# servo_ramp_pwm_flat

Figure 1. Close-up of the layout (servo_ramp_pwm_flat).
Window x 137 to 187, y 78 to 128 um. Cells in gray, sequential cells in the stronger gray; small squares are vias.
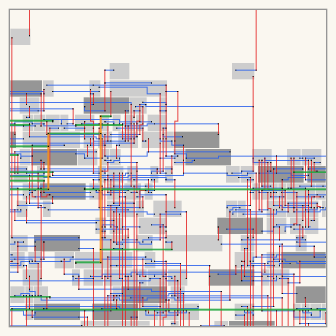

==> src/rtl/servo_ramp_pwm_if.sv <==
// servo_ramp_pwm_if: sequencer-to-joint-driver signal bundle
interface servo_ramp_pwm_if;
    logic        ENABLE;
    logic [19:0] DESIRED;
    logic        PWM;
    logic [19:0] CURRENT;
    logic        FRAME;
    logic        FLAG;
    modport master (output ENABLE, DESIRED, input PWM, CURRENT, FRAME, FLAG);
    modport slave  (input ENABLE, DESIRED, output PWM, CURRENT, FRAME, FLAG);
endinterface

==> src/rtl/servo_ramp_pwm.sv <==
// servo_ramp_pwm: slews a joint position toward its target once per frame and drives the servo pulse
module servo_ramp_pwm #(
    parameter int PERIOD        = 2000000,
    parameter int MIN_PULSE     = 100000,
    parameter int MAX_POS       = 200000,
    parameter int STEP          = 4000,
    parameter int SETTLE_FRAMES = 5,
    parameter int INIT_POS      = 113274
) (
    input logic CLK,
    input logic RST,
    servo_ramp_pwm_if.slave bus
);
    localparam int CW = $clog2(PERIOD);
    typedef enum logic [1:0] {IDLE, RAMP, SETTLE, HOLD} state_t;
    state_t        state;
    logic [CW-1:0] cnt, cnt_d;
    logic [19:0]   cur, tgt, tgt_n, cur_n, cur_d;
    logic [20:0]   wid;
    logic [4:0]    sc, sc_n;
    logic          pwm, flag, bnd, on, restart;
    always_comb begin
        bnd     = bus.ENABLE && cnt == '0;
        tgt_n   = bus.DESIRED > 20'(MAX_POS) ? 20'(MAX_POS) : bus.DESIRED;
        cur_n   = tgt_n > cur ? (tgt_n - cur > 20'(STEP) ? cur + 20'(STEP) : tgt_n)
                              : (cur - tgt_n > 20'(STEP) ? cur - 20'(STEP) : tgt_n);
        cur_d   = bnd ? cur_n : cur;
        cnt_d   = (!bus.ENABLE || cnt == CW'(PERIOD - 1)) ? '0 : cnt + CW'(1);
        wid     = 21'(MIN_PULSE) + {1'b0, cur_d};
        on      = cur_n == tgt_n;
        restart = state inside {IDLE, RAMP} || tgt_n != tgt;
        sc_n    = restart ? 5'd1 : sc + 5'd1;
    end
    // PWM is registered from the next count so the pulse starts the cycle after FRAME
    always_ff @(posedge CLK) begin
        if (RST) begin
            cnt   <= '0;
            pwm   <= 1'b0;
            flag  <= 1'b0;
            cur   <= 20'(INIT_POS);
            tgt   <= 20'(INIT_POS);
            sc    <= '0;
            state <= IDLE;
        end else begin
            cnt <= cnt_d;
            pwm <= cnt_d != '0 && 32'(cnt_d) <= 32'(wid);
            if (!bus.ENABLE) begin
                state <= IDLE;
                flag  <= 1'b0;
                sc    <= '0;
            end else if (bnd) begin
                tgt <= tgt_n;
                cur <= cur_n;
                if (!on) begin
                    state <= RAMP;
                    sc    <= '0;
                    flag  <= 1'b0;
                end else if (sc_n >= 5'(SETTLE_FRAMES)) begin
                    state <= HOLD;
                    sc    <= 5'(SETTLE_FRAMES);
                    flag  <= 1'b1;
                end else begin
                    state <= SETTLE;
                    sc    <= sc_n;
                    flag  <= 1'b0;
                end
            end
        end
    end
    assign bus.FRAME   = bnd && !RST;
    assign bus.PWM     = pwm;
    assign bus.CURRENT = cur;
    assign bus.FLAG    = flag;
endmodule

==> src/flat_wrapper.sv <==
// flat-port wrapper written by rule: the top's interface ports become plain ports
module servo_ramp_pwm_flat 
#(
    parameter int PERIOD        = 2000000,
    parameter int MIN_PULSE     = 100000,
    parameter int MAX_POS       = 200000,
    parameter int STEP          = 4000,
    parameter int SETTLE_FRAMES = 5,
    parameter int INIT_POS      = 113274
)
  (CLK, RST, bus_ENABLE, bus_DESIRED, bus_PWM, bus_CURRENT, bus_FRAME, bus_FLAG);
  servo_ramp_pwm_if bus_i ();
  input logic CLK;
  input logic RST;
  input wire logic [$bits(bus_i.ENABLE)-1:0] bus_ENABLE;
  input wire logic [$bits(bus_i.DESIRED)-1:0] bus_DESIRED;
  output wire logic [$bits(bus_i.PWM)-1:0] bus_PWM;
  output wire logic [$bits(bus_i.CURRENT)-1:0] bus_CURRENT;
  output wire logic [$bits(bus_i.FRAME)-1:0] bus_FRAME;
  output wire logic [$bits(bus_i.FLAG)-1:0] bus_FLAG;
  assign bus_i.ENABLE = bus_ENABLE;
  assign bus_i.DESIRED = bus_DESIRED;
  assign bus_PWM = bus_i.PWM;
  assign bus_CURRENT = bus_i.CURRENT;
  assign bus_FRAME = bus_i.FRAME;
  assign bus_FLAG = bus_i.FLAG;
  servo_ramp_pwm #(.PERIOD(PERIOD), .MIN_PULSE(MIN_PULSE), .MAX_POS(MAX_POS), .STEP(STEP), .SETTLE_FRAMES(SETTLE_FRAMES), .INIT_POS(INIT_POS)) u_core (.CLK(CLK), .RST(RST), .bus(bus_i));
endmodule
==> config.mk <==
export PLATFORM = sky130hd
export DESIGN_NAME = servo_ramp_pwm_flat
export DESIGN_NICKNAME = d
export VERILOG_FILES = /design/src/rtl/servo_ramp_pwm_if.sv /design/src/rtl/servo_ramp_pwm.sv /design/src/flat_wrapper.sv
export SDC_FILE = /design/constraint.sdc
export NUM_CORES = 1
export LEC_CHECK = 0
export CORE_ASPECT_RATIO = 0.6
export CORE_MARGIN = 10
export CORE_UTILIZATION = 35
export DETAILED_ROUTE_END_ITERATION = 8
export PLACE_DENSITY = 0.57
export RECOVER_POWER = 50
export SYNTH_ARGS = -nofsm -noshare
export SYNTH_HDL_FRONTEND = slang
export SYNTH_SLANG_ARGS = --single-unit
==> constraint.sdc <==
create_clock -name CLK -period 24.1 [get_ports CLK]
set_input_delay 6.025 -clock CLK [delete_from_list [all_inputs] [get_ports CLK]]
set_output_delay 6.025 -clock CLK [all_outputs]
set_load 0.05 [all_outputs]
# id_ex_stage_flat

--- config.mk ---
export PLATFORM = sky130hd
export DESIGN_NAME = id_ex_stage_flat
export DESIGN_NICKNAME = d
export VERILOG_FILES = /design/src/rtl/id_ex_stage_if.sv /design/src/rtl/id_ex_stage.sv /design/src/flat_wrapper.sv
export SDC_FILE = /design/constraint.sdc
export NUM_CORES = 1
export LEC_CHECK = 0
export ABC_AREA = 1
export CORE_UTILIZATION = 38
export CTS_BUF_LIST = sky130_fd_sc_hd__clkbuf_4 sky130_fd_sc_hd__clkbuf_8
export DETAILED_ROUTE_END_ITERATION = 8
export PLACE_DENSITY_LB_ADDON = 0.3
export SYNTH_ARGS = -nofsm -noshare
export SYNTH_HDL_FRONTEND = slang
export SYNTH_SLANG_ARGS = --single-unit
--- constraint.sdc ---
create_clock -name clk -period 3 [get_ports clk]
set_clock_uncertainty 0.15 [all_clocks]
set_input_delay 0.6 -clock clk [delete_from_list [all_inputs] [get_ports clk]]
set_output_delay 0.6 -clock clk [all_outputs]
set_load 0.05 [all_outputs]
--- src/rtl/id_ex_stage_if.sv ---
// ID/EX stage bundle: decode fields, hazard controls and forwarding sources in,
// ALU operands and EX-stage controls out.
interface id_ex_stage_if #(
  parameter int XLEN = 32,
  parameter int REGW = 5
);
  logic            id_valid;
  logic [XLEN-1:0] id_pc;
  logic [REGW-1:0] id_rs1;
  logic [REGW-1:0] id_rs2;
  logic [XLEN-1:0] id_rs1_data;
  logic [XLEN-1:0] id_rs2_data;
  logic [REGW-1:0] id_rd;
  logic [XLEN-1:0] id_imm;
  logic            id_alusrc;
  logic [3:0]      id_aluop;
  logic            id_regwrite;
  logic            id_memread;
  logic            id_memwrite;
  logic            ex_hold;
  logic            flush;
  logic [REGW-1:0] mem_rd;
  logic            mem_regwrite;
  logic [XLEN-1:0] mem_result;
  logic [REGW-1:0] wb_rd;
  logic            wb_regwrite;
  logic [XLEN-1:0] wb_result;
  logic [XLEN-1:0] alu_x;
  logic [XLEN-1:0] alu_y;
  logic [3:0]      alu_op;
  logic [XLEN-1:0] ex_store_data;
  logic [XLEN-1:0] ex_pc;
  logic [REGW-1:0] ex_rd;
  logic            ex_valid;
  logic            ex_regwrite;
  logic            ex_memread;
  logic            ex_memwrite;
  logic            stall_id;

  modport master (
    output id_valid, id_pc, id_rs1, id_rs2, id_rs1_data, id_rs2_data, id_rd,
           id_imm, id_alusrc, id_aluop, id_regwrite, id_memread, id_memwrite,
           ex_hold, flush, mem_rd, mem_regwrite, mem_result,
           wb_rd, wb_regwrite, wb_result,
    input  alu_x, alu_y, alu_op, ex_store_data, ex_pc, ex_rd, ex_valid,
           ex_regwrite, ex_memread, ex_memwrite, stall_id
  );

  modport slave (
    input  id_valid, id_pc, id_rs1, id_rs2, id_rs1_data, id_rs2_data, id_rd,
           id_imm, id_alusrc, id_aluop, id_regwrite, id_memread, id_memwrite,
           ex_hold, flush, mem_rd, mem_regwrite, mem_result,
           wb_rd, wb_regwrite, wb_result,
    output alu_x, alu_y, alu_op, ex_store_data, ex_pc, ex_rd, ex_valid,
           ex_regwrite, ex_memread, ex_memwrite, stall_id
  );
endinterface

--- src/rtl/id_ex_stage.sv ---
// ID/EX pipeline register with operand forwarding from EX/MEM and MEM/WB,
// load-use stall detection, flush and downstream hold.
module id_ex_stage #(
  parameter int XLEN = 32,
  parameter int REGW = 5
) (
  input logic         clk,
  input logic         rst_n,
  id_ex_stage_if.slave bus
);

  typedef struct packed {
    logic            valid;
    logic [XLEN-1:0] pc;
    logic [REGW-1:0] rs1;
    logic [REGW-1:0] rs2;
    logic [REGW-1:0] rd;
    logic [XLEN-1:0] rs1_data;
    logic [XLEN-1:0] rs2_data;
    logic [XLEN-1:0] imm;
    logic            alusrc;
    logic [3:0]      aluop;
    logic            regwrite;
    logic            memread;
    logic            memwrite;
  } ex_reg_t;

  ex_reg_t         ex_q;
  logic [XLEN-1:0] fwd_rs1;
  logic [XLEN-1:0] fwd_rs2;
  logic [XLEN-1:0] cap_rs1;
  logic [XLEN-1:0] cap_rs2;
  logic            stall;

  // Operand forwarding: youngest producer (EX/MEM) wins; x0 is hard zero.
  always_comb begin
    // NOTE: every always_comb output gets a default first so no path can infer a latch.
    fwd_rs1 = ex_q.rs1_data;
    if (ex_q.rs1 == '0)
      fwd_rs1 = '0;
    else if (bus.mem_regwrite && bus.mem_rd == ex_q.rs1)
      fwd_rs1 = bus.mem_result;
    else if (bus.wb_regwrite && bus.wb_rd == ex_q.rs1)
      fwd_rs1 = bus.wb_result;

    fwd_rs2 = ex_q.rs2_data;
    if (ex_q.rs2 == '0)
      fwd_rs2 = '0;
    else if (bus.mem_regwrite && bus.mem_rd == ex_q.rs2)
      fwd_rs2 = bus.mem_result;
    else if (bus.wb_regwrite && bus.wb_rd == ex_q.rs2)
      fwd_rs2 = bus.wb_result;
  end

  // Register-file write-through: a value retiring this cycle is not yet in the file.
  always_comb begin
    cap_rs1 = bus.id_rs1_data;
    cap_rs2 = bus.id_rs2_data;
    if (bus.wb_regwrite && bus.wb_rd != '0 && bus.wb_rd == bus.id_rs1)
      cap_rs1 = bus.wb_result;
    if (bus.wb_regwrite && bus.wb_rd != '0 && bus.wb_rd == bus.id_rs2)
      cap_rs2 = bus.wb_result;
  end

  // rs2 only matters when it feeds the ALU or is the store data.
  assign stall = ex_q.valid && ex_q.memread && (ex_q.rd != '0) && bus.id_valid &&
                 ((bus.id_rs1 == ex_q.rd) ||
                  ((bus.id_rs2 == ex_q.rd) && (!bus.id_alusrc || bus.id_memwrite)));

  always_ff @(posedge clk or negedge rst_n) begin
    if (!rst_n) begin
      ex_q <= '0;
    end else if (bus.flush) begin
      // NOTE: sequential state uses non-blocking assignments so all registers update together.
      ex_q.valid <= 1'b0;
    end else if (bus.ex_hold) begin
      // Latch forwarded values so they survive their producers retiring.
      ex_q.rs1_data <= fwd_rs1;
      ex_q.rs2_data <= fwd_rs2;
    end else if (stall) begin
      ex_q.valid <= 1'b0;
    end else begin
      ex_q.valid    <= bus.id_valid;
      ex_q.pc       <= bus.id_pc;
      ex_q.rs1      <= bus.id_rs1;
      ex_q.rs2      <= bus.id_rs2;
      ex_q.rd       <= bus.id_rd;
      ex_q.rs1_data <= cap_rs1;
      ex_q.rs2_data <= cap_rs2;
      ex_q.imm      <= bus.id_imm;
      ex_q.alusrc   <= bus.id_alusrc;
      ex_q.aluop    <= bus.id_aluop;
      ex_q.regwrite <= bus.id_regwrite;
      ex_q.memread  <= bus.id_memread;
      ex_q.memwrite <= bus.id_memwrite;
    end
  end

  assign bus.alu_x         = fwd_rs1;
  assign bus.alu_y         = ex_q.alusrc ? ex_q.imm : fwd_rs2;
  assign bus.ex_store_data = fwd_rs2;
  assign bus.alu_op        = ex_q.aluop;
  assign bus.ex_pc         = ex_q.pc;
  assign bus.ex_rd         = ex_q.rd;
  assign bus.ex_valid      = ex_q.valid;
  assign bus.ex_regwrite   = ex_q.valid & ex_q.regwrite;
  assign bus.ex_memread    = ex_q.valid & ex_q.memread;
  assign bus.ex_memwrite   = ex_q.valid & ex_q.memwrite;
  assign bus.stall_id      = stall;

endmodule

--- src/flat_wrapper.sv ---
// flat-port wrapper written by rule: the top's interface ports become plain ports
module id_ex_stage_flat 
#(
  parameter int XLEN = 32,
  parameter int REGW = 5
)
  (clk, rst_n, bus_id_valid, bus_id_pc, bus_id_rs1, bus_id_rs2, bus_id_rs1_data, bus_id_rs2_data, bus_id_rd, bus_id_imm, bus_id_alusrc, bus_id_aluop, bus_id_regwrite, bus_id_memread, bus_id_memwrite, bus_ex_hold, bus_flush, bus_mem_rd, bus_mem_regwrite, bus_mem_result, bus_wb_rd, bus_wb_regwrite, bus_wb_result, bus_alu_x, bus_alu_y, bus_alu_op, bus_ex_store_data, bus_ex_pc, bus_ex_rd, bus_ex_valid, bus_ex_regwrite, bus_ex_memread, bus_ex_memwrite, bus_stall_id);
  id_ex_stage_if #(.XLEN(XLEN), .REGW(REGW)) bus_i ();
  input logic clk;
  input logic rst_n;
  input wire logic [$bits(bus_i.id_valid)-1:0] bus_id_valid;
  input wire logic [$bits(bus_i.id_pc)-1:0] bus_id_pc;
  input wire logic [$bits(bus_i.id_rs1)-1:0] bus_id_rs1;
  input wire logic [$bits(bus_i.id_rs2)-1:0] bus_id_rs2;
  input wire logic [$bits(bus_i.id_rs1_data)-1:0] bus_id_rs1_data;
  input wire logic [$bits(bus_i.id_rs2_data)-1:0] bus_id_rs2_data;
  input wire logic [$bits(bus_i.id_rd)-1:0] bus_id_rd;
  input wire logic [$bits(bus_i.id_imm)-1:0] bus_id_imm;
  input wire logic [$bits(bus_i.id_alusrc)-1:0] bus_id_alusrc;
  input wire logic [$bits(bus_i.id_aluop)-1:0] bus_id_aluop;
  input wire logic [$bits(bus_i.id_regwrite)-1:0] bus_id_regwrite;
  input wire logic [$bits(bus_i.id_memread)-1:0] bus_id_memread;
  input wire logic [$bits(bus_i.id_memwrite)-1:0] bus_id_memwrite;
  input wire logic [$bits(bus_i.ex_hold)-1:0] bus_ex_hold;
  input wire logic [$bits(bus_i.flush)-1:0] bus_flush;
  input wire logic [$bits(bus_i.mem_rd)-1:0] bus_mem_rd;
  input wire logic [$bits(bus_i.mem_regwrite)-1:0] bus_mem_regwrite;
  input wire logic [$bits(bus_i.mem_result)-1:0] bus_mem_result;
  input wire logic [$bits(bus_i.wb_rd)-1:0] bus_wb_rd;
  input wire logic [$bits(bus_i.wb_regwrite)-1:0] bus_wb_regwrite;
  input wire logic [$bits(bus_i.wb_result)-1:0] bus_wb_result;
  output wire logic [$bits(bus_i.alu_x)-1:0] bus_alu_x;
  output wire logic [$bits(bus_i.alu_y)-1:0] bus_alu_y;
  output wire logic [$bits(bus_i.alu_op)-1:0] bus_alu_op;
  output wire logic [$bits(bus_i.ex_store_data)-1:0] bus_ex_store_data;
  output wire logic [$bits(bus_i.ex_pc)-1:0] bus_ex_pc;
  output wire logic [$bits(bus_i.ex_rd)-1:0] bus_ex_rd;
  output wire logic [$bits(bus_i.ex_valid)-1:0] bus_ex_valid;
  output wire logic [$bits(bus_i.ex_regwrite)-1:0] bus_ex_regwrite;
  output wire logic [$bits(bus_i.ex_memread)-1:0] bus_ex_memread;
  output wire logic [$bits(bus_i.ex_memwrite)-1:0] bus_ex_memwrite;
  output wire logic [$bits(bus_i.stall_id)-1:0] bus_stall_id;
  assign bus_i.id_valid = bus_id_valid;
  assign bus_i.id_pc = bus_id_pc;
  assign bus_i.id_rs1 = bus_id_rs1;
  assign bus_i.id_rs2 = bus_id_rs2;
  assign bus_i.id_rs1_data = bus_id_rs1_data;
  assign bus_i.id_rs2_data = bus_id_rs2_data;
  assign bus_i.id_rd = bus_id_rd;
  assign bus_i.id_imm = bus_id_imm;
  assign bus_i.id_alusrc = bus_id_alusrc;
  assign bus_i.id_aluop = bus_id_aluop;
  assign bus_i.id_regwrite = bus_id_regwrite;
  assign bus_i.id_memread = bus_id_memread;
  assign bus_i.id_memwrite = bus_id_memwrite;
  assign bus_i.ex_hold = bus_ex_hold;
  assign bus_i.flush = bus_flush;
  assign bus_i.mem_rd = bus_mem_rd;
  assign bus_i.mem_regwrite = bus_mem_regwrite;
  assign bus_i.mem_result = bus_mem_result;
  assign bus_i.wb_rd = bus_wb_rd;
  assign bus_i.wb_regwrite = bus_wb_regwrite;
  assign bus_i.wb_result = bus_wb_result;
  assign bus_alu_x = bus_i.alu_x;
  assign bus_alu_y = bus_i.alu_y;
  assign bus_alu_op = bus_i.alu_op;
  assign bus_ex_store_data = bus_i.ex_store_data;
  assign bus_ex_pc = bus_i.ex_pc;
  assign bus_ex_rd = bus_i.ex_rd;
  assign bus_ex_valid = bus_i.ex_valid;
  assign bus_ex_regwrite = bus_i.ex_regwrite;
  assign bus_ex_memread = bus_i.ex_memread;
  assign bus_ex_memwrite = bus_i.ex_memwrite;
  assign bus_stall_id = bus_i.stall_id;
  id_ex_stage #(.XLEN(XLEN), .REGW(REGW)) u_core (.clk(clk), .rst_n(rst_n), .bus(bus_i));
endmodule
Figure 2. Ports around the boundary (id_ex_stage_flat).
Scale: 2 px per um. Pins as bars across the die edge, other pins in gray.
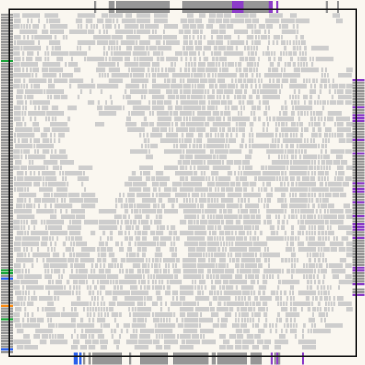
- green: `bus_alu_op` (pins 4; direction output; edge left)
- orange: `bus_id_memwrite` (pins 1; direction input; edge left)
- purple: `bus_alu_x` (pins 32; direction output; edge 20 right, 9 top, 3 bottom)
- blue: `bus_id_rd` (pins 5; direction input; edge 3 bottom, 2 left)
- all pins by edge: 125 left, 85 top, 85 bottom, 79 right
vertical die dimension: 173 um
Port Buffers: 373
horizontal die dimension: 173 um

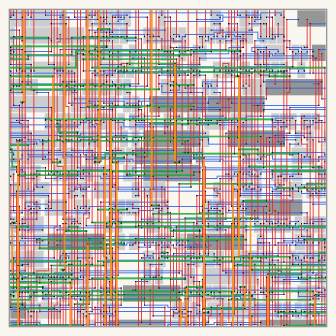
Figure 3: id_ex_stage_flat, close-up of the layout.
Window x 105 to 155, y 105 to 155 um. Cells in gray, sequential cells in the stronger gray; small squares are vias.
- red: met2
- green: met3
- orange: met4
- blue: met1
- netlist names of flops here include: `u_core.ex_q` (11)
- most frequent: nand2_1 (113), nand3_1 (38), nor2_1 (21)
- sequential cells in the window: 11
- cells with their middle in the window: 260

==> datasheet_impl.txt, id_ex_stage_flat <==
Implementation parameters

Parameter                              Value

Place
  Weighted congestion reported at the end of routability-driven placement    0.902
  DP HPWL    33000 um

Run status
  Violated checks    setup timing
  Status    finished with violations

Synthesis
  Tally of yosys warning messages    0
  Largest area contributor in the synthesized netlist    sky130_fd_sc_hd__dfrtp_1
  Most area-consuming cells after synthesis    sky130_fd_sc_hd__dfrtp_1 34%, sky130_fd_sc_hd__nand2_1 32%, sky130_fd_sc_hd__nand3_1 11%
  Main logic family after synthesis    simple AND/OR/NAND/NOR gates
  Library cell with the highest instance count after synthesis    sky130_fd_sc_hd__nand2_1
  Distinct cell type count after synthesis    25
  Net count of the mapped netlist    2081

STA
  Number of endpoints failing setup at the final stage    31
  Final worst-path setup slack    -110 ps

CTS
  Maximum level of the CTS H-tree    4
  CTS Root Buffer Type    sky130_fd_sc_hd__clkbuf_8
  Post-cts resize count    276

Die
  Number of top-level pins    374

Pwr
  Power after layout    9.87 mW

Layout
  Number of logic gates    1437
  Layout non-clock buf frac    34.2%
  ClkCell Share    1.91%

Global routing
  Wire length of the first global-routing pass    76200 um

Setup path
  Critical Path RT    2250 ps
  Endpoint class of the critical path    primary output

Routing
  Routed vias/inst    5.48
==> id_ex_stage_flat: report_power, final <==
part | switching (mW) | total (mW) | internal (mW)
logic | 3.28 | 5.71 | 2.43
clock network | 0.932 | 1.62 | 0.685
registers | 0.229 | 2.55 | 2.32
total | 4.44 | 9.87 | 5.44
==> id_ex_stage_flat: metal layers <==
| metal | vias up | global-route usage, % | wire, um |
|---|---|---|---|
| met1 | 6753 | 41.5 | 20000 |
| met2 | 1042 | 52.7 | 24500 |
| met5 | - | 0 | 0 |
| li1 | 6535 | - | - |
| met3 | 216 | 9.23 | 6170 |
| met4 | 0 | 9.37 | 2190 |
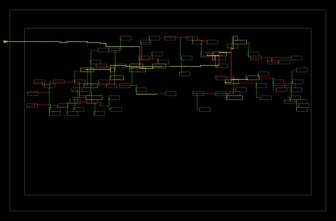
Figure 4: servo_ramp_pwm_flat, the clock network.
worst setup skew after layout: 11.3 ps
P_clk: 0.154 mW
layout sequential cell count: 69

## Picture notes: Figure 1
- orange: met4
- red: met2
- green: met3
- blue: met1
- sequential cells in the window: 15
- most frequent: dfxtp_1 (15), nor2_1 (13), xor2_1 (10)
- netlist names of flops here include: `u_core.cnt` (5), `u_core.tgt` (4), `u_core.sc` (3)
- cells with their middle in the window: 119

==> datasheet_impl.txt, servo_ramp_pwm_flat <==
Implementation parameters

Parameter                              Value

Run status
  Status    finished with violations
  Violated checks    capacitance limit, slew limit

Pwr
  Comb pwr share    37.8%

Hold path
  HP Class    reg -> reg

Run
  Number of warnings in the stage logs    40
  Max-cap check violation count    1

STA
  Max-slew violation count    57
  Total negative slack    0 ps
  Achievable clock frequency    63.4 MHz

Layout
  Number of flip-flops in the largest register    21
  Final cell area excluding filler cells    9080 um^2
  Nets    1184

Setup path
  Critical-path cell with the highest stage delay    sky130_fd_sc_hd__clkbuf_1
  R2R setup slack    16360 ps

CTS
  Hold Buf Count CTS    0

Routing
  Routed vias/inst    6.18

Global routing
  Remaining global-route overflow    0
  Wire length of the first global-routing pass    47400 um

Synthesis
  Area fraction of the dominant cell type after synthesis    17.1%
  Arithmetic-cell share of the synthesized area counting full adders, half adders and majority gates    9.14%
[servo_ramp_pwm_flat: cell type report]
class	instances	area [um^2]	area share, %
clock buffers	9	225	2.48
clock inverters	6	113	1.24
inverters	63	236	2.60
multi-input cells	906	6240	68.8
flip-flops and latches	69	1380	15.2
well taps	308	385	4.24
repair buffers	53	494	5.44
[servo_ramp_pwm_flat: critical path, delay by kind of cell]
kind / cells / cell delay (ps)
buf+inv: 3 / 3150
simple gates: 4 / 520

# traffic_lights

Figure 5. Placement by cell class (traffic_lights).
Scale: 12 px per um.
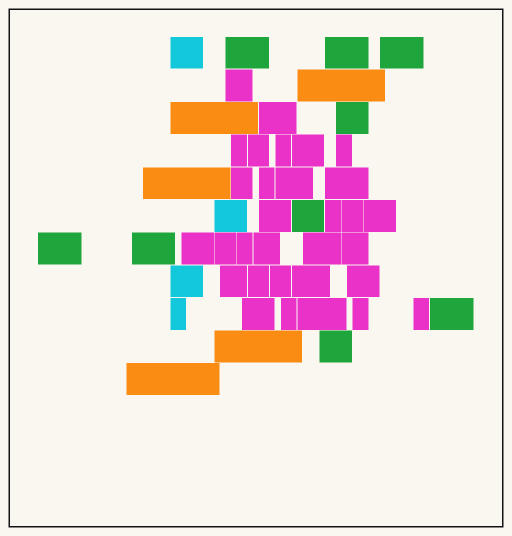

--- src/rtl/traffic_lights.sv ---
`default_nettype none
// ============================================================================
//  Module   : traffic_lights
//  Purpose  : Highway/farm-road intersection controller. Highway green by
//             default; a farm-road car request runs yellow, all-red and
//             farm-green phases, then farm yellow back to highway green.
//             Moore FSM with a single shared phase timer.
//  Revision : 1.0  initial release
// ============================================================================

`ifndef TRUE
`define TRUE  1'b1
`endif
`ifndef FALSE
`define FALSE 1'b0
`endif

module traffic_lights #(
    parameter int Y2R_DELAY = 3,   // cycles in each yellow phase (>= 1)
    parameter int R2G_DELAY = 2    // cycles in the all-red phase (>= 1)
) (
    output logic [1:0] highway,
    output logic [1:0] farm,
    input  logic       x,
    input  logic       clk,
    input  logic       clear
);

    localparam logic [1:0] c_RED    = 2'b00;
    localparam logic [1:0] c_YELLOW = 2'b01;
    localparam logic [1:0] c_GREEN  = 2'b10;

    localparam int c_MAX_DELAY = (Y2R_DELAY > R2G_DELAY) ? Y2R_DELAY : R2G_DELAY;
    // Timer counts down from DELAY-1 to 0, so it only needs to hold MAX-1.
    localparam int c_CNT_W     = (c_MAX_DELAY > 1) ? $clog2(c_MAX_DELAY) : 1;

    localparam logic [c_CNT_W-1:0] c_Y2R_LOAD = c_CNT_W'(Y2R_DELAY - 1);
    localparam logic [c_CNT_W-1:0] c_R2G_LOAD = c_CNT_W'(R2G_DELAY - 1);
    localparam logic [c_CNT_W-1:0] c_CNT_ONE  = c_CNT_W'(1);

    typedef enum logic [2:0] {
        S0 = 3'd0,   // highway green, farm red
        S1 = 3'd1,   // highway yellow, farm red
        S2 = 3'd2,   // all red
        S3 = 3'd3,   // highway red, farm green
        S4 = 3'd4    // highway red, farm yellow
    } state_t;

    state_t               state_q, state_d;
    logic [c_CNT_W-1:0]   timer_q, timer_d;

    // State and phase-timer registers; clear forces highway green and zeroes the timer.
    always_ff @(posedge clk) begin
        if (clear) begin
            state_q <= S0;
            timer_q <= '0;
        end else begin
            state_q <= state_d;
            timer_q <= timer_d;
        end
    end

    // Next-state and timer: timed phases load DELAY-1 on entry and leave when the timer hits 0.
    always_comb begin
        state_d = state_q;
        timer_d = timer_q;
        case (state_q)
            S0: begin
                if (x) begin
                    state_d = S1;
                    timer_d = c_Y2R_LOAD;
                end
            end
            S1: begin
                if (timer_q == '0) begin
                    state_d = S2;
                    timer_d = c_R2G_LOAD;
                end else begin
                    timer_d = timer_q - c_CNT_ONE;
                end
            end
            S2: begin
                if (timer_q == '0) begin
                    state_d = S3;
                    timer_d = '0;
                end else begin
                    timer_d = timer_q - c_CNT_ONE;
                end
            end
            S3: begin
                if (!x) begin
                    state_d = S4;
                    timer_d = c_Y2R_LOAD;
                end
            end
            S4: begin
                if (timer_q == '0) begin
                    state_d = S0;
                    timer_d = '0;
                end else begin
                    timer_d = timer_q - c_CNT_ONE;
                end
            end
            default: begin
                // Unused encodings fall back to highway green.
                state_d = S0;
                timer_d = '0;
            end
        endcase
    end

    // Lamp codes decoded purely from the state register.
    always_comb begin
        highway = c_RED;
        farm    = c_RED;
        case (state_q)
            S0: begin
                highway = c_GREEN;
                farm    = c_RED;
            end
            S1: begin
                highway = c_YELLOW;
                farm    = c_RED;
            end
            S2: begin
                highway = c_RED;
                farm    = c_RED;
            end
            S3: begin
                highway = c_RED;
                farm    = c_GREEN;
            end
            S4: begin
                highway = c_RED;
                farm    = c_YELLOW;
            end
            default: begin
                highway = c_RED;
                farm    = c_RED;
            end
        endcase
    end

endmodule

`default_nettype wire

--- config.mk ---
export PLATFORM = sky130hd
export DESIGN_NAME = traffic_lights
export DESIGN_NICKNAME = d
export VERILOG_FILES = /design/src/rtl/traffic_lights.sv
export SDC_FILE = /design/constraint.sdc
export NUM_CORES = 1
export LEC_CHECK = 0
export CAP_MARGIN = 5
export CORE_AREA = 2 2 39 41
export CTS_CLUSTER_DIAMETER = 200
export CTS_CLUSTER_SIZE = 40
export DETAILED_ROUTE_END_ITERATION = 7
export DIE_AREA = 0 0 41 43
export PLACE_DENSITY = 0.5
export SLEW_MARGIN = 20
export SYNTH_ARGS = -nofsm -noshare
export SYNTH_HDL_FRONTEND = slang
export SYNTH_SLANG_ARGS = --single-unit
--- constraint.sdc ---
create_clock -name clk -period 2.26 [get_ports clk]
set_clock_uncertainty 0.2 [all_clocks]
set_input_delay 0.339 -clock clk [delete_from_list [all_inputs] [get_ports clk]]
set_output_delay 0.339 -clock clk [all_outputs]
set_load 0.01 [all_outputs]
# mem_wb_stage

File: src/rtl/mem_wb_stage.sv
// MEM/WB pipeline register with write-back source select, forwarding outputs
// and a running count of register-file writes.
`timescale 1ns/1ps
module mem_wb_stage (
   input  logic        clk,
   input  logic        rst,
   input  logic [50:0] data_in,
   input  logic [2:0]  rdst_idx,
   input  logic        in_valid,
   input  logic        stall,
   input  logic        flush,
   output logic        rf_we,
   output logic [2:0]  rf_addr,
   output logic [15:0] rf_wdata,
   output logic        fwd_valid,
   output logic [2:0]  fwd_addr,
   output logic [15:0] fwd_data,
   output logic [15:0] retire_cnt
);

   logic        r_v;
   logic [2:0]  r_wb;
   logic [15:0] r_imm;
   logic [15:0] r_alu;
   logic [15:0] r_mem;
   logic [2:0]  r_idx;
   logic [15:0] r_retire_cnt;

   logic        w_writes;
   logic        w_rf_we;
   logic [15:0] w_wdata;

   // Flush beats stall; on flush only v matters, the payload is left as is.
   always_ff @(posedge clk) begin
      if (rst) begin
         r_v   <= 1'b0;
         r_wb  <= 3'd0;
         r_imm <= 16'd0;
         r_alu <= 16'd0;
         r_mem <= 16'd0;
         r_idx <= 3'd0;
      end else if (flush) begin
         r_v <= 1'b0;
      end else if (!stall) begin
         r_v   <= in_valid;
         r_wb  <= data_in[50:48];
         r_imm <= data_in[47:32];
         r_alu <= data_in[31:16];
         r_mem <= data_in[15:0];
         r_idx <= rdst_idx;
      end
   end

   always_ff @(posedge clk) begin
      if (rst) begin
         r_retire_cnt <= 16'd0;
      end else if (w_rf_we) begin
         r_retire_cnt <= r_retire_cnt + 16'd1;
      end
   end

   always_comb begin
      w_wdata = r_alu;
      case (r_wb[2:1])
         2'b00:   w_wdata = r_mem;
         2'b01:   w_wdata = r_alu;
         2'b10:   w_wdata = r_imm;
         default: w_wdata = r_alu;
      endcase
   end

   // Forwarding stays live during a stall; the write itself waits for release.
   assign w_writes = r_v & r_wb[0];
   assign w_rf_we  = w_writes & ~stall;

   assign rf_we      = w_rf_we;
   assign rf_addr    = r_idx;
   assign rf_wdata   = w_wdata;
   assign fwd_valid  = w_writes;
   assign fwd_addr   = r_idx;
   assign fwd_data   = w_wdata;
   assign retire_cnt = r_retire_cnt;

endmodule

File: config.mk
export PLATFORM = sky130hd
export DESIGN_NAME = mem_wb_stage
export DESIGN_NICKNAME = d
export VERILOG_FILES = /design/src/rtl/mem_wb_stage.sv
export SDC_FILE = /design/constraint.sdc
export NUM_CORES = 1
export LEC_CHECK = 0
export ABC_AREA = 1
export CAP_MARGIN = 40
export CELL_PAD_IN_SITES_DETAIL_PLACEMENT = 1
export CELL_PAD_IN_SITES_GLOBAL_PLACEMENT = 2
export CORE_MARGIN = 2
export CORE_UTILIZATION = 21
export CTS_BUF_LIST = sky130_fd_sc_hd__clkbuf_16
export CTS_CLUSTER_DIAMETER = 200
export CTS_CLUSTER_SIZE = 14
export DETAILED_ROUTE_END_ITERATION = 12
export GPL_ROUTABILITY_DRIVEN = 0
export PLACE_DENSITY = 0.77
export SLEW_MARGIN = 20
export SYNTH_ARGS = -nofsm -noshare
export SYNTH_HDL_FRONTEND = slang
export SYNTH_SLANG_ARGS = --single-unit
File: constraint.sdc
create_clock -name clk -period 1.1 [get_ports clk]
set_input_delay 0.165 -clock clk [delete_from_list [all_inputs] [get_ports clk]]
set_output_delay 0.165 -clock clk [all_outputs]
set_load 0.05 [all_outputs]
# display_scan

`config.mk`:
```
export PLATFORM = sky130hd
export DESIGN_NAME = display_scan
export DESIGN_NICKNAME = d
export VERILOG_FILES = /design/src/rtl/display_scan.sv
export SDC_FILE = /design/constraint.sdc
export NUM_CORES = 1
export LEC_CHECK = 0
export CAP_MARGIN = 20
export CORE_ASPECT_RATIO = 1.2
export CORE_MARGIN = 5
export CORE_UTILIZATION = 35
export DETAILED_ROUTE_END_ITERATION = 8
export MAX_ROUTING_LAYER = met4
export PLACE_DENSITY = 0.55
export SYNTH_ARGS = -nofsm -noshare
export SYNTH_HDL_FRONTEND = slang
export SYNTH_SLANG_ARGS = --single-unit
export TNS_END_PERCENT = 20
```
`constraint.sdc`:
```
create_clock -name clk -period 3.49 [get_ports clk]
set_input_delay 0.5235 -clock clk [delete_from_list [all_inputs] [get_ports clk]]
set_output_delay 0.5235 -clock clk [all_outputs]
set_load 0.005 [all_outputs]
```
`src/rtl/display_scan.sv`:
```
// display_scan: time-multiplexes one shared 2-of-5 seven-segment decoder
// across DIGITS common-cathode digits, with blanking between digit slots
// and a frame-aligned active/shadow register swap driven by load/ready.
// Optional blink support is compiled in with `define DISPLAY_SCAN_BLINK_EN.
module display_scan #(
  parameter int DIGITS   = 4,
  parameter int PRESCALE = 1000,
  parameter int BLANK    = 16
`ifdef DISPLAY_SCAN_BLINK_EN
  , parameter int BLINK_LOG2 = 5
`endif
) (
  input  logic                  clk,
  input  logic                  rst,
  input  logic                  load,
  input  logic [5*DIGITS-1:0]   code_in,
`ifdef DISPLAY_SCAN_BLINK_EN
  input  logic [DIGITS-1:0]     blink,
`endif
  output logic                  ready,
  output logic [4:0]            dig_code,
  output logic                  dig_v,
  output logic [DIGITS-1:0]     an,
  output logic [DIGITS-1:0]     err
);

  localparam int CMAX = (PRESCALE > BLANK) ? PRESCALE : BLANK;
  localparam int CW   = (CMAX > 1) ? $clog2(CMAX) : 1;
  localparam int IW   = $clog2(DIGITS);
  localparam logic [CW-1:0] SHOW_LAST  = CW'(PRESCALE - 1);
  localparam logic [CW-1:0] BLANK_LAST = CW'(BLANK - 1);
  localparam logic [IW-1:0] IDX_LAST   = IW'(DIGITS - 1);

  typedef enum logic {ST_BLANK = 1'b0, ST_SHOW = 1'b1} state_t;

  // True when the 5-bit code has exactly two bits set.
  function automatic logic is_2of5(input logic [4:0] c);
    logic [2:0] s;
    s = {2'b00, c[0]} + {2'b00, c[1]} + {2'b00, c[2]} + {2'b00, c[3]} + {2'b00, c[4]};
    return (s == 3'd2);
  endfunction

  state_t                   r_state;
  logic [CW-1:0]            r_cnt;
  logic [IW-1:0]            r_idx;
  logic [DIGITS-1:0]        r_an;
  logic [4:0]               r_dig_code;
  logic                     r_dig_v;
  logic [DIGITS-1:0][4:0]   r_active;
  logic [DIGITS-1:0][4:0]   r_shadow;
  logic                     r_pending;
  logic                     r_ready;
  logic [DIGITS-1:0]        r_err;
`ifdef DISPLAY_SCAN_BLINK_EN
  logic [BLINK_LOG2:0]      r_fcnt;
`endif

  logic [DIGITS-1:0][4:0]   w_code_in;
  logic [CW-1:0]            w_last_cnt;
  logic                     w_slot_end;
  logic                     w_boundary;
  logic                     w_accept;
  logic [IW-1:0]            w_next_idx;
  logic [4:0]               w_next_code;
  logic [DIGITS-1:0]        w_show_an;
  logic [DIGITS-1:0]        w_err_new;

  assign w_code_in = code_in;

  // Slot timing, frame boundary detection and next-slot decoder data.
  always_comb begin
    w_last_cnt = (r_state == ST_SHOW) ? SHOW_LAST : BLANK_LAST;
    w_slot_end = (r_cnt == w_last_cnt);
    w_boundary = (r_state == ST_SHOW) && w_slot_end && (r_idx == IDX_LAST);
    w_accept   = load && r_ready;
    if (r_idx == IDX_LAST) begin
      w_next_idx = '0;
    end else begin
      w_next_idx = r_idx + IW'(1);
    end
    // On a swapping boundary the new frame's digit 0 comes straight from shadow.
    if (w_boundary && r_pending) begin
      w_next_code = r_shadow[0];
    end else begin
      w_next_code = r_active[w_next_idx];
    end
    w_show_an = {{(DIGITS-1){1'b0}}, 1'b1} << r_idx;
`ifdef DISPLAY_SCAN_BLINK_EN
    if (r_fcnt[BLINK_LOG2]) begin
      w_show_an = w_show_an & ~blink;
    end else begin
      w_show_an = w_show_an;
    end
`endif
    for (int i = 0; i < DIGITS; i++) begin
      w_err_new[i] = ~is_2of5(w_code_in[i]);
    end
  end

  // Scan state machine: BLANK/SHOW slots, digit index and registered decoder drive.
  always_ff @(posedge clk or posedge rst) begin
    if (rst) begin
      r_state    <= ST_BLANK;
      r_cnt      <= '0;
      r_idx      <= '0;
      r_an       <= '0;
      r_dig_code <= 5'b00000;
      r_dig_v    <= 1'b0;
`ifdef DISPLAY_SCAN_BLINK_EN
      r_fcnt     <= '0;
`endif
    end else begin
      case (r_state)
        ST_BLANK: begin
          if (w_slot_end) begin
            r_state <= ST_SHOW;
            r_cnt   <= '0;
            r_an    <= w_show_an;
          end else begin
            r_cnt   <= r_cnt + CW'(1);
          end
        end
        ST_SHOW: begin
          if (w_slot_end) begin
            r_state    <= ST_BLANK;
            r_cnt      <= '0;
            r_an       <= '0;
            r_idx      <= w_next_idx;
            r_dig_code <= w_next_code;
            r_dig_v    <= is_2of5(w_next_code);
`ifdef DISPLAY_SCAN_BLINK_EN
            if (w_boundary) begin
              r_fcnt <= r_fcnt + (BLINK_LOG2+1)'(1);
            end
`endif
          end else begin
            r_cnt <= r_cnt + CW'(1);
          end
        end
        default: begin
          r_state <= ST_BLANK;
          r_cnt   <= '0;
          r_an    <= '0;
        end
      endcase
    end
  end

  // Load handshake into shadow and frame-aligned shadow-to-active swap.
  always_ff @(posedge clk or posedge rst) begin
    if (rst) begin
      r_active  <= '0;
      r_shadow  <= '0;
      r_pending <= 1'b0;
      r_ready   <= 1'b1;
      r_err     <= '0;
    end else begin
      if (w_boundary && r_pending) begin
        r_active <= r_shadow;
      end
      // A load taken on the boundary cycle stays pending until the next boundary.
      if (w_accept) begin
        r_shadow  <= w_code_in;
        r_err     <= w_err_new;
        r_pending <= 1'b1;
        r_ready   <= 1'b0;
      end else if (w_boundary) begin
        r_pending <= 1'b0;
        r_ready   <= 1'b1;
      end
    end
  end

  assign an       = r_an;
  assign dig_code = r_dig_code;
  assign dig_v    = r_dig_v;
  assign ready    = r_ready;
  assign err      = r_err;

endmodule

```
# fb_scan_controller

$ cat src/rtl/fb_scan_controller.sv
// fb_scan_controller: double-buffered framebuffer read-side control.
// Maps scan coordinates to a read address in the shown bank and drives the
// ROM->RAM copier into the back bank. Banks swap only at frame boundaries.
// Optional copy watchdog: define FB_COPY_WATCHDOG_EN to enable it.
module fb_scan_controller #(
    parameter int IMG_W     = 160,
    parameter int IMG_H     = 120,
    parameter int SCR_W     = 640,
    parameter int SCR_H     = 480,
    parameter int ADDR_W    = 19,
    parameter int MAX_SHIFT = 2
`ifdef FB_COPY_WATCHDOG_EN
    ,
    parameter int TIMEOUT_CYC = 1048576
`endif
) (
    input  logic              i_clk,
    input  logic              i_reset,
    input  logic [9:0]        i_next_x,
    input  logic [9:0]        i_next_y,
    input  logic              i_frame_start,
    input  logic [3:0]        i_mode,
    input  logic              i_copy_done,
    output logic              o_copy_start,
    output logic              o_copy_bank,
    output logic [3:0]        o_copy_mode,
    output logic [ADDR_W-1:0] o_rd_addr,
    output logic              o_rd_bank,
    output logic              o_pix_valid,
    output logic              o_busy,
    output logic              o_copy_err
);

    typedef enum logic [1:0] {
        ST_BOOT      = 2'd0,
        ST_COPY      = 2'd1,
        ST_SWAP_WAIT = 2'd2,
        ST_SHOW      = 2'd3
    } state_t;

    // Scaled image dimension: zoom multiplies, reduce divides, otherwise 1x.
    function automatic logic [ADDR_W-1:0] scale_dim(input logic is_zoom, input logic is_reduce,
                                                    input logic big_shift, input logic [ADDR_W-1:0] base);
        logic [ADDR_W-1:0] sh;
        logic [ADDR_W-1:0] res;
        sh = big_shift ? ADDR_W'(MAX_SHIFT) : ADDR_W'(1);
        if (is_zoom) begin
            res = base << sh;
        end else if (is_reduce) begin
            res = base >> sh;
        end else begin
            res = base;
        end
        return res;
    endfunction

    state_t            r_state;
    state_t            w_state_d;
    logic              r_show_bank;
    logic [3:0]        r_show_mode;
    logic              r_have;
    logic              r_pend;
    logic              r_mode_chg;
    logic [ADDR_W-1:0] r_w_disp, r_h_disp, r_xoff, r_yoff;

    logic              w_start, w_bank_d, w_swap, w_timeout;
    logic [3:0]        w_cmode_d;
    logic [3:0]        w_show_mode_d;
    logic              w_mode_ne_copy, w_pend_any;
    logic              w_new_zoom, w_new_reduce;
    logic [ADDR_W-1:0] w_new_w, w_new_h;

    assign w_mode_ne_copy = (i_mode != o_copy_mode);
    assign w_pend_any     = r_pend | w_mode_ne_copy;
    assign w_show_mode_d  = w_swap ? o_copy_mode : r_show_mode;

    // Geometry of the image about to be shown comes from the mode it was copied with.
    assign w_new_zoom   = ~o_copy_mode[2] & ~o_copy_mode[0];
    assign w_new_reduce = ~o_copy_mode[2] &  o_copy_mode[0];
    assign w_new_w = scale_dim(w_new_zoom, w_new_reduce, o_copy_mode[3], ADDR_W'(IMG_W));
    assign w_new_h = scale_dim(w_new_zoom, w_new_reduce, o_copy_mode[3], ADDR_W'(IMG_H));

`ifdef FB_COPY_WATCHDOG_EN
    localparam int DOG_W = $clog2(TIMEOUT_CYC + 1);
    logic [DOG_W-1:0] r_dog_cnt;
    logic             r_err;

    assign w_timeout  = (r_state == ST_COPY) && !i_copy_done && (r_dog_cnt == DOG_W'(TIMEOUT_CYC - 1));
    assign o_copy_err = r_err;

    // Watchdog counter: restarts with every copy_start, counts while copying; error is sticky.
    always_ff @(posedge i_clk) begin
        if (i_reset) begin
            r_dog_cnt <= {DOG_W{1'b0}};
            r_err     <= 1'b0;
        end else begin
            if (w_start) begin
                r_dog_cnt <= {DOG_W{1'b0}};
            end else if (r_state == ST_COPY) begin
                r_dog_cnt <= r_dog_cnt + DOG_W'(1);
            end else begin
                r_dog_cnt <= r_dog_cnt;
            end
            r_err <= r_err | w_timeout;
        end
    end
`else
    assign w_timeout  = 1'b0;
    assign o_copy_err = 1'b0;
`endif

    // FSM state register.
    always_ff @(posedge i_clk) begin
        if (i_reset) begin
            r_state <= ST_BOOT;
        end else begin
            r_state <= w_state_d;
        end
    end

    // FSM next-state logic.
    always_comb begin
        w_state_d = r_state;
        case (r_state)
            ST_BOOT: w_state_d = ST_COPY;
            ST_COPY: begin
                if (w_timeout) begin
                    w_state_d = ST_COPY;
                end else if (i_copy_done && !w_pend_any) begin
                    w_state_d = ST_SWAP_WAIT;
                end else begin
                    w_state_d = ST_COPY;
                end
            end
            ST_SWAP_WAIT: begin
                if (w_mode_ne_copy) begin
                    w_state_d = ST_COPY;
                end else if (i_frame_start) begin
                    w_state_d = ST_SHOW;
                end else begin
                    w_state_d = ST_SWAP_WAIT;
                end
            end
            ST_SHOW: begin
                if (r_mode_chg) begin
                    w_state_d = ST_COPY;
                end else begin
                    w_state_d = ST_SHOW;
                end
            end
            default: w_state_d = ST_BOOT;
        endcase
    end

    // FSM actions: copy launches (bank/mode) and the frame-aligned swap.
    always_comb begin
        w_start   = 1'b0;
        w_bank_d  = o_copy_bank;
        w_cmode_d = o_copy_mode;
        w_swap    = 1'b0;
        case (r_state)
            ST_BOOT: begin
                w_start   = 1'b1;
                w_bank_d  = 1'b0;
                w_cmode_d = i_mode;
            end
            ST_COPY: begin
                if (w_timeout || (i_copy_done && w_pend_any)) begin
                    w_start   = 1'b1;
                    w_cmode_d = i_mode;
                end else begin
                    w_start   = 1'b0;
                end
            end
            ST_SWAP_WAIT: begin
                if (w_mode_ne_copy) begin
                    w_start   = 1'b1;
                    w_cmode_d = i_mode;
                end else if (i_frame_start) begin
                    w_swap = 1'b1;
                end else begin
                    w_swap = 1'b0;
                end
            end
            ST_SHOW: begin
                if (r_mode_chg) begin
                    w_start   = 1'b1;
                    w_bank_d  = ~r_show_bank;
                    w_cmode_d = i_mode;
                end else begin
                    w_start = 1'b0;
                end
            end
            default: w_start = 1'b0;
        endcase
    end

    // Copier outputs, shown-bank context and display geometry registers.
    always_ff @(posedge i_clk) begin
        if (i_reset) begin
            o_copy_start <= 1'b0;
            o_copy_bank  <= 1'b0;
            o_copy_mode  <= 4'b0000;
            o_busy       <= 1'b0;
            r_show_bank  <= 1'b0;
            r_show_mode  <= 4'b0000;
            r_have       <= 1'b0;
            r_pend       <= 1'b0;
            r_mode_chg   <= 1'b0;
            r_w_disp     <= {ADDR_W{1'b0}};
            r_h_disp     <= {ADDR_W{1'b0}};
            r_xoff       <= {ADDR_W{1'b0}};
            r_yoff       <= {ADDR_W{1'b0}};
        end else begin
            o_copy_start <= w_start;
            o_copy_bank  <= w_bank_d;
            o_copy_mode  <= w_cmode_d;
            o_busy       <= (w_state_d != ST_SHOW);
            // Compare against the post-swap shown mode so a swap never looks like a change.
            r_mode_chg   <= (i_mode != w_show_mode_d);
            if (w_start) begin
                r_pend <= 1'b0;
            end else if ((r_state == ST_COPY) && w_mode_ne_copy) begin
                r_pend <= 1'b1;
            end else begin
                r_pend <= r_pend;
            end
            if (w_swap) begin
                r_show_bank <= o_copy_bank;
                r_show_mode <= o_copy_mode;
                r_have      <= 1'b1;
                r_w_disp    <= w_new_w;
                r_h_disp    <= w_new_h;
                r_xoff      <= (ADDR_W'(SCR_W) - w_new_w) >> 1'd1;
                r_yoff      <= (ADDR_W'(SCR_H) - w_new_h) >> 1'd1;
            end else begin
                r_show_bank <= r_show_bank;
                r_show_mode <= r_show_mode;
                r_have      <= r_have;
                r_w_disp    <= r_w_disp;
                r_h_disp    <= r_h_disp;
                r_xoff      <= r_xoff;
                r_yoff      <= r_yoff;
            end
        end
    end

    logic [ADDR_W-1:0] w_x, w_y;
    logic              w_in_img;
    logic [ADDR_W-1:0] r_s1_dx, r_s1_dy, r_s1_w;
    logic              r_s1_in, r_s1_bank, r_s1_have;

    assign w_x = ADDR_W'(i_next_x);
    assign w_y = ADDR_W'(i_next_y);
    assign w_in_img = (w_x >= r_xoff) && (w_x < (r_xoff + r_w_disp)) &&
                      (w_y >= r_yoff) && (w_y < (r_yoff + r_h_disp));

    // Two-stage address pipeline; bank, width and image flag travel with the pixel.
    always_ff @(posedge i_clk) begin
        if (i_reset) begin
            r_s1_dx     <= {ADDR_W{1'b0}};
            r_s1_dy     <= {ADDR_W{1'b0}};
            r_s1_w      <= {ADDR_W{1'b0}};
            r_s1_in     <= 1'b0;
            r_s1_bank   <= 1'b0;
            r_s1_have   <= 1'b0;
            o_rd_addr   <= {ADDR_W{1'b0}};
            o_rd_bank   <= 1'b0;
            o_pix_valid <= 1'b0;
        end else begin
            r_s1_dx     <= w_x - r_xoff;
            r_s1_dy     <= w_y - r_yoff;
            r_s1_w      <= r_w_disp;
            r_s1_in     <= w_in_img;
            r_s1_bank   <= r_show_bank;
            r_s1_have   <= r_have;
            o_rd_addr   <= r_s1_in ? ((r_s1_dy * r_s1_w) + r_s1_dx) : {ADDR_W{1'b0}};
            o_rd_bank   <= r_s1_bank;
            o_pix_valid <= r_s1_in & r_s1_have;
        end
    end

endmodule

$ cat config.mk
export PLATFORM = sky130hd
export DESIGN_NAME = fb_scan_controller
export DESIGN_NICKNAME = d
export VERILOG_FILES = /design/src/rtl/fb_scan_controller.sv
export SDC_FILE = /design/constraint.sdc
export NUM_CORES = 1
export LEC_CHECK = 0
export CAP_MARGIN = 10
export CELL_PAD_IN_SITES_DETAIL_PLACEMENT = 0
export CELL_PAD_IN_SITES_GLOBAL_PLACEMENT = 2
export CORE_UTILIZATION = 41
export CTS_BUF_LIST = sky130_fd_sc_hd__clkbuf_8
export DETAILED_ROUTE_END_ITERATION = 7
export PLACE_DENSITY_LB_ADDON = 0.1
export SLEW_MARGIN = 20
export SYNTH_ARGS = -nofsm -noshare
export SYNTH_HDL_FRONTEND = slang
export SYNTH_SLANG_ARGS = --single-unit
$ cat constraint.sdc
create_clock -name i_clk -period 17.06 [get_ports i_clk]
set_input_delay 3.412 -clock i_clk [delete_from_list [all_inputs] [get_ports i_clk]]
set_output_delay 3.412 -clock i_clk [all_outputs]
set_load 0.01 [all_outputs]

==> gallery <==
The clock network.
picture 1
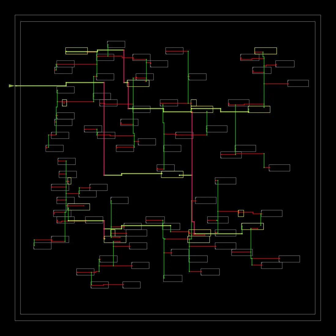
picture 2
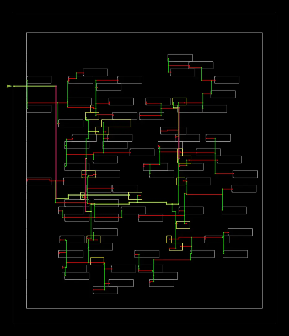
picture 3
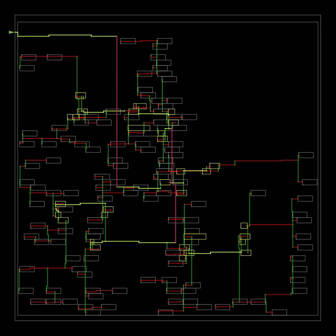
| picture | from |
|---|---|
| picture 2 | display_scan |
| picture 3 | fb_scan_controller |
| picture 1 | mem_wb_stage |
- most clock buffers: picture 3
- most sequential cells: picture 3

Figure 6. Met3 routing (fb_scan_controller).
Scale: 3 px per um. Cells faint in the background.
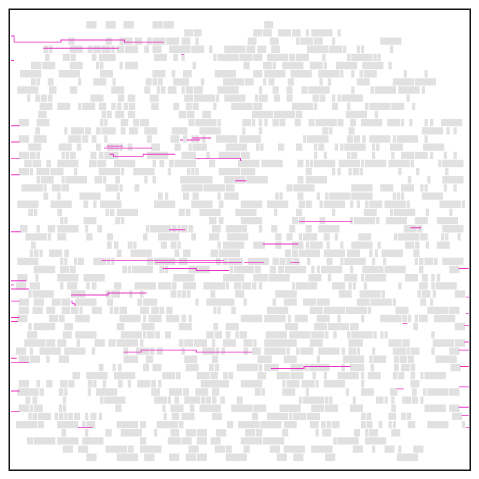
- nets with wire on the layer: 43
- longest straight run: 40.5 um
- share of all routed wire: 2.3%
- wire length on this layer: 463 um
- main direction: horizontal
Detailed Route WL: 19800 um
M3 GR Usage: 3.26%
via count of the routed design: 6660

==> datasheet_impl.txt, fb_scan_controller <==
Implementation parameters

Parameter                              Value

Setup path
  R2R setup slack    11020 ps
  Combined buffer and inverter count along the critical path    5
  Most frequent cell on the critical path    sky130_fd_sc_hd__fa_1
  Startpoint of the lowest-slack register-to-register path    r_s1_w[4]

Pwr
  Power per cell area    64.2 nW/um^2
  Lkg Pwr    4.75 nW
  Sequential Power Share    44.1%
  Worst voltage drop across the vdd grid    0.0000413 V

STA
  Count of final hold-check violations    0

Synthesis
  Area fraction of the dominant cell type after synthesis    26.1%
  Main logic family after synthesis    adder cells
  Arithmetic-cell share of the synthesized area counting full adders, half adders and majority gates    32.4%
  Post-synthesis area per instance    9.02 um^2
  Synthesized cell area    9370 um^2

Routing
  Uppermost signal routing layer after detailed routing    met4
  Met2 wire len    9640 um
  Met1 WL    9550 um
  Routed wire length on met3    463 um
  Routed vias/inst    4.77

Global routing
  Wire length of the first global-routing pass    33500 um
  Met1 routing resource usage after global routing    23.8%
  M2 GR Usage    30.8%

Layout
  Post-layout utilization of the core    48.1%
  Final cell area excluding filler cells    10600 um^2
  Area grow syn2layout    13.5%
  # fillers    2169

Place
  Minimum setup slack after placement    10990 ps

Die
  Area of the core    22100 um^2

Run status
  Status    finished, final reports clean

CTS
  Worst-path clk slew    90 ps
## fb_scan_controller: power by group through the flow
stage / combinational [mW] / clock (mW) / sequential [mW]
3_3_place_gp: 0.121 / 0 / 0.308
2_1_floorplan: 0.0884 / 0 / 0.304
3_5_place_dp: 0.120 / 0 / 0.308
6_report: 0.119 / 0.263 / 0.301
4_1_cts: 0.121 / 0.273 / 0.301
5_1_grt: 0.135 / 0.288 / 0.303
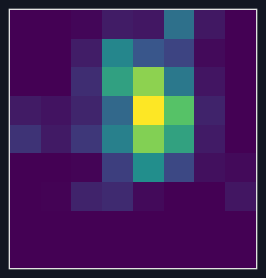
Figure 7: traffic_lights, wiring heat map.
Scale: 6 px per um. The die is cut into 8 by 9 equal tiles; dark purple is low, yellow is high, scaled to the fullest tile. Values are wire area over tile area, all layers added.
- fullest tile: 0.52
- nearly empty tiles: 49%
- mean over tiles: 0.069
- densest ninth of the die: center
- emptiest ninth of the die: lower right
- tiles over half the peak: 8.3%
via count of the routed design: 324
overall fraction of global-route tracks in use: 11.6%
Detailed Route WL: 759 um
routed wire length per instance: 11.7 um

## Picture notes: Figure 5
- green: other buffers and delay cells (cells 9; share of their area 21%)
- cyan: clock drivers and dummy loads (cells 4; share of their area 6.6%)
- orange: flip-flops (cells 5; share of their area 25%)
- magenta: all other logic (cells 31; share of their area 47%)
count of standard-cell rows: 14
final cell area excluding filler cells: 420 um^2
area of the core: 1380 um^2
post-layout utilization of the core: 30.4%
fraction of standard cell area that is sequential: 24.1%

==> datasheet_impl.txt, traffic_lights <==
Implementation parameters

Parameter                              Value

Layout
  Top cell excl fill/tap    sky130_fd_sc_hd__clkdlybuf4s50_1

Place
  Number of placed instances with taps included    61
  Port Buffers    6
  Minimum setup slack after placement    337 ps

Synthesis
  Synth Register Bits    5
  Yosys-reported design area after synthesis    317 um^2
  Number of synthesized flops with an enable pin    0

Routing
  Uppermost signal routing layer after detailed routing    met4
  Routed vias/inst    4.98

Run status
  Status    finished, final reports clean

Hold path
  Hold path start    state_q[2]

Die
  Die ar.    1760 um^2
  Vertical die dimension    43 um

STA
  Number of endpoints failing setup at the final stage    0
  Max-slew violation count    0
  Total negative slack    0 ps
  RSZ-0062 raised after global routing    no

Global routing
  Wire length of the first global-routing pass    1350 um
  M3 GR Usage    3.14%

Run
  Max-cap check violation count    0

CTS
  CTS Root Buffer Type    sky130_fd_sc_hd__clkbuf_4
  Number of buffers on the longest clock path    2

Pwr
  Power per cell area    949 nW/um^2
  Sequential Power Share    37.1%
  Pint    0.258 mW
  Worst voltage drop across the vdd grid    0.000336 V

Setup path
  Startpoint of the lowest-slack register-to-register path    state_q[0]
==> traffic_lights: cell families after synthesis <==
| logic type | after synthesis | share of synthesized area, % |
|---|---|---|
| compound gates | 11 | 27.3 |
| buf+inv | 6 | 10.7 |
| flops | 5 | 31.6 |
| simple gates | 18 | 30.4 |
==> traffic_lights: cell type report <==
type,count,area [um^2],share of cell area [%]
Multi-Input combinational cell,29,183,43.5
Sequential cell,5,101,24.1
Timing Repair Buffer,9,82.6,19.6
Clock buffer,4,26.3,6.25
Tap cell,16,20.0,4.76
Inverter,2,7.51,1.79
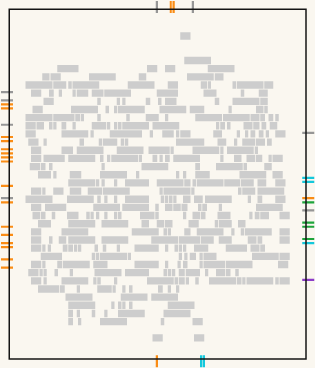
Figure 8: display_scan, ports around the boundary.
Scale: 3 px per um. Pins as bars across the die edge, other pins in gray.
- orange: `code_in` (pins 20; direction input; edge 16 left, 2 top, 1 bottom, 1 right)
- cyan: `dig_code` (pins 5; direction output; edge 3 right, 2 bottom)
- green: `an` (pins 4; direction output; edge right)
- purple: `rst` (pins 1; direction input; edge right)
- all pins by edge: 20 left, 11 right, 4 top, 3 bottom
Port Buffers: 37
horizontal die dimension: 98.4 um

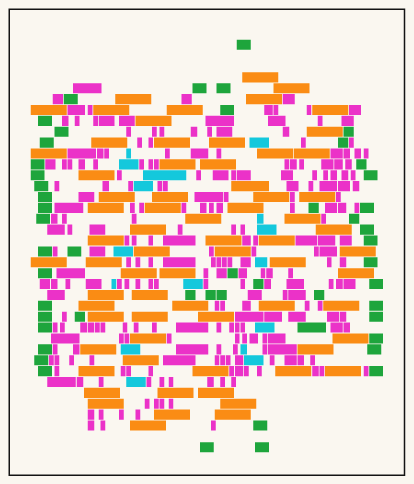
Figure 9: display_scan, placement by cell class.
Scale: 4 px per um.
- orange: flip-flops (cells 69; share of their area 44%)
- magenta: all other logic (cells 241; share of their area 39%)
- cyan: clock drivers and dummy loads (cells 16; share of their area 5.0%)
- green: other buffers and delay cells (cells 50; share of their area 12%)
area of the core: 9130 um^2
post-layout utilization of the core: 44.5%
fraction of standard cell area that is sequential: 42.5%
final cell area excluding filler cells: 4070 um^2
count of standard-cell rows: 38

==> datasheet_impl.txt, display_scan <==
Implementation parameters

Parameter                              Value

Pwr
  Lkg Pwr    2.00 nW
  Sequential Power Share    52.3%
  Psw    0.373 mW
  Comb pwr share    8.6%
  Switching portion of total power    22.8%
  Largest power group    sequential cells

Die
  Die ar.    11400 um^2

Routing
  Detailed Route WL    6450 um
  Router iterations before antenna repair    4
  Uppermost signal routing layer after detailed routing    met4

Layout
  Count of placed standard cells in the final layout, fillers left out    496
  # fillers    920
  Area grow syn2layout    23.8%

Synthesis
  Main logic family after synthesis    simple AND/OR/NAND/NOR gates
  Post-synthesis area per instance    10.2 um^2
  Synth Register Bits    69

STA
  Max-slew violation count    0
  Period utilization    92.8%
  Achievable clock frequency    309 MHz
  RSZ-0062 raised after global routing    no

Global routing
  M3 GR Usage    2.27%
  Remaining global-route overflow    0
  Busiest metal layer after global routing    met2
  Initial antenna violation count    0

CTS
  # Post-CTS Setup Buffers    0
  Hold Buf Count CTS    0

Run status
  Status    finished, final reports clean

Place
  Number of placed instances with taps included    479

Setup path
  Critical-path cell with the highest stage delay    sky130_fd_sc_hd__fa_1
==> display_scan: final cells by class <==
type	instances	area share (%)
flip-flops and latches	69	42.5
multi-input cells	208	34.2
repair buffers	50	11.8
well taps	120	3.69
clock buffers	12	3.57
inverters	33	3.05
clock inverters	4	1.20
==> display_scan: sequential cells by signal, indices dropped and copies added, names as in the netlist <==
signal / flops
r_state: 1
r_cnt: 10
err: 4
dig_v: 1
r_idx: 2
ready: 1
r_active: 20
dig_code: 5
r_pending: 1
r_shadow: 20
an: 4
==> display_scan: tightest hold or removal path: cells and delay by family, from the launching register on <==
family        cells  cell delay [ps]
flops             1              340
simple gates      2               90
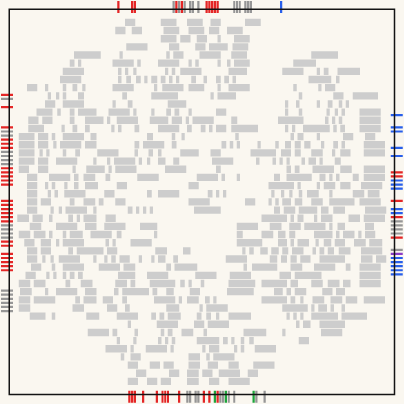
Figure 10: mem_wb_stage, ports around the boundary.
Scale: 3 px per um. Pins as bars across the die edge, other pins in gray.
- red: `data_in` (pins 51; direction input; edge 24 left, 12 bottom, 10 top, 5 right)
- green: `rdst_idx` (pins 3; direction input; edge bottom)
- blue: `retire_cnt` (pins 16; direction output; edge 15 right, 1 top)
- purple: `rf_we` (pins 1; direction output; edge right)
Port Buffers: 114
horizontal die dimension: 128 um
vertical die dimension: 128 um

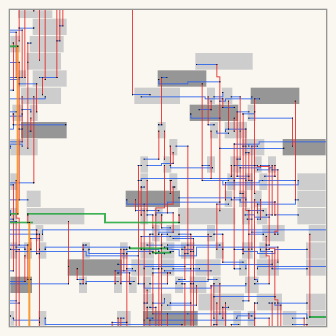
Figure 11: mem_wb_stage, close-up of the layout.
Window x 71 to 121, y 71 to 121 um. Cells in gray, sequential cells in the stronger gray; small squares are vias.
- green: met3
- red: met2
- blue: met1
- orange: met4
- most frequent: nor2_1 (21), nand2_1 (16), inv_1 (6)
- netlist names of flops here include: `retire_cnt` (7), `r_alu` (1)
- sequential cells in the window: 8
- cells with their middle in the window: 92

==> datasheet_impl.txt, mem_wb_stage <==
Implementation parameters

Parameter                              Value

Synthesis
  Cells after synthesis    450
  Compound-Gate Fraction of Synth Area    12.3%
  Synth Register Bits    71
  Tally of yosys warning messages    0

STA
  Final worst-path setup slack    -468 ps
  Relative slew slack    79.3%
  Count of final hold-check violations    0
  Total negative slack    -14910 ps
  Number of endpoints failing setup at the final stage    54

Routing
  Router iterations before antenna repair    4
  DRC violations left    0

Run status
  Violated checks    setup timing
  Status    finished with violations

Layout
  Number of antenna cells inserted    0
  Count of placed standard cells in the final layout, fillers left out    768
  Non-clock inverters    18
  Layout sequential cell count    71
  Clkbuf count    11
  Area grow syn2layout    85.7%

Global routing
  Largest net degree at the start of global routing    54
  Initial antenna violation count    0

Setup path
  Critical Path Max Stage Delay    370 ps
  Arrival time of data at the critical path endpoint    1400 ps

CTS
  Insertion delay of the later-clocked pin in the worst-skew pair    340 ps
  Post-cts resize count    115
  Maximum level of the CTS H-tree    3

Pwr
  Power per cell area    1250 nW/um^2
  Comb pwr share    23.2%
[mem_wb_stage: worst paths after layout]
path,start,to,slack (ps),depth (start not counted)
max,r_wb[1],fwd_data[1],-470,6
min,flush,r_v,200,3
max reg2reg,r_wb[0],retire_cnt[4],-110,6
min reg2reg,retire_cnt[8],retire_cnt[8],510,2
[mem_wb_stage: routing by layer]
metal	vias up	wire, um
met5	-	0
met4	0	149
met3	14	527
met2	84	5810
met1	1597	4910
li1	1695	-
[mem_wb_stage: critical path: cells and delay by family (launching register included)]
family,cells,cell delay [ps]
AND/OR/NAND/NOR,3,280
flip-flops,1,370
buffers and inverters,3,420

# rd_addr_dispatch

Figure 12. The clock network (rd_addr_dispatch).
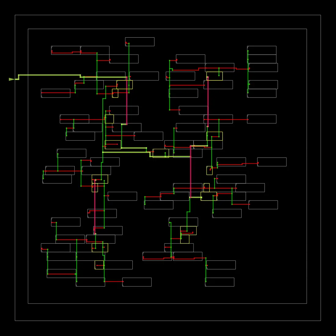

===== config.mk =====
export PLATFORM = sky130hd
export DESIGN_NAME = rd_addr_dispatch
export DESIGN_NICKNAME = d
export VERILOG_FILES = /design/src/rtl/rd_addr_dispatch.sv
export SDC_FILE = /design/constraint.sdc
export NUM_CORES = 1
export LEC_CHECK = 0
export ABC_CLOCK_PERIOD_IN_PS = 2800
export CORE_MARGIN = 4
export CORE_UTILIZATION = 35
export CTS_BUF_LIST = sky130_fd_sc_hd__clkbuf_4 sky130_fd_sc_hd__clkbuf_8
export DETAILED_ROUTE_END_ITERATION = 7
export HOLD_SLACK_MARGIN = 0.05
export PLACE_DENSITY = 0.69
export SLEW_MARGIN = 20
export SYNTH_ARGS = -nofsm -noshare
export SYNTH_HDL_FRONTEND = slang
export SYNTH_SLANG_ARGS = --single-unit
export TNS_END_PERCENT = 30

===== constraint.sdc =====
create_clock -name ACLK -period 2.8 [get_ports ACLK]
set_clock_uncertainty 0.1 [all_clocks]
set_input_delay 0.42 -clock ACLK [delete_from_list [all_inputs] [get_ports ACLK]]
set_output_delay 0.42 -clock ACLK [all_outputs]
set_load 0.01 [all_outputs]

===== src/rtl/rd_addr_dispatch.sv =====
// rd_addr_dispatch: read-address forward path. Takes one AR from the master, decodes it
// to slave 1 / slave 2, forwards it registered, then steers the R return until RLAST.
// Latency: AR accepted at T, slave ARVALID/mas_sel from T+1. Backpressure: m_ARREADY=0 while a read is outstanding.
//
// Ports:
//   ACLK, ARESET               clock, asynchronous active-high reset
//   m_AR*                      master AR channel (VALID/READY, ADDR, ID, LEN, SIZE, BURST)
//   s_AR*                      registered AR payload shared by both slaves
//   s1_/s2_ARVALID/ARREADY     per-slave AR handshake
//   rd_RVALID, rd_RLAST,
//   m_RREADY                   returned R channel as seen by the master (beat counting only)
//   mas_sel1, mas_sel2         R return mux codes: 2'b01 = this slave owns R, 2'b00 = idle
//   len_err                    one-cycle pulse, cycle after a beat whose RLAST disagrees with ARLEN
//   err_R* (RD_DECERR_EN only) locally generated DECERR response for unmapped addresses
//
// Build option: define RD_DECERR_EN to answer unmapped addresses with DECERR beats;
// otherwise unmapped addresses fall through to slave 2 as the default slave.
module rd_addr_dispatch #(
  parameter logic [31:0] S1_BASE  = 32'h0000_0000,
  parameter logic [31:0] S1_LIMIT = 32'h0000_FFFF,
  parameter logic [31:0] S2_BASE  = 32'h0001_0000,
  parameter logic [31:0] S2_LIMIT = 32'h0001_FFFF
) (
  input  logic        ACLK,
  input  logic        ARESET,
  input  logic        m_ARVALID,
  input  logic [31:0] m_ARADDR,
  input  logic [7:0]  m_ARID,
  input  logic [7:0]  m_ARLEN,
  input  logic [2:0]  m_ARSIZE,
  input  logic [1:0]  m_ARBURST,
  output logic        m_ARREADY,
  output logic [31:0] s_ARADDR,
  output logic [7:0]  s_ARID,
  output logic [7:0]  s_ARLEN,
  output logic [2:0]  s_ARSIZE,
  output logic [1:0]  s_ARBURST,
  output logic        s1_ARVALID,
  output logic        s2_ARVALID,
  input  logic        s1_ARREADY,
  input  logic        s2_ARREADY,
  input  logic        rd_RVALID,
  input  logic        rd_RLAST,
  input  logic        m_RREADY,
  output logic [1:0]  mas_sel1,
  output logic [1:0]  mas_sel2,
`ifdef RD_DECERR_EN
  output logic        err_RVALID,
  output logic [7:0]  err_RID,
  output logic [31:0] err_RDATA,
  output logic [1:0]  err_RRESP,
  output logic        err_RLAST,
`endif
  output logic        len_err
);

`ifdef RD_DECERR_EN
  typedef enum logic [1:0] {IDLE = 2'd0, ADDR = 2'd1, DATA = 2'd2, ERR = 2'd3} state_t;
`else
  typedef enum logic [1:0] {IDLE = 2'd0, ADDR = 2'd1, DATA = 2'd2} state_t;
`endif

  state_t     state, state_nxt;
  logic       tgt_s2;       // 0: slave 1 owns the transaction, 1: slave 2
  logic [7:0] beat_cnt;
  logic       ar_acc, beat_inc, len_err_nxt;
  logic       sel_s1, dec_s2;

  // Offset-and-span compare: one unsigned compare per region, no dependence on BASE being nonzero.
  assign sel_s1 = (m_ARADDR - S1_BASE) <= (S1_LIMIT - S1_BASE);
  // Anything outside slave 1 goes to slave 2; with DECERR enabled the unmapped case is caught first.
  assign dec_s2 = ~sel_s1;

`ifdef RD_DECERR_EN
  logic sel_s2, unmapped;
  assign sel_s2    = (m_ARADDR - S2_BASE) <= (S2_LIMIT - S2_BASE);
  assign unmapped  = ~sel_s1 & ~sel_s2;
  assign err_RID   = s_ARID;
  assign err_RDATA = '0;
  assign err_RRESP = 2'b11;
`endif

  always_ff @(posedge ACLK or posedge ARESET) begin
    if (ARESET) begin
      state     <= IDLE;
      tgt_s2    <= 1'b0;
      beat_cnt  <= '0;
      len_err   <= 1'b0;
      s_ARADDR  <= '0;
      s_ARID    <= '0;
      s_ARLEN   <= '0;
      s_ARSIZE  <= '0;
      s_ARBURST <= '0;
    end else begin
      state   <= state_nxt;
      len_err <= len_err_nxt;
      if (ar_acc) begin
        s_ARADDR  <= m_ARADDR;
        s_ARID    <= m_ARID;
        s_ARLEN   <= m_ARLEN;
        s_ARSIZE  <= m_ARSIZE;
        s_ARBURST <= m_ARBURST;
        tgt_s2    <= dec_s2;
        beat_cnt  <= '0;
      end else if (beat_inc) begin
        beat_cnt <= beat_cnt + 8'd1;
      end
    end
  end

  always_comb begin
    state_nxt   = state;
    m_ARREADY   = 1'b0;
    s1_ARVALID  = 1'b0;
    s2_ARVALID  = 1'b0;
    mas_sel1    = 2'b00;
    mas_sel2    = 2'b00;
    ar_acc      = 1'b0;
    beat_inc    = 1'b0;
    len_err_nxt = 1'b0;
`ifdef RD_DECERR_EN
    err_RVALID  = 1'b0;
    err_RLAST   = 1'b0;
`endif
    case (state)
      IDLE: begin
        m_ARREADY = 1'b1;
        if (m_ARVALID) begin
          ar_acc    = 1'b1;
`ifdef RD_DECERR_EN
          state_nxt = unmapped ? ERR : ADDR;
`else
          state_nxt = ADDR;
`endif
        end
      end
      ADDR: begin
        // R beats seen here belong to nobody we forwarded to, so they are not counted.
        if (tgt_s2) begin
          s2_ARVALID = 1'b1;
          mas_sel2   = 2'b01;
          if (s2_ARREADY) state_nxt = DATA;
        end else begin
          s1_ARVALID = 1'b1;
          mas_sel1   = 2'b01;
          if (s1_ARREADY) state_nxt = DATA;
        end
      end
      DATA: begin
        if (tgt_s2) mas_sel2 = 2'b01;
        else        mas_sel1 = 2'b01;
        if (rd_RVALID && m_RREADY) begin
          beat_inc = 1'b1;
          // beat_cnt is the index of this beat; only index ARLEN may carry RLAST.
          len_err_nxt = rd_RLAST ? (beat_cnt != s_ARLEN) : (beat_cnt == s_ARLEN);
          if (rd_RLAST) state_nxt = IDLE;
        end
      end
`ifdef RD_DECERR_EN
      ERR: begin
        err_RVALID = 1'b1;
        err_RLAST  = (beat_cnt == s_ARLEN);
        if (m_RREADY) begin
          beat_inc = 1'b1;
          if (beat_cnt == s_ARLEN) state_nxt = IDLE;
        end
      end
`endif
      default: state_nxt = IDLE;
    endcase
  end

endmodule


# mem_access_ctrl

==> src/rtl/mem_access_ctrl.sv <==
// Memory bus initiator for LW/SW/LM/SM; one word per cycle, strobes registered on posedge for a negedge-sampling memory.
// Latency: LW/SW done 1 cycle after accept, LM with last reg write, SM N+1 cycles; req is accepted only while ready=1, never queued.
module mem_access_ctrl (
  input  logic        clk,
  input  logic        proc_rst,
  input  logic        req,
  input  logic [1:0]  op,
  input  logic [5:0]  base_addr,
  input  logic [7:0]  mask,
  input  logic [15:0] wr_data,
  input  logic [15:0] reg_rdata,
  input  logic [15:0] mem_rdata,
  output logic        ready,
  output logic        done,
  output logic [15:0] rd_data,
  output logic [2:0]  reg_ridx,
  output logic        reg_we,
  output logic [2:0]  reg_widx,
  output logic [15:0] reg_wdata,
  output logic [5:0]  mem_addr,
  output logic [15:0] mem_wdata,
  output logic        mem_write_n,
  output logic        mem_read_n
);

  localparam logic [2:0] S_IDLE        = 3'd0;
  localparam logic [2:0] S_READ        = 3'd1;
  localparam logic [2:0] S_STORE_SETUP = 3'd2;
  localparam logic [2:0] S_STORE       = 3'd3;
  localparam logic [2:0] S_FINISH      = 3'd4;

  localparam logic [1:0] OP_LW = 2'b00;
  localparam logic [1:0] OP_SW = 2'b01;
  localparam logic [1:0] OP_LM = 2'b10;
  localparam logic [1:0] OP_SM = 2'b11;

  logic [2:0] state;
  logic [1:0] op_q;
  logic [7:0] rem;
  logic [5:0] ptr;
  logic [2:0] widx_q;

  function automatic logic [2:0] first_bit(input logic [7:0] m);
    first_bit = '0;
    for (int i = 7; i >= 0; i--) begin
      if (m[i]) first_bit = i[2:0];
    end
  endfunction

  // done is held back one cycle from ready so a new req cannot overlap the completion pulse
  assign ready = (state == S_IDLE) && !done;

  always_ff @(posedge clk or negedge proc_rst) begin
    if (!proc_rst) begin
      state       <= S_IDLE;
      op_q        <= OP_LW;
      rem         <= '0;
      ptr         <= '0;
      widx_q      <= '0;
      done        <= 1'b0;
      rd_data     <= '0;
      reg_ridx    <= '0;
      reg_we      <= 1'b0;
      reg_widx    <= '0;
      reg_wdata   <= '0;
      mem_addr    <= '0;
      mem_wdata   <= '0;
      mem_write_n <= 1'b1;
      mem_read_n  <= 1'b1;
    end else begin
      done        <= 1'b0;
      reg_we      <= 1'b0;
      mem_read_n  <= 1'b1;
      mem_write_n <= 1'b1;
      case (state)
        S_IDLE: begin
          if (req && ready) begin
            op_q <= op;
            case (op)
              OP_LW: begin
                mem_read_n <= 1'b0;
                mem_addr   <= base_addr;
                state      <= S_READ;
              end
              OP_SW: begin
                mem_write_n <= 1'b0;
                mem_addr    <= base_addr;
                mem_wdata   <= wr_data;
                state       <= S_FINISH;
              end
              OP_LM: begin
                if (mask == 8'd0) begin
                  done <= 1'b1;
                end else begin
                  mem_read_n <= 1'b0;
                  mem_addr   <= base_addr;
                  widx_q     <= first_bit(mask);
                  rem        <= mask & (mask - 8'd1);
                  state      <= S_READ;
                end
              end
              default: begin
                if (mask == 8'd0) begin
                  done <= 1'b1;
                end else begin
                  reg_ridx <= first_bit(mask);
                  rem      <= mask & (mask - 8'd1);
                  ptr      <= base_addr;
                  state    <= S_STORE_SETUP;
                end
              end
            endcase
          end
        end
        S_READ: begin
          if (op_q == OP_LW) begin
            rd_data <= mem_rdata;
            done    <= 1'b1;
            state   <= S_IDLE;
          end else begin
            reg_we    <= 1'b1;
            reg_widx  <= widx_q;
            reg_wdata <= mem_rdata;
            if (rem != 8'd0) begin
              mem_read_n <= 1'b0;
              mem_addr   <= mem_addr + 6'd1;
              widx_q     <= first_bit(rem);
              rem        <= rem & (rem - 8'd1);
            end else begin
              done  <= 1'b1;
              state <= S_IDLE;
            end
          end
        end
        // the register file answers reg_ridx combinationally, so each cycle stores one word
        S_STORE_SETUP, S_STORE: begin
          mem_write_n <= 1'b0;
          mem_addr    <= ptr;
          mem_wdata   <= reg_rdata;
          ptr         <= ptr + 6'd1;
          if (rem != 8'd0) begin
            reg_ridx <= first_bit(rem);
            rem      <= rem & (rem - 8'd1);
            state    <= S_STORE;
          end else begin
            state <= S_FINISH;
          end
        end
        S_FINISH: begin
          done  <= 1'b1;
          state <= S_IDLE;
        end
        default: state <= S_IDLE;
      endcase
    end
  end

endmodule

==> config.mk <==
export PLATFORM = sky130hd
export DESIGN_NAME = mem_access_ctrl
export DESIGN_NICKNAME = d
export VERILOG_FILES = /design/src/rtl/mem_access_ctrl.sv
export SDC_FILE = /design/constraint.sdc
export NUM_CORES = 1
export LEC_CHECK = 0
export CAP_MARGIN = 20
export CORE_UTILIZATION = 42
export DETAILED_ROUTE_END_ITERATION = 8
export PLACE_DENSITY = 0.76
export SLEW_MARGIN = 20
export SYNTH_ARGS = -nofsm -noshare
export SYNTH_HDL_FRONTEND = slang
export SYNTH_SLANG_ARGS = --single-unit
==> constraint.sdc <==
create_clock -name clk -period 1.9 [get_ports clk]
set_input_delay 0.19 -clock clk [delete_from_list [all_inputs] [get_ports clk]]
set_output_delay 0.19 -clock clk [all_outputs]
set_load 0.05 [all_outputs]
# dmem_arbiter

$ cat src/rtl/dmem_arbiter.sv
// dmem_arbiter
//   Shares one fixed-latency data memory between the pipeline MEM stage and a
//   debug/loader port. Each access is issued in a single IDLE cycle and then
//   occupies the memory for LAT further cycles. The pipeline is stalled until
//   its own access completes, so the MEM/WB register captures load data on the
//   completion edge.
//
// Parameters
//   LAT      memory latency in cycles from issue to valid m_rdata (1..7)
//
// Ports
//   clk, reset                  clock (rising edge), synchronous active-high reset
//   p_req/p_we/p_addr/p_wdata   pipeline request, held while stalled
//   p_rdata                     pipeline load data, valid in the completion cycle
//   p_stall                     freezes pipeline stages up to and including MEM
//   d_req/d_we/d_addr/d_wdata   debug/loader request, held until completion
//   d_rdata                     registered debug read data
//   d_ack                       one-cycle debug completion pulse
//   m_en/m_we/m_addr/m_wdata    memory strobe and request fields (issue cycle only)
//   m_rdata                     memory read data, valid LAT cycles after m_en

module dmem_arbiter #(
  parameter int LAT = 2
) (
  input  logic        clk,
  input  logic        reset,
  input  logic        p_req,
  input  logic        p_we,
  input  logic [31:0] p_addr,
  input  logic [31:0] p_wdata,
  output logic [31:0] p_rdata,
  output logic        p_stall,
  input  logic        d_req,
  input  logic        d_we,
  input  logic [31:0] d_addr,
  input  logic [31:0] d_wdata,
  output logic [31:0] d_rdata,
  output logic        d_ack,
  output logic        m_en,
  output logic        m_we,
  output logic [31:0] m_addr,
  output logic [31:0] m_wdata,
  input  logic [31:0] m_rdata
);

  typedef enum logic {IDLE, BUSY} state_t;
  typedef enum logic {OWN_P, OWN_D} port_t;

  // The counter is loaded at issue so that it reaches zero exactly LAT cycles later.
  localparam logic [2:0] CNT_INIT = 3'(LAT - 1);

  state_t     state;
  port_t      owner;
  port_t      last;
  logic [2:0] cnt;

  logic any_req;
  logic issue;
  logic grant_d;
  logic complete;
  logic p_done;

  // Arbitration and completion decode. On contention the port that did not
  // win the previous grant goes next, so neither side can be starved.
  always_comb begin
    any_req  = p_req | d_req;
    issue    = ~reset & (state == IDLE) & any_req;
    grant_d  = d_req & (~p_req | (last == OWN_P));
    complete = ~reset & (state == BUSY) & (cnt == 3'd0);
    p_done   = complete & (owner == OWN_P);
  end

  // Memory request fields come straight from the granted port during the
  // issue cycle and are forced to zero at all other times.
  always_comb begin
    m_en    = issue;
    m_we    = 1'b0;
    m_addr  = 32'h0;
    m_wdata = 32'h0;
    if (issue) begin
      if (grant_d) begin
        m_we    = d_we;
        m_addr  = d_addr;
        m_wdata = d_wdata;
      end else begin
        m_we    = p_we;
        m_addr  = p_addr;
        m_wdata = p_wdata;
      end
    end
  end

  // Pipeline side: load data is a pass-through in its completion cycle, and
  // the stall drops in that same cycle so MEM/WB captures on this edge. A
  // flushed request (p_req low) never stalls.
  assign p_rdata = p_done ? m_rdata : 32'h0;
  assign p_stall = p_req & ~reset & ~p_done;

  // Access sequencer. Debug completion is reported one cycle late through the
  // registered d_ack/d_rdata, and is suppressed if the requester gave up.
  always_ff @(posedge clk) begin
    if (reset) begin
      state   <= IDLE;
      cnt     <= 3'd0;
      owner   <= OWN_P;
      last    <= OWN_D;
      d_rdata <= 32'h0;
      d_ack   <= 1'b0;
    end else begin
      d_ack <= 1'b0;
      case (state)
        IDLE: begin
          if (any_req) begin
            state <= BUSY;
            owner <= grant_d ? OWN_D : OWN_P;
            last  <= grant_d ? OWN_D : OWN_P;
            cnt   <= CNT_INIT;
          end
        end
        BUSY: begin
          if (cnt == 3'd0) begin
            state <= IDLE;
            if ((owner == OWN_D) && d_req) begin
              d_ack <= 1'b1;
              if (!d_we) begin
                d_rdata <= m_rdata;
              end
            end
          end else begin
            cnt <= cnt - 3'd1;
          end
        end
        default: state <= IDLE;
      endcase
    end
  end

endmodule

$ cat config.mk
export PLATFORM = sky130hd
export DESIGN_NAME = dmem_arbiter
export DESIGN_NICKNAME = d
export VERILOG_FILES = /design/src/rtl/dmem_arbiter.sv
export SDC_FILE = /design/constraint.sdc
export NUM_CORES = 1
export LEC_CHECK = 0
export CAP_MARGIN = 0
export CORE_AREA = 2 2 116 118
export CTS_CLUSTER_DIAMETER = 120
export CTS_CLUSTER_SIZE = 28
export DETAILED_ROUTE_END_ITERATION = 10
export DIE_AREA = 0 0 118 120
export PLACE_DENSITY = 0.69
export SYNTH_ARGS = -nofsm -noshare
export SYNTH_HDL_FRONTEND = slang
export SYNTH_SLANG_ARGS = --single-unit
$ cat constraint.sdc
create_clock -name clk -period 1.8 [get_ports clk]
set_input_delay 0.45 -clock clk [delete_from_list [all_inputs] [get_ports clk]]
set_output_delay 0.45 -clock clk [all_outputs]
set_load 0.1 [all_outputs]
# adventure_rooms

$ cat src/rtl/adventure_pkg.sv
// rtl/adventure_pkg.sv - room codes and direction bit indices for the adventure game
package adventure_pkg;

  typedef enum logic [2:0] {
    CAVE      = 3'd0,
    TUNNEL    = 3'd1,
    RIVER     = 3'd2,
    STASH     = 3'd3,
    DEN       = 3'd4,
    VICTORY   = 3'd5,
    GRAVEYARD = 3'd6
  } room_t;

  localparam int DIR_BITS = 4;

  // bit positions inside dir = {n,s,e,w}
  localparam int DIR_N = 3;
  localparam int DIR_S = 2;
  localparam int DIR_E = 1;
  localparam int DIR_W = 0;

endpackage

$ cat src/rtl/dir_press.sv
// rtl/dir_press.sv - single-press detector: one-hot direction accepted only after all buttons released
module dir_press
  import adventure_pkg::*;
(
  input  logic                clk,
  input  logic                reset,
  input  logic [DIR_BITS-1:0] dir,
  output logic                press_valid,
  output logic [DIR_BITS-1:0] press_dir
);

  logic [DIR_BITS-1:0] prev_dir;
  logic                one_hot;

  always_ff @(posedge clk or negedge reset) begin
    if (!reset) prev_dir <= '0;
    else        prev_dir <= dir;
  end

  // x & (x-1) clears the lowest set bit; zero result with x != 0 means exactly one bit
  assign one_hot     = (dir != '0) && ((dir & (dir - {{(DIR_BITS-1){1'b0}}, 1'b1})) == '0);
  assign press_valid = one_hot && (prev_dir == '0);
  assign press_dir   = press_valid ? dir : '0;

endmodule

$ cat src/rtl/adventure_rooms.sv
// rtl/adventure_rooms.sv - room-tracking FSM with sword-resolved dragon den and saturating move count
module adventure_rooms
  import adventure_pkg::*;
#(
  parameter int MOVE_W = 8
) (
  input  logic              clk,
  input  logic              reset,
  input  logic              n,
  input  logic              s,
  input  logic              e,
  input  logic              w,
  input  logic              v,
  output logic [2:0]        room,
  output logic              in_secret_sword_stash,
  output logic              win,
  output logic              dead,
  output logic [MOVE_W-1:0] moves
);

  room_t               room_q, room_d;
  logic [MOVE_W-1:0]   moves_q;
  logic                press_valid;
  logic [DIR_BITS-1:0] press_dir;
  logic                counted;

  dir_press u_dir_press (
    .clk         (clk),
    .reset       (reset),
    .dir         ({n, s, e, w}),
    .press_valid (press_valid),
    .press_dir   (press_dir)
  );

  always_ff @(posedge clk or negedge reset) begin
    if (!reset) room_q <= CAVE;
    else        room_q <= room_d;
  end

  always_comb begin
    room_d = room_q;
    if (room_q == DEN) begin
      // den dwells one cycle; the sword flag at its closing edge decides the outcome
      room_d = v ? VICTORY : GRAVEYARD;
    end else if (press_valid) begin
      case (room_q)
        CAVE:    if (press_dir[DIR_E]) room_d = TUNNEL;
        TUNNEL: begin
          if (press_dir[DIR_S]) room_d = RIVER;
          if (press_dir[DIR_W]) room_d = CAVE;
        end
        RIVER: begin
          if (press_dir[DIR_N]) room_d = TUNNEL;
          if (press_dir[DIR_W]) room_d = STASH;
          if (press_dir[DIR_E]) room_d = DEN;
        end
        STASH:   if (press_dir[DIR_E]) room_d = RIVER;
        default: room_d = room_q;
      endcase
    end
  end

  assign counted = press_valid && (room_q != DEN) && (room_d != room_q);

  always_ff @(posedge clk or negedge reset) begin
    if (!reset)                          moves_q <= '0;
    else if (counted && (moves_q != '1)) moves_q <= moves_q + {{(MOVE_W-1){1'b0}}, 1'b1};
  end

  assign room                  = room_q;
  assign moves                 = moves_q;
  assign in_secret_sword_stash = (room_q == STASH);
  assign win                   = (room_q == VICTORY);
  assign dead                  = (room_q == GRAVEYARD);

endmodule

$ cat config.mk
export PLATFORM = sky130hd
export DESIGN_NAME = adventure_rooms
export DESIGN_NICKNAME = d
export VERILOG_FILES = /design/src/rtl/adventure_pkg.sv /design/src/rtl/dir_press.sv /design/src/rtl/adventure_rooms.sv
export SDC_FILE = /design/constraint.sdc
export NUM_CORES = 1
export LEC_CHECK = 0
export ABC_AREA = 1
export CAP_MARGIN = 10
export CORE_MARGIN = 8
export CORE_UTILIZATION = 30
export DETAILED_ROUTE_END_ITERATION = 8
export GPL_ROUTABILITY_DRIVEN = 0
export RECOVER_POWER = 50
export SYNTH_ARGS = -nofsm -noshare
export SYNTH_HDL_FRONTEND = slang
export SYNTH_SLANG_ARGS = --single-unit
$ cat constraint.sdc
create_clock -name clk -period 2.99 [get_ports clk]
set_input_delay 0.299 -clock clk [delete_from_list [all_inputs] [get_ports clk]]
set_output_delay 0.299 -clock clk [all_outputs]
set_load 0.02 [all_outputs]
Figure 13. Wiring heat map (adventure_rooms).
Scale: 4 px per um. The die is cut into 14 by 14 equal tiles; dark purple is low, yellow is high, scaled to the fullest tile. Values are wire area over tile area, all layers added.
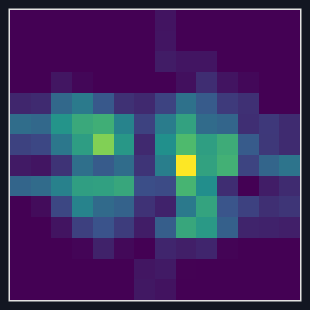
- tiles over half the peak: 10%
- nearly empty tiles: 43%
- densest ninth of the die: center
overall fraction of global-route tracks in use: 9.84%
Detailed Route WL: 2240 um
routed wire length per instance: 11.4 um
via count of the routed design: 907

==> datasheet_impl.txt, adventure_rooms <==
Implementation parameters

Parameter                              Value

Run status
  Status    finished, final reports clean

Synthesis
  Number of synthesized flops with an enable pin    0
  Fraction of registers with async set/reset    100%
  Largest area contributor in the synthesized netlist    sky130_fd_sc_hd__dfrtp_1
  Post-synthesis sequential area ratio    39.2%

STA
  Actual slew at the worst max-slew pin    709 ps
  Count of final hold-check violations    0
  Relative slew slack    52.6%
  Number of endpoints failing setup at the final stage    0

Layout
  Fraction of standard cell area that is sequential    30.8%
  Area grow syn2layout    27.3%
  Top cell excl fill/tap    sky130_fd_sc_hd__nand2_1
  ClkCell Share    2.16%

Place
  Minimum setup slack after placement    703 ps
  Port Buffers    20

Setup path
  Critical Path Max Stage Delay    610 ps
  Cell count along the critical path    13
  R2R setup slack    830 ps
  Number of cells traversed by the worst register-to-register path    12
  Startpoint of the lowest-slack register-to-register path    u_dir_press.prev_dir[1]

Routing
  Met1 WL    1080 um
  Remaining antenna violation count    0
  Routed vias/inst    4.60

CTS
  Post-cts resize count    0

Die
  Number of top-level pins    21
adventure_rooms: kinds of logic (layout without fill, tap and decap cells):
group | Yosys count | after routing | share of synthesized area [%]
flops | 15 | 15 | 39.2
compound gates | 4 | 4 | 3.01
fa+ha+maj | 1 | 1 | 1.31
simple gates | 88 | 88 | 44.3
xor+xnor | 6 | 6 | 5.49
buf+inv | 16 | 39 | 6.67
adventure_rooms: power breakdown:
group / switching, mW / internal [mW] / total [mW] / leakage [nW]
clock network: 0.0609 / 0.0516 / 0.113 / 0.0150
logic: 0.0394 / 0.0269 / 0.0663 / 0.395
registers: 0.00883 / 0.211 / 0.220 / 0.186
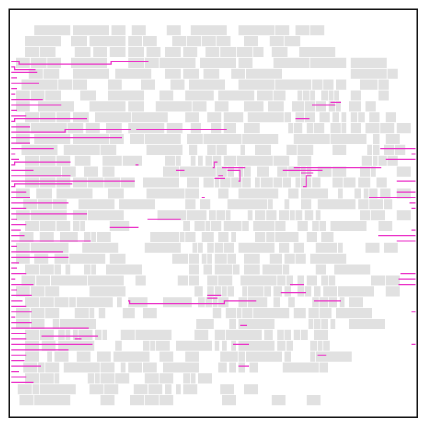
Figure 14: mem_access_ctrl, met3 routing.
Scale: 4 px per um. Cells faint in the background.
- main direction: horizontal
- share of all routed wire: 6.8%
- longest straight run: 30.6 um
- wire length on this layer: 731 um
Detailed Route WL: 10800 um
M3 GR Usage: 6.90%
via count of the routed design: 3663

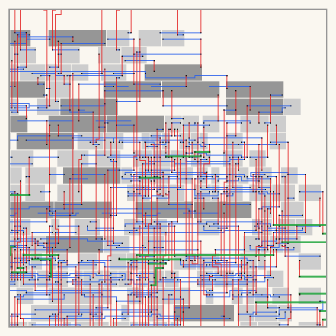
Figure 15: mem_access_ctrl, close-up of the layout.
Window x 51 to 101, y 51 to 101 um. Cells in gray, sequential cells in the stronger gray; small squares are vias.
- green: met3
- blue: met1
- red: met2
- most frequent: buf_4 (25), clkdlybuf4s50_1 (16), dfrtp_1 (16)
- sequential cells in the window: 18
- cells with their middle in the window: 148
- netlist names of flops here include: `rem` (7), `reg_widx` (3), `widx_q` (3)

==> datasheet_impl.txt, mem_access_ctrl <==
Implementation parameters

Parameter                              Value

Setup path
  Number of cells traversed by the worst register-to-register path    6
  Critical Path Max Stage Delay    500 ps
  Combined buffer and inverter count along the critical path    1
  Type of element launching the critical path    register
  RR Endpoint    rem[3]

Routing
  Met1 WL    4770 um

Place
  DP HPWL    8150 um
  Port Buffers    131
  Placed Instance Area    5960 um^2

Global routing
  Wire length of the first global-routing pass    17500 um
  Remaining global-route overflow    0
  Met1 routing resource usage after global routing    27.4%
  Overall fraction of global-route tracks in use    21.9%

Synthesis
  Post-synthesis area per instance    10.9 um^2
  Main synth FF type    sky130_fd_sc_hd__dfrtp_1
  Number of synthesized flops with an enable pin    0
  Post-synth mux share    15.4%
  Library cell with the highest instance count after synthesis    sky130_fd_sc_hd__dfrtp_1
  Number of cells in the yosys synthesis report    383
  Area fraction of the dominant cell type after synthesis    49.8%

CTS
  Number of buffers on the longest clock path    2

Run status
  Status    finished, final reports clean

Layout
  Count of buffers not belonging to the clock network in the layout    185
  Area grow syn2layout    49.2%
  Top Registers    mem_wdata (16), rd_data (16), reg_wdata (16)

Die
  Die ar.    10300 um^2
## mem_access_ctrl: power groups by stage
stage | Clock, mW | Sequential, mW | Combinational (mW)
3_5_place_dp | 0 | 3.35 | 7.94
2_1_floorplan | 0 | 5.60 | 2.78
4_1_cts | 1.31 | 3.33 | 7.99
6_report | 1.27 | 3.32 | 8.05
5_1_grt | 1.40 | 3.44 | 8.56
3_3_place_gp | 0 | 3.29 | 7.82
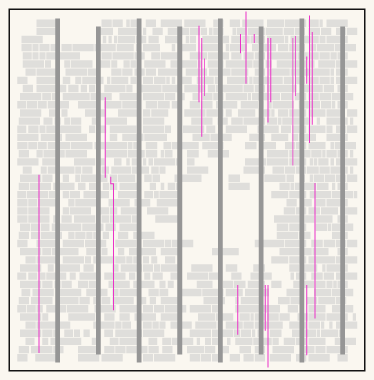
Figure 16: dmem_arbiter, M4 wires.
Scale: 3 px per um. Supply wires on this layer in gray. Cells faint in the background.
- nets with wire on the layer: 20
- wire length on this layer: 552 um
Detailed Route WL: 18100 um
via count of the routed design: 4440

==> datasheet_impl.txt, dmem_arbiter <==
Implementation parameters

Parameter                              Value

STA
  Period utilization    129%
  Count of final hold-check violations    0
  Max-slew violation count    0
  Total negative slack    -38190 ps
  Number of endpoints failing setup at the final stage    99
  Final worst-path setup slack    -514 ps

CTS
  Hold Buf Count CTS    0
  Clock buffer count from CTS    5

Routing
  First-iteration detailed-routing DRC count    161
  Router iterations before antenna repair    4
  Remaining antenna violation count    0

Synthesis
  Top cells by instance count after synthesis    131 x sky130_fd_sc_hd__nand2_1, 66 x sky130_fd_sc_hd__nand2b_1, 48 x sky130_fd_sc_hd__a21oi_1
  Post-synth mux share    10.6%
  Post-synthesis sequential area ratio    25.9%
  Number of cells in the yosys synthesis report    428
  Net count of the mapped netlist    596
  Yosys-reported design area after synthesis    3010 um^2
  Library cell with the highest instance count after synthesis    sky130_fd_sc_hd__nand2_1

Die
  Area of the core    13000 um^2

Run status
  Status    finished with violations
  Violated checks    setup timing

Global routing
  Initial antenna violation count    0

Layout
  Number of flip-flops in the largest register    32
  Post-layout utilization of the core    75.4%

Pwr
  Worst voltage drop across the vdd grid    0.000487 V
[dmem_arbiter: area by class of cell]
| type | count | area, um^2 |
|---|---|---|
| Clock buffer | 5 | 125 |
| Clock inverter | 3 | 20.0 |
| Fill cell | 833 | 3190 |
| Inverter | 4 | 20.0 |
| Multi-Input combinational cell | 351 | 3170 |
| Sequential cell | 39 | 788 |
| Tap cell | 176 | 220 |
| Timing Repair Buffer | 366 | 5450 |
[dmem_arbiter: what timing repair did]
item / in CTS / in global routing
gates cloned: 11 / 12
buffers inserted: 16 / 15
setup endpoints to repair: 100 / 104
pin swaps: 26 / 41
gates resized: 76 / 89
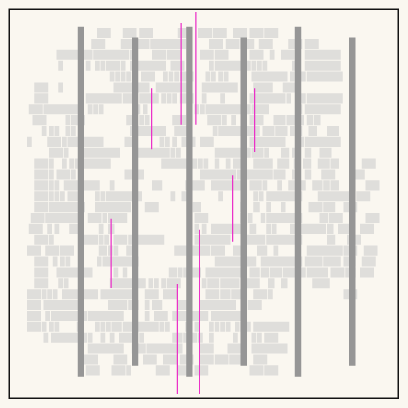
Figure 17: rd_addr_dispatch, M4 wires.
Scale: 4 px per um. Supply wires on this layer in gray. Cells faint in the background.
- wire length on this layer: 185 um
- main direction: vertical
- longest straight run: 40.8 um
- nets with wire on the layer: 6
via count of the routed design: 2403
Detailed Route WL: 7270 um

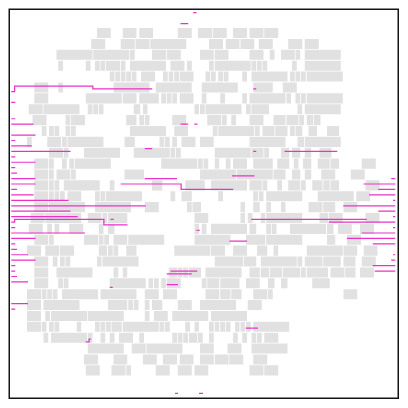
Figure 18: rd_addr_dispatch, met3 routing.
Scale: 4 px per um. Cells faint in the background.
- longest straight run: 33.4 um
- wire length on this layer: 454 um
- nets with wire on the layer: 62
- main direction: horizontal
M3 GR Usage: 4.25%

## Picture notes: Figure 12
insertion delay of the later-clocked pin in the worst-skew pair: 330 ps
P_clk: 0.667 mW

==> datasheet_impl.txt, rd_addr_dispatch <==
Implementation parameters

Parameter                              Value

Run status
  Status    finished, final reports clean

STA
  Max-slew violation count    0
  Relative slew slack    57.8%
  Period utilization    81.1%

Setup path
  Critical Path Max Stage Delay    480 ps
  RR Endpoint    beat_cnt[3]
  Type of element launching the critical path    register

Routing
  Met1 WL    3150 um

Die
  Count of standard-cell rows    32
  Initial core utilization    36.0%
  Area of the core    7690 um^2

Pwr
  Comb pwr share    46.4%
  Largest power group    combinational logic

Layout
  Nets    496
  Area grow syn2layout    53.9%
  Register containing the most flip-flops in the final layout    s_ARADDR

Synthesis
  Post-synth mux share    1.27%
  Largest area contributor in the synthesized netlist    sky130_fd_sc_hd__dfrtp_1
  Synthesized cell area    2770 um^2
  Post-synthesis area per instance    8.98 um^2

Global routing
  Largest net degree at the start of global routing    31

Hold path
  Endpoint of the worst hold path    s_ARADDR[5]

CTS
  CTS sink cnt    65

Place
  Minimum setup slack after placement    746 ps
-- rd_addr_dispatch: cell type report --
cell class / count / area, um^2 / share of cell area [%]
clock buffers: 10 / 131 / 3.09
clock inverters: 6 / 35.0 / 0.823
inverters: 4 / 15.0 / 0.353
multi-input cells: 225 / 1060 / 25.0
flip-flops and latches: 65 / 1630 / 38.2
well taps: 102 / 128 / 3.00
repair buffers: 126 / 1260 / 29.5
-- rd_addr_dispatch: worst min-delay path: stages (launching register included) --
cell	delay [ps]
sky130_fd_sc_hd__dfrtp_1	340
sky130_fd_sc_hd__nand2_1	50
sky130_fd_sc_hd__nand2_1	50

# sm_context_swapper

==> src/rtl/sm_context_swapper.sv <==
// Context-swap engine behind the SM scheduler: saves the live context of the current SM, then restores the next one.
// Optional build macro CTX_DIRTY_SKIP_EN skips the save phase when the live context is clean.
module sm_context_swapper #(
    parameter int SM_LOG       = 2,
    parameter int CTX_WORDS    = 8,
    parameter int CTX_WORD_LOG = 3,
    parameter int DATA_W       = 32
) (
    input  logic                    clk,
    input  logic                    reset,
    input  logic                    stall_i,
    input  logic [SM_LOG-1:0]       sm_i,
    input  logic [SM_LOG-1:0]       nSM_i,
    input  logic                    swap_req_i,
    input  logic                    ctx_dirty_i,
    output logic [CTX_WORD_LOG-1:0] ctx_rd_addr_o,
    input  logic [DATA_W-1:0]       ctx_rd_data_i,
    output logic                    ctx_wr_en_o,
    output logic [CTX_WORD_LOG-1:0] ctx_wr_addr_o,
    output logic [DATA_W-1:0]       ctx_wr_data_o,
    output logic                    busy_o,
    output logic                    swap_done_o,
    output logic [15:0]             swap_cnt_o
);

    localparam logic [1:0] IDLE    = 2'd0;
    localparam logic [1:0] SAVE    = 2'd1;
    localparam logic [1:0] RESTORE = 2'd2;
    localparam logic [1:0] DONE    = 2'd3;

    localparam int                      SM_NUM  = 2 ** SM_LOG;
    localparam logic [CTX_WORD_LOG-1:0] WC_LAST = CTX_WORD_LOG'(CTX_WORDS - 1);
    localparam logic [CTX_WORD_LOG-1:0] WC_ONE  = CTX_WORD_LOG'(1);
    localparam logic [SM_LOG-1:0]       SM_ONE  = SM_LOG'(1);

    logic [1:0]              state;
    logic [CTX_WORD_LOG-1:0] wc;
    logic [SM_LOG-1:0]       cur;
    logic [SM_LOG-1:0]       nxt;
    logic [SM_LOG-1:0]       nxt_calc;
    logic [15:0]             swap_cnt;
    logic                    skip_save;
    logic [DATA_W-1:0]       ctx_tbl [SM_NUM][CTX_WORDS];

    // Round-robin successor, wrapping at the scheduler's highest allowed SM.
    assign nxt_calc = (sm_i == nSM_i) ? '0 : sm_i + SM_ONE;

`ifdef CTX_DIRTY_SKIP_EN
    assign skip_save = !ctx_dirty_i;
`else
    logic unused_dirty;
    assign unused_dirty = ctx_dirty_i;
    assign skip_save    = 1'b0;
`endif

    always_ff @(posedge clk) begin
        if (reset) begin
            state    <= IDLE;
            wc       <= '0;
            cur      <= '0;
            nxt      <= '0;
            swap_cnt <= '0;
            for (int s = 0; s < SM_NUM; s++) begin
                for (int w = 0; w < CTX_WORDS; w++) begin
                    ctx_tbl[s][w] <= '0;
                end
            end
        end else begin
            case (state)
                IDLE: begin
                    if (swap_req_i && !stall_i) begin
                        cur <= sm_i;
                        nxt <= nxt_calc;
                        wc  <= '0;
                        if (nxt_calc == sm_i) begin
                            state <= DONE;
                        end else if (skip_save) begin
                            state <= RESTORE;
                        end else begin
                            state <= SAVE;
                        end
                    end
                end
                SAVE: begin
                    if (!stall_i) begin
                        ctx_tbl[cur][wc] <= ctx_rd_data_i;
                        if (wc == WC_LAST) begin
                            wc    <= '0;
                            state <= RESTORE;
                        end else begin
                            wc <= wc + WC_ONE;
                        end
                    end
                end
                RESTORE: begin
                    if (!stall_i) begin
                        if (wc == WC_LAST) begin
                            wc    <= '0;
                            state <= DONE;
                        end else begin
                            wc <= wc + WC_ONE;
                        end
                    end
                end
                DONE: begin
                    // Completion is never held off by a stall so the scheduler always sees it.
                    swap_cnt <= swap_cnt + 16'd1;
                    state    <= IDLE;
                end
                default: state <= IDLE;
            endcase
        end
    end

    assign busy_o        = (state != IDLE);
    assign swap_done_o   = (state == DONE);
    assign swap_cnt_o    = swap_cnt;
    assign ctx_rd_addr_o = (state == SAVE) ? wc : '0;
    assign ctx_wr_en_o   = (state == RESTORE) && !stall_i;
    assign ctx_wr_addr_o = (state == RESTORE) ? wc : '0;
    assign ctx_wr_data_o = (state == RESTORE) ? ctx_tbl[nxt][wc] : '0;

endmodule

==> config.mk <==
export PLATFORM = sky130hd
export DESIGN_NAME = sm_context_swapper
export DESIGN_NICKNAME = d
export VERILOG_FILES = /design/src/rtl/sm_context_swapper.sv
export SDC_FILE = /design/constraint.sdc
export NUM_CORES = 1
export LEC_CHECK = 0
export ABC_CLOCK_PERIOD_IN_PS = 3000
export CAP_MARGIN = 30
export CORE_MARGIN = 2
export CORE_UTILIZATION = 60
export DETAILED_ROUTE_END_ITERATION = 10
export PLACE_DENSITY = 0.77
export SLEW_MARGIN = 40
export SYNTH_ARGS = -nofsm -noshare
export SYNTH_HDL_FRONTEND = slang
export SYNTH_SLANG_ARGS = --single-unit
==> constraint.sdc <==
create_clock -name clk -period 3 [get_ports clk]
set_input_delay 0.3 -clock clk [delete_from_list [all_inputs] [get_ports clk]]
set_output_delay 0.3 -clock clk [all_outputs]
set_load 0.005 [all_outputs]
# seq_divider_stage_flat

`src/rtl/seq_divider_stage_if.sv`:
```
`timescale 1ns/1ps
// Operand/result handshake bundle for the sequential divider stage.
// slave = divider side, master = producer/consumer side.
interface seq_divider_stage_if #(
    parameter int WIDTH = 10
);
    logic             i_valid;
    logic             o_ready;
    logic [WIDTH-1:0] i_dividend;
    logic [WIDTH-1:0] i_divisor;
    logic             o_valid;
    logic             i_ready;
    logic [WIDTH-1:0] o_quotient;
    logic [WIDTH-1:0] o_remainder;
    logic             o_div_zero;
    logic             o_busy;

    modport slave (
        input  i_valid, i_dividend, i_divisor, i_ready,
        output o_ready, o_valid, o_quotient, o_remainder, o_div_zero, o_busy
    );

    modport master (
        output i_valid, i_dividend, i_divisor, i_ready,
        input  o_ready, o_valid, o_quotient, o_remainder, o_div_zero, o_busy
    );
endinterface

```
`src/rtl/seq_divider_stage.sv`:
```
`timescale 1ns/1ps
// Restoring shift-subtract unsigned divider, one quotient bit per cycle.
// Latency WIDTH+1 cycles from accept to o_valid (1 cycle for a zero divisor).
// Result held in DONE until i_ready; no new operands accepted until then.
module seq_divider_stage #(
    parameter int WIDTH = 10
) (
    input  logic                 i_clk,
    input  logic                 i_rst,
    seq_divider_stage_if.slave   bus
);
    localparam int CNT_W = $clog2(WIDTH);
    localparam logic [CNT_W-1:0] LAST_ITER = CNT_W'(WIDTH - 1);

    typedef enum logic [1:0] {
        S_IDLE = 2'd0,
        S_CALC = 2'd1,
        S_DONE = 2'd2
    } state_t;

    state_t           r_state;
    state_t           w_state_nx;
    logic             w_ready;
    logic             w_valid;
    logic             w_busy;

    // r_dq starts as the dividend; quotient bits shift into its vacated LSBs.
    logic [WIDTH-1:0] r_dq;
    logic [WIDTH-1:0] r_div;
    logic [WIDTH-1:0] r_rem;
    logic [CNT_W-1:0] r_cnt;
    logic [WIDTH-1:0] r_o_quot;
    logic [WIDTH-1:0] r_o_rem;
    logic             r_o_dz;

    logic [WIDTH:0]   w_t;
    logic [WIDTH:0]   w_diff;
    logic             w_qbit;
    logic [WIDTH-1:0] w_rem_nx;
    logic             w_last;

    // Partial remainder stays below the divisor, so its extra top bit is always
    // zero and is not stored; a clear borrow out of the subtract means t >= divisor.
    assign w_t      = {r_rem, r_dq[WIDTH-1]};
    assign w_diff   = w_t - {1'b0, r_div};
    assign w_qbit   = ~w_diff[WIDTH];
    assign w_rem_nx = w_qbit ? w_diff[WIDTH-1:0] : w_t[WIDTH-1:0];
    assign w_last   = (r_cnt == LAST_ITER);

    always_ff @(posedge i_clk) begin
        if (i_rst) begin
            r_state <= S_IDLE;
        end else begin
            r_state <= w_state_nx;
        end
    end

    always_comb begin
        w_state_nx = r_state;
        w_ready    = 1'b0;
        w_valid    = 1'b0;
        w_busy     = 1'b1;
        case (r_state)
            S_IDLE: begin
                w_ready = ~i_rst;
                w_busy  = 1'b0;
                if (bus.i_valid) begin
                    w_state_nx = (bus.i_divisor == '0) ? S_DONE : S_CALC;
                end
            end
            S_CALC: begin
                if (w_last) begin
                    w_state_nx = S_DONE;
                end
            end
            S_DONE: begin
                w_valid = 1'b1;
                if (bus.i_ready) begin
                    w_state_nx = S_IDLE;
                end
            end
            default: begin
                w_state_nx = S_IDLE;
            end
        endcase
    end

    always_ff @(posedge i_clk) begin
        if (i_rst) begin
            r_dq     <= '0;
            r_div    <= '0;
            r_rem    <= '0;
            r_cnt    <= '0;
            r_o_quot <= '0;
            r_o_rem  <= '0;
            r_o_dz   <= 1'b0;
        end else begin
            case (r_state)
                S_IDLE: begin
                    if (bus.i_valid) begin
                        r_dq  <= bus.i_dividend;
                        r_div <= bus.i_divisor;
                        r_rem <= '0;
                        r_cnt <= '0;
                        if (bus.i_divisor == '0) begin
                            r_o_quot <= '1;
                            r_o_rem  <= bus.i_dividend;
                            r_o_dz   <= 1'b1;
                        end
                    end
                end
                S_CALC: begin
                    r_dq  <= {r_dq[WIDTH-2:0], w_qbit};
                    r_rem <= w_rem_nx;
                    r_cnt <= r_cnt + 1'b1;
                    if (w_last) begin
                        r_o_quot <= {r_dq[WIDTH-2:0], w_qbit};
                        r_o_rem  <= w_rem_nx;
                        r_o_dz   <= 1'b0;
                    end
                end
                S_DONE: begin
                    if (bus.i_ready) begin
                        r_o_quot <= '0;
                        r_o_rem  <= '0;
                        r_o_dz   <= 1'b0;
                    end
                end
                default: begin
                    r_cnt <= '0;
                end
            endcase
        end
    end

    assign bus.o_ready     = w_ready;
    assign bus.o_valid     = w_valid;
    assign bus.o_busy      = w_busy;
    assign bus.o_quotient  = r_o_quot;
    assign bus.o_remainder = r_o_rem;
    assign bus.o_div_zero  = r_o_dz;
endmodule

```
`src/flat_wrapper.sv`:
```
// flat-port wrapper written by rule: the top's interface ports become plain ports
module seq_divider_stage_flat 
#(
    parameter int WIDTH = 10
)
  (i_clk, i_rst, bus_i_valid, bus_i_dividend, bus_i_divisor, bus_i_ready, bus_o_ready, bus_o_valid, bus_o_quotient, bus_o_remainder, bus_o_div_zero, bus_o_busy);
  seq_divider_stage_if #(.WIDTH(WIDTH)) bus_i ();
  input  logic i_clk;
  input  logic i_rst;
  input wire logic [$bits(bus_i.i_valid)-1:0] bus_i_valid;
  input wire logic [$bits(bus_i.i_dividend)-1:0] bus_i_dividend;
  input wire logic [$bits(bus_i.i_divisor)-1:0] bus_i_divisor;
  input wire logic [$bits(bus_i.i_ready)-1:0] bus_i_ready;
  output wire logic [$bits(bus_i.o_ready)-1:0] bus_o_ready;
  output wire logic [$bits(bus_i.o_valid)-1:0] bus_o_valid;
  output wire logic [$bits(bus_i.o_quotient)-1:0] bus_o_quotient;
  output wire logic [$bits(bus_i.o_remainder)-1:0] bus_o_remainder;
  output wire logic [$bits(bus_i.o_div_zero)-1:0] bus_o_div_zero;
  output wire logic [$bits(bus_i.o_busy)-1:0] bus_o_busy;
  assign bus_i.i_valid = bus_i_valid;
  assign bus_i.i_dividend = bus_i_dividend;
  assign bus_i.i_divisor = bus_i_divisor;
  assign bus_i.i_ready = bus_i_ready;
  assign bus_o_ready = bus_i.o_ready;
  assign bus_o_valid = bus_i.o_valid;
  assign bus_o_quotient = bus_i.o_quotient;
  assign bus_o_remainder = bus_i.o_remainder;
  assign bus_o_div_zero = bus_i.o_div_zero;
  assign bus_o_busy = bus_i.o_busy;
  seq_divider_stage #(.WIDTH(WIDTH)) u_core (.i_clk(i_clk), .i_rst(i_rst), .bus(bus_i));
endmodule
```
`config.mk`:
```
export PLATFORM = sky130hd
export DESIGN_NAME = seq_divider_stage_flat
export DESIGN_NICKNAME = d
export VERILOG_FILES = /design/src/rtl/seq_divider_stage_if.sv /design/src/rtl/seq_divider_stage.sv /design/src/flat_wrapper.sv
export SDC_FILE = /design/constraint.sdc
export NUM_CORES = 1
export LEC_CHECK = 0
export ABC_AREA = 1
export CORE_MARGIN = 5
export CORE_UTILIZATION = 50
export DETAILED_ROUTE_END_ITERATION = 8
export PLACE_DENSITY = 0.76
export REMOVE_ABC_BUFFERS = 1
export SLEW_MARGIN = 20
export SYNTH_ARGS = -nofsm -noshare
export SYNTH_HDL_FRONTEND = slang
export SYNTH_SLANG_ARGS = --single-unit
```
`constraint.sdc`:
```
create_clock -name i_clk -period 3.35 [get_ports i_clk]
set_input_delay 0.335 -clock i_clk [delete_from_list [all_inputs] [get_ports i_clk]]
set_output_delay 0.335 -clock i_clk [all_outputs]
set_load 0.03 [all_outputs]
```
Figure 19. Close-up of the layout (sm_context_swapper).
Window x 190 to 240, y 190 to 240 um. Cells in gray, sequential cells in the stronger gray; small squares are vias.
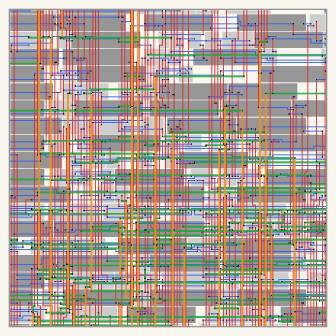
- orange: met4
- blue: met1
- red: met2
- green: met3
- cells with their middle in the window: 126
- most frequent: edfxtp_1 (43), and2_1 (37), mux2i_1 (13)
- netlist names of flops here include: `ctx_tbl` (43)
- sequential cells in the window: 43

==> datasheet_impl.txt, sm_context_swapper <==
Implementation parameters

Parameter                              Value

STA
  Final worst-path setup slack    -179 ps
  Total negative slack    -2040 ps
  Number of endpoints failing setup at the final stage    27
  Count of final hold-check violations    0

Synthesis
  Fraction of registers with async set/reset    0%
  Net count of the mapped netlist    3529
  Main logic family after synthesis    simple AND/OR/NAND/NOR gates
  Post-synth mux share    10.9%
  Number of synthesized flops with an enable pin    1024
  Library cell with the highest instance count after synthesis    sky130_fd_sc_hd__and2_1
  Top cells by instance count after synthesis    1032 x sky130_fd_sc_hd__and2_1, 1024 x sky130_fd_sc_hd__edfxtp_1, 518 x sky130_fd_sc_hd__mux2i_1
  Cells after synthesis    3481
  Yosys-reported design area after synthesis    47700 um^2
  Synthesized cell area    47700 um^2

Routing
  DRC violations left    0

Setup path
  Critical path launch point    wc[1]
  Critical-path cell with the highest stage delay    sky130_fd_sc_hd__dfxtp_4
  R2R setup slack    120 ps
  Critical path class    reg -> out
  Arrival time of data at the critical path endpoint    2880 ps
  RR Endpoint    ctx_tbl[3][63]

Die
  Count of standard-cell rows    103

Layout
  Final cell area excluding filler cells    59700 um^2

CTS
  CTS sink cnt    1051

Run status
  Status    finished with violations
  Violated checks    setup timing

Global routing
  Remaining global-route overflow    0
  Overall fraction of global-route tracks in use    39.4%
[sm_context_swapper: routing by layer]
metal	part of all wire [%]	wire length, um	GRT usage (%)	vias to the layer above
met5	0	0	0.756	-
met4	8.4	14100	26.9	0
met3	16	26500	10.1	896
met2	44	74100	60.2	3238
met1	32	53000	49.7	16400
li1	-	-	-	13300
[sm_context_swapper: registers in the layout (all words and copies together), names as in the netlist, named ones only]
name,cells
wc,3
swap_cnt_o,16
cur,2
state,2
ctx_tbl,1024
nxt,2
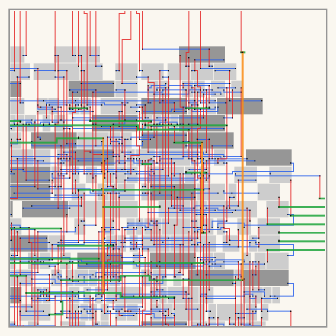
Figure 20: seq_divider_stage_flat, close-up of the layout.
Window x 40 to 90, y 40 to 90 um. Cells in gray, sequential cells in the stronger gray; small squares are vias.
- orange: met4
- red: met2
- blue: met1
- green: met3
- most frequent: nand2_1 (26), clkdlybuf4s50_1 (22)
- cells with their middle in the window: 167
- netlist names of flops here include: `u_core.bus.o_quotient` (5), `u_core.r_dq` (5), `u_core.bus.o_remainder` (4)
- sequential cells in the window: 20

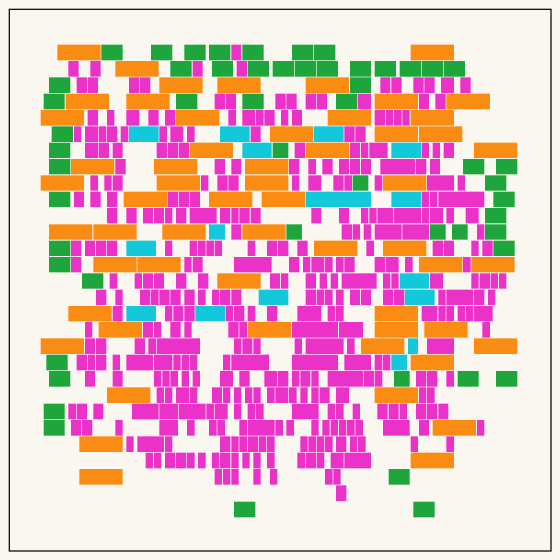
Figure 21: seq_divider_stage_flat, placement by cell class.
Scale: 6 px per um.
- orange: flip-flops (cells 57; share of their area 30%)
- magenta: all other logic (cells 375; share of their area 51%)
- green: other buffers and delay cells (cells 53; share of their area 13%)
- cyan: clock drivers and dummy loads (cells 16; share of their area 5.6%)
area of the core: 6280 um^2
count of standard-cell rows: 29
final cell area excluding filler cells: 3950 um^2
fraction of standard cell area that is sequential: 28.9%

==> datasheet_impl.txt, seq_divider_stage_flat <==
Implementation parameters

Parameter                              Value

STA
  Total negative slack    0 ps
  Count of final hold-check violations    0
  Max-slew violation count    0
  Achievable clock frequency    451 MHz
  Period utilization    66.2%
  Smallest hold slack    466 ps

Routing
  Router iterations before antenna repair    4
  Remaining antenna violation count    0

Run status
  Status    finished, final reports clean

Synthesis
  Distinct cell type count after synthesis    32
  Arithmetic-cell share of the synthesized area counting full adders, half adders and majority gates    6.88%
  Fraction of registers with async set/reset    0%
  Compound-Gate Fraction of Synth Area    21.4%
  XOR/XNOR Fraction of Synth Area    1.09%

Setup path
  Critical Path RT    3010 ps
  Critical path launch point    u_core.r_state[1]
  Startpoint of the lowest-slack register-to-register path    u_core.r_state[1]

Global routing
  M3 GR Usage    5.84%
  M2 GR Usage    33.5%

Hold path
  Number of stages on the worst hold path    2
  Endpoint of the worst hold path    u_core.r_div[9]

CTS
  Hold Buf Count CTS    0
  Post-cts resize count    0
  CTS sink cnt    57

Place
  DP HPWL    5880 um
  Weighted congestion reported at the end of routability-driven placement    0.864

Layout
  Most used cells in the layout excluding fill and tap cells    96 x sky130_fd_sc_hd__nand2_1, 58 x sky130_fd_sc_hd__a21oi_1, 57 x sky130_fd_sc_hd__dfxtp_1, 52 x sky130_fd_sc_hd__o21ai_0
## seq_divider_stage_flat: worst max-delay path, stage by stage, from the launching register on
cell,delay (ps)
sky130_fd_sc_hd__dfxtp_1,330
sky130_fd_sc_hd__inv_1,110
sky130_fd_sc_hd__ha_1,210
sky130_fd_sc_hd__inv_1,120
sky130_fd_sc_hd__nor2_1,100
sky130_fd_sc_hd__clkdlybuf4s50_1,670

==> screenshots <==
Met3 routing.
shot_01.png
Scale: 4 px per um. Cells faint in the background.
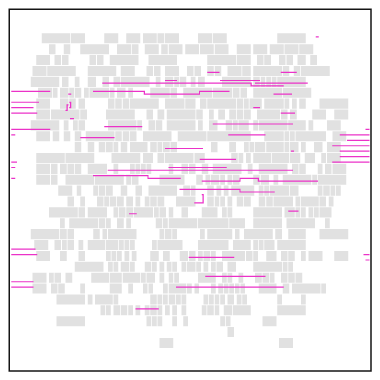
shot_02.png
Scale: 1.5 px per um. Cells faint in the background.
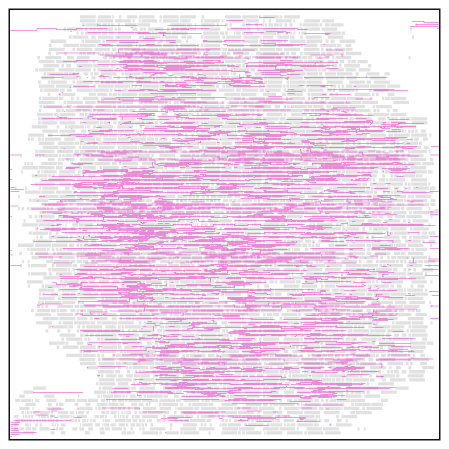
| picture | from |
|---|---|
| shot_02.png | sm_context_swapper |
| shot_01.png | seq_divider_stage_flat |

Key to shot_02.png:
- wire length on this layer: 26.5 mm
- longest straight run: 115 um



==> gallery <==
Ports around the boundary.
panel A
Scale: 4 px per um. Pins as bars across the die edge, other pins in gray.
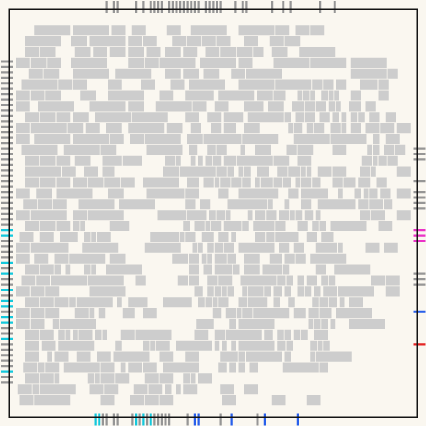
panel B
Scale: 1 px per um. Pins as bars across the die edge, other pins in gray.
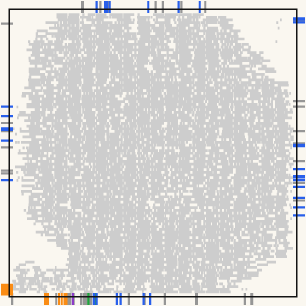
panel C
Scale: 2 px per um. Pins as bars across the die edge, other pins in gray.
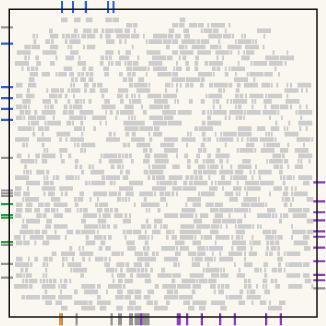
panel D
Scale: 4 px per um. Pins as bars across the die edge, other pins in gray.
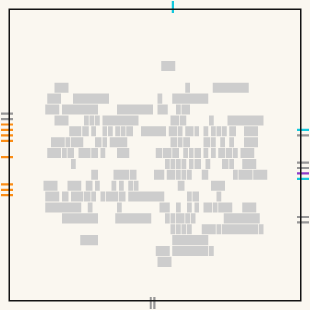
panel E
Scale: 3 px per um. Pins as bars across the die edge, other pins in gray.
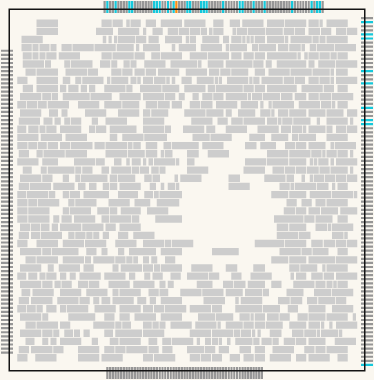
panel F
Scale: 4 px per um. Pins as bars across the die edge, other pins in gray.
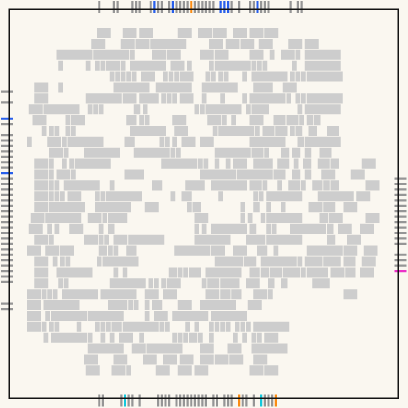
| picture | from |
|---|---|
| panel F | rd_addr_dispatch |
| panel D | adventure_rooms |
| panel A | mem_access_ctrl |
| panel E | dmem_arbiter |
| panel B | sm_context_swapper |
| panel C | fb_scan_controller |


## Gallery

Met3 routing.
Plate I
Scale: 6 px per um. Cells faint in the background.
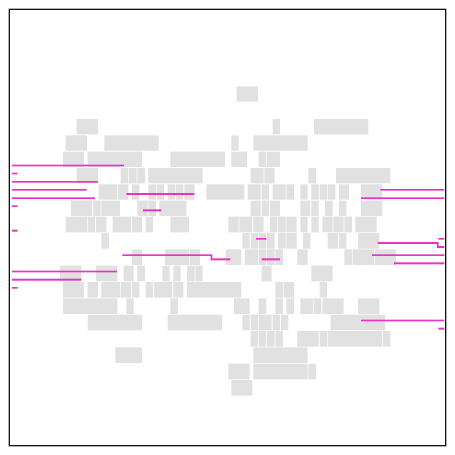
Plate II
Scale: 4 px per um. Cells faint in the background.
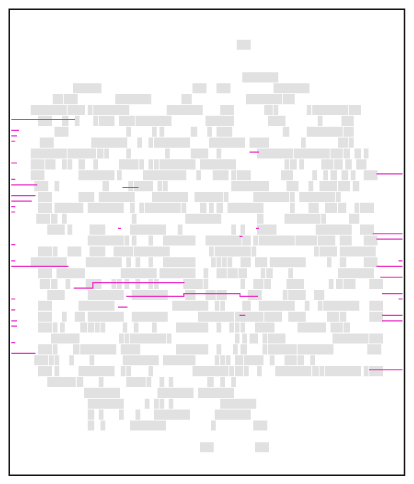
Plate III
Scale: 12 px per um. Cells faint in the background.
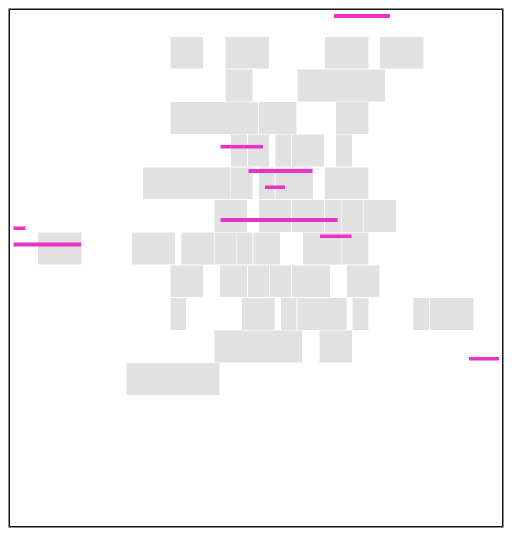
Plate IV
Scale: 4 px per um. Cells faint in the background.
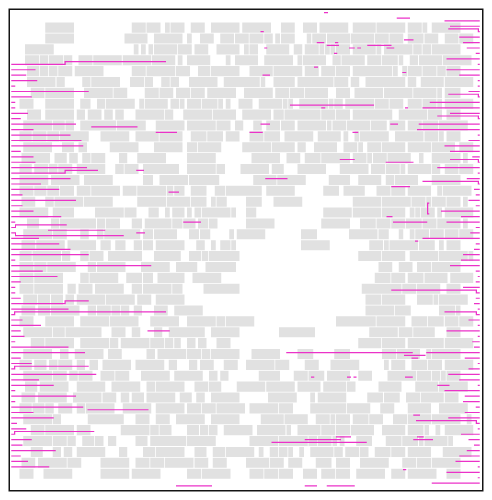
Plate V
Scale: 2 px per um. Cells faint in the background.
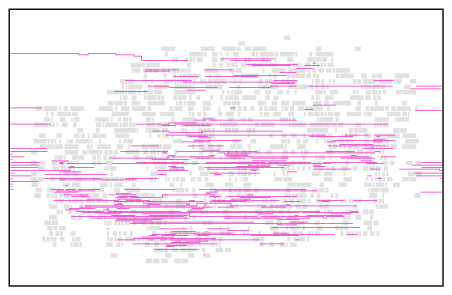
Plate VI
Scale: 4 px per um. Cells faint in the background.
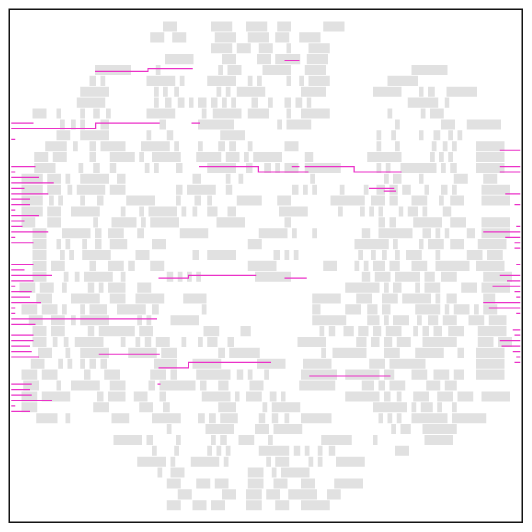
Of these, largest die: Plate V
Of these, smallest die: Plate III
| picture | from |
|---|---|
| Plate V | servo_ramp_pwm_flat |
| Plate II | display_scan |
| Plate I | adventure_rooms |
| Plate VI | mem_wb_stage |
| Plate III | traffic_lights |
| Plate IV | dmem_arbiter |

Power is estimated from default activity; no workload was simulated.
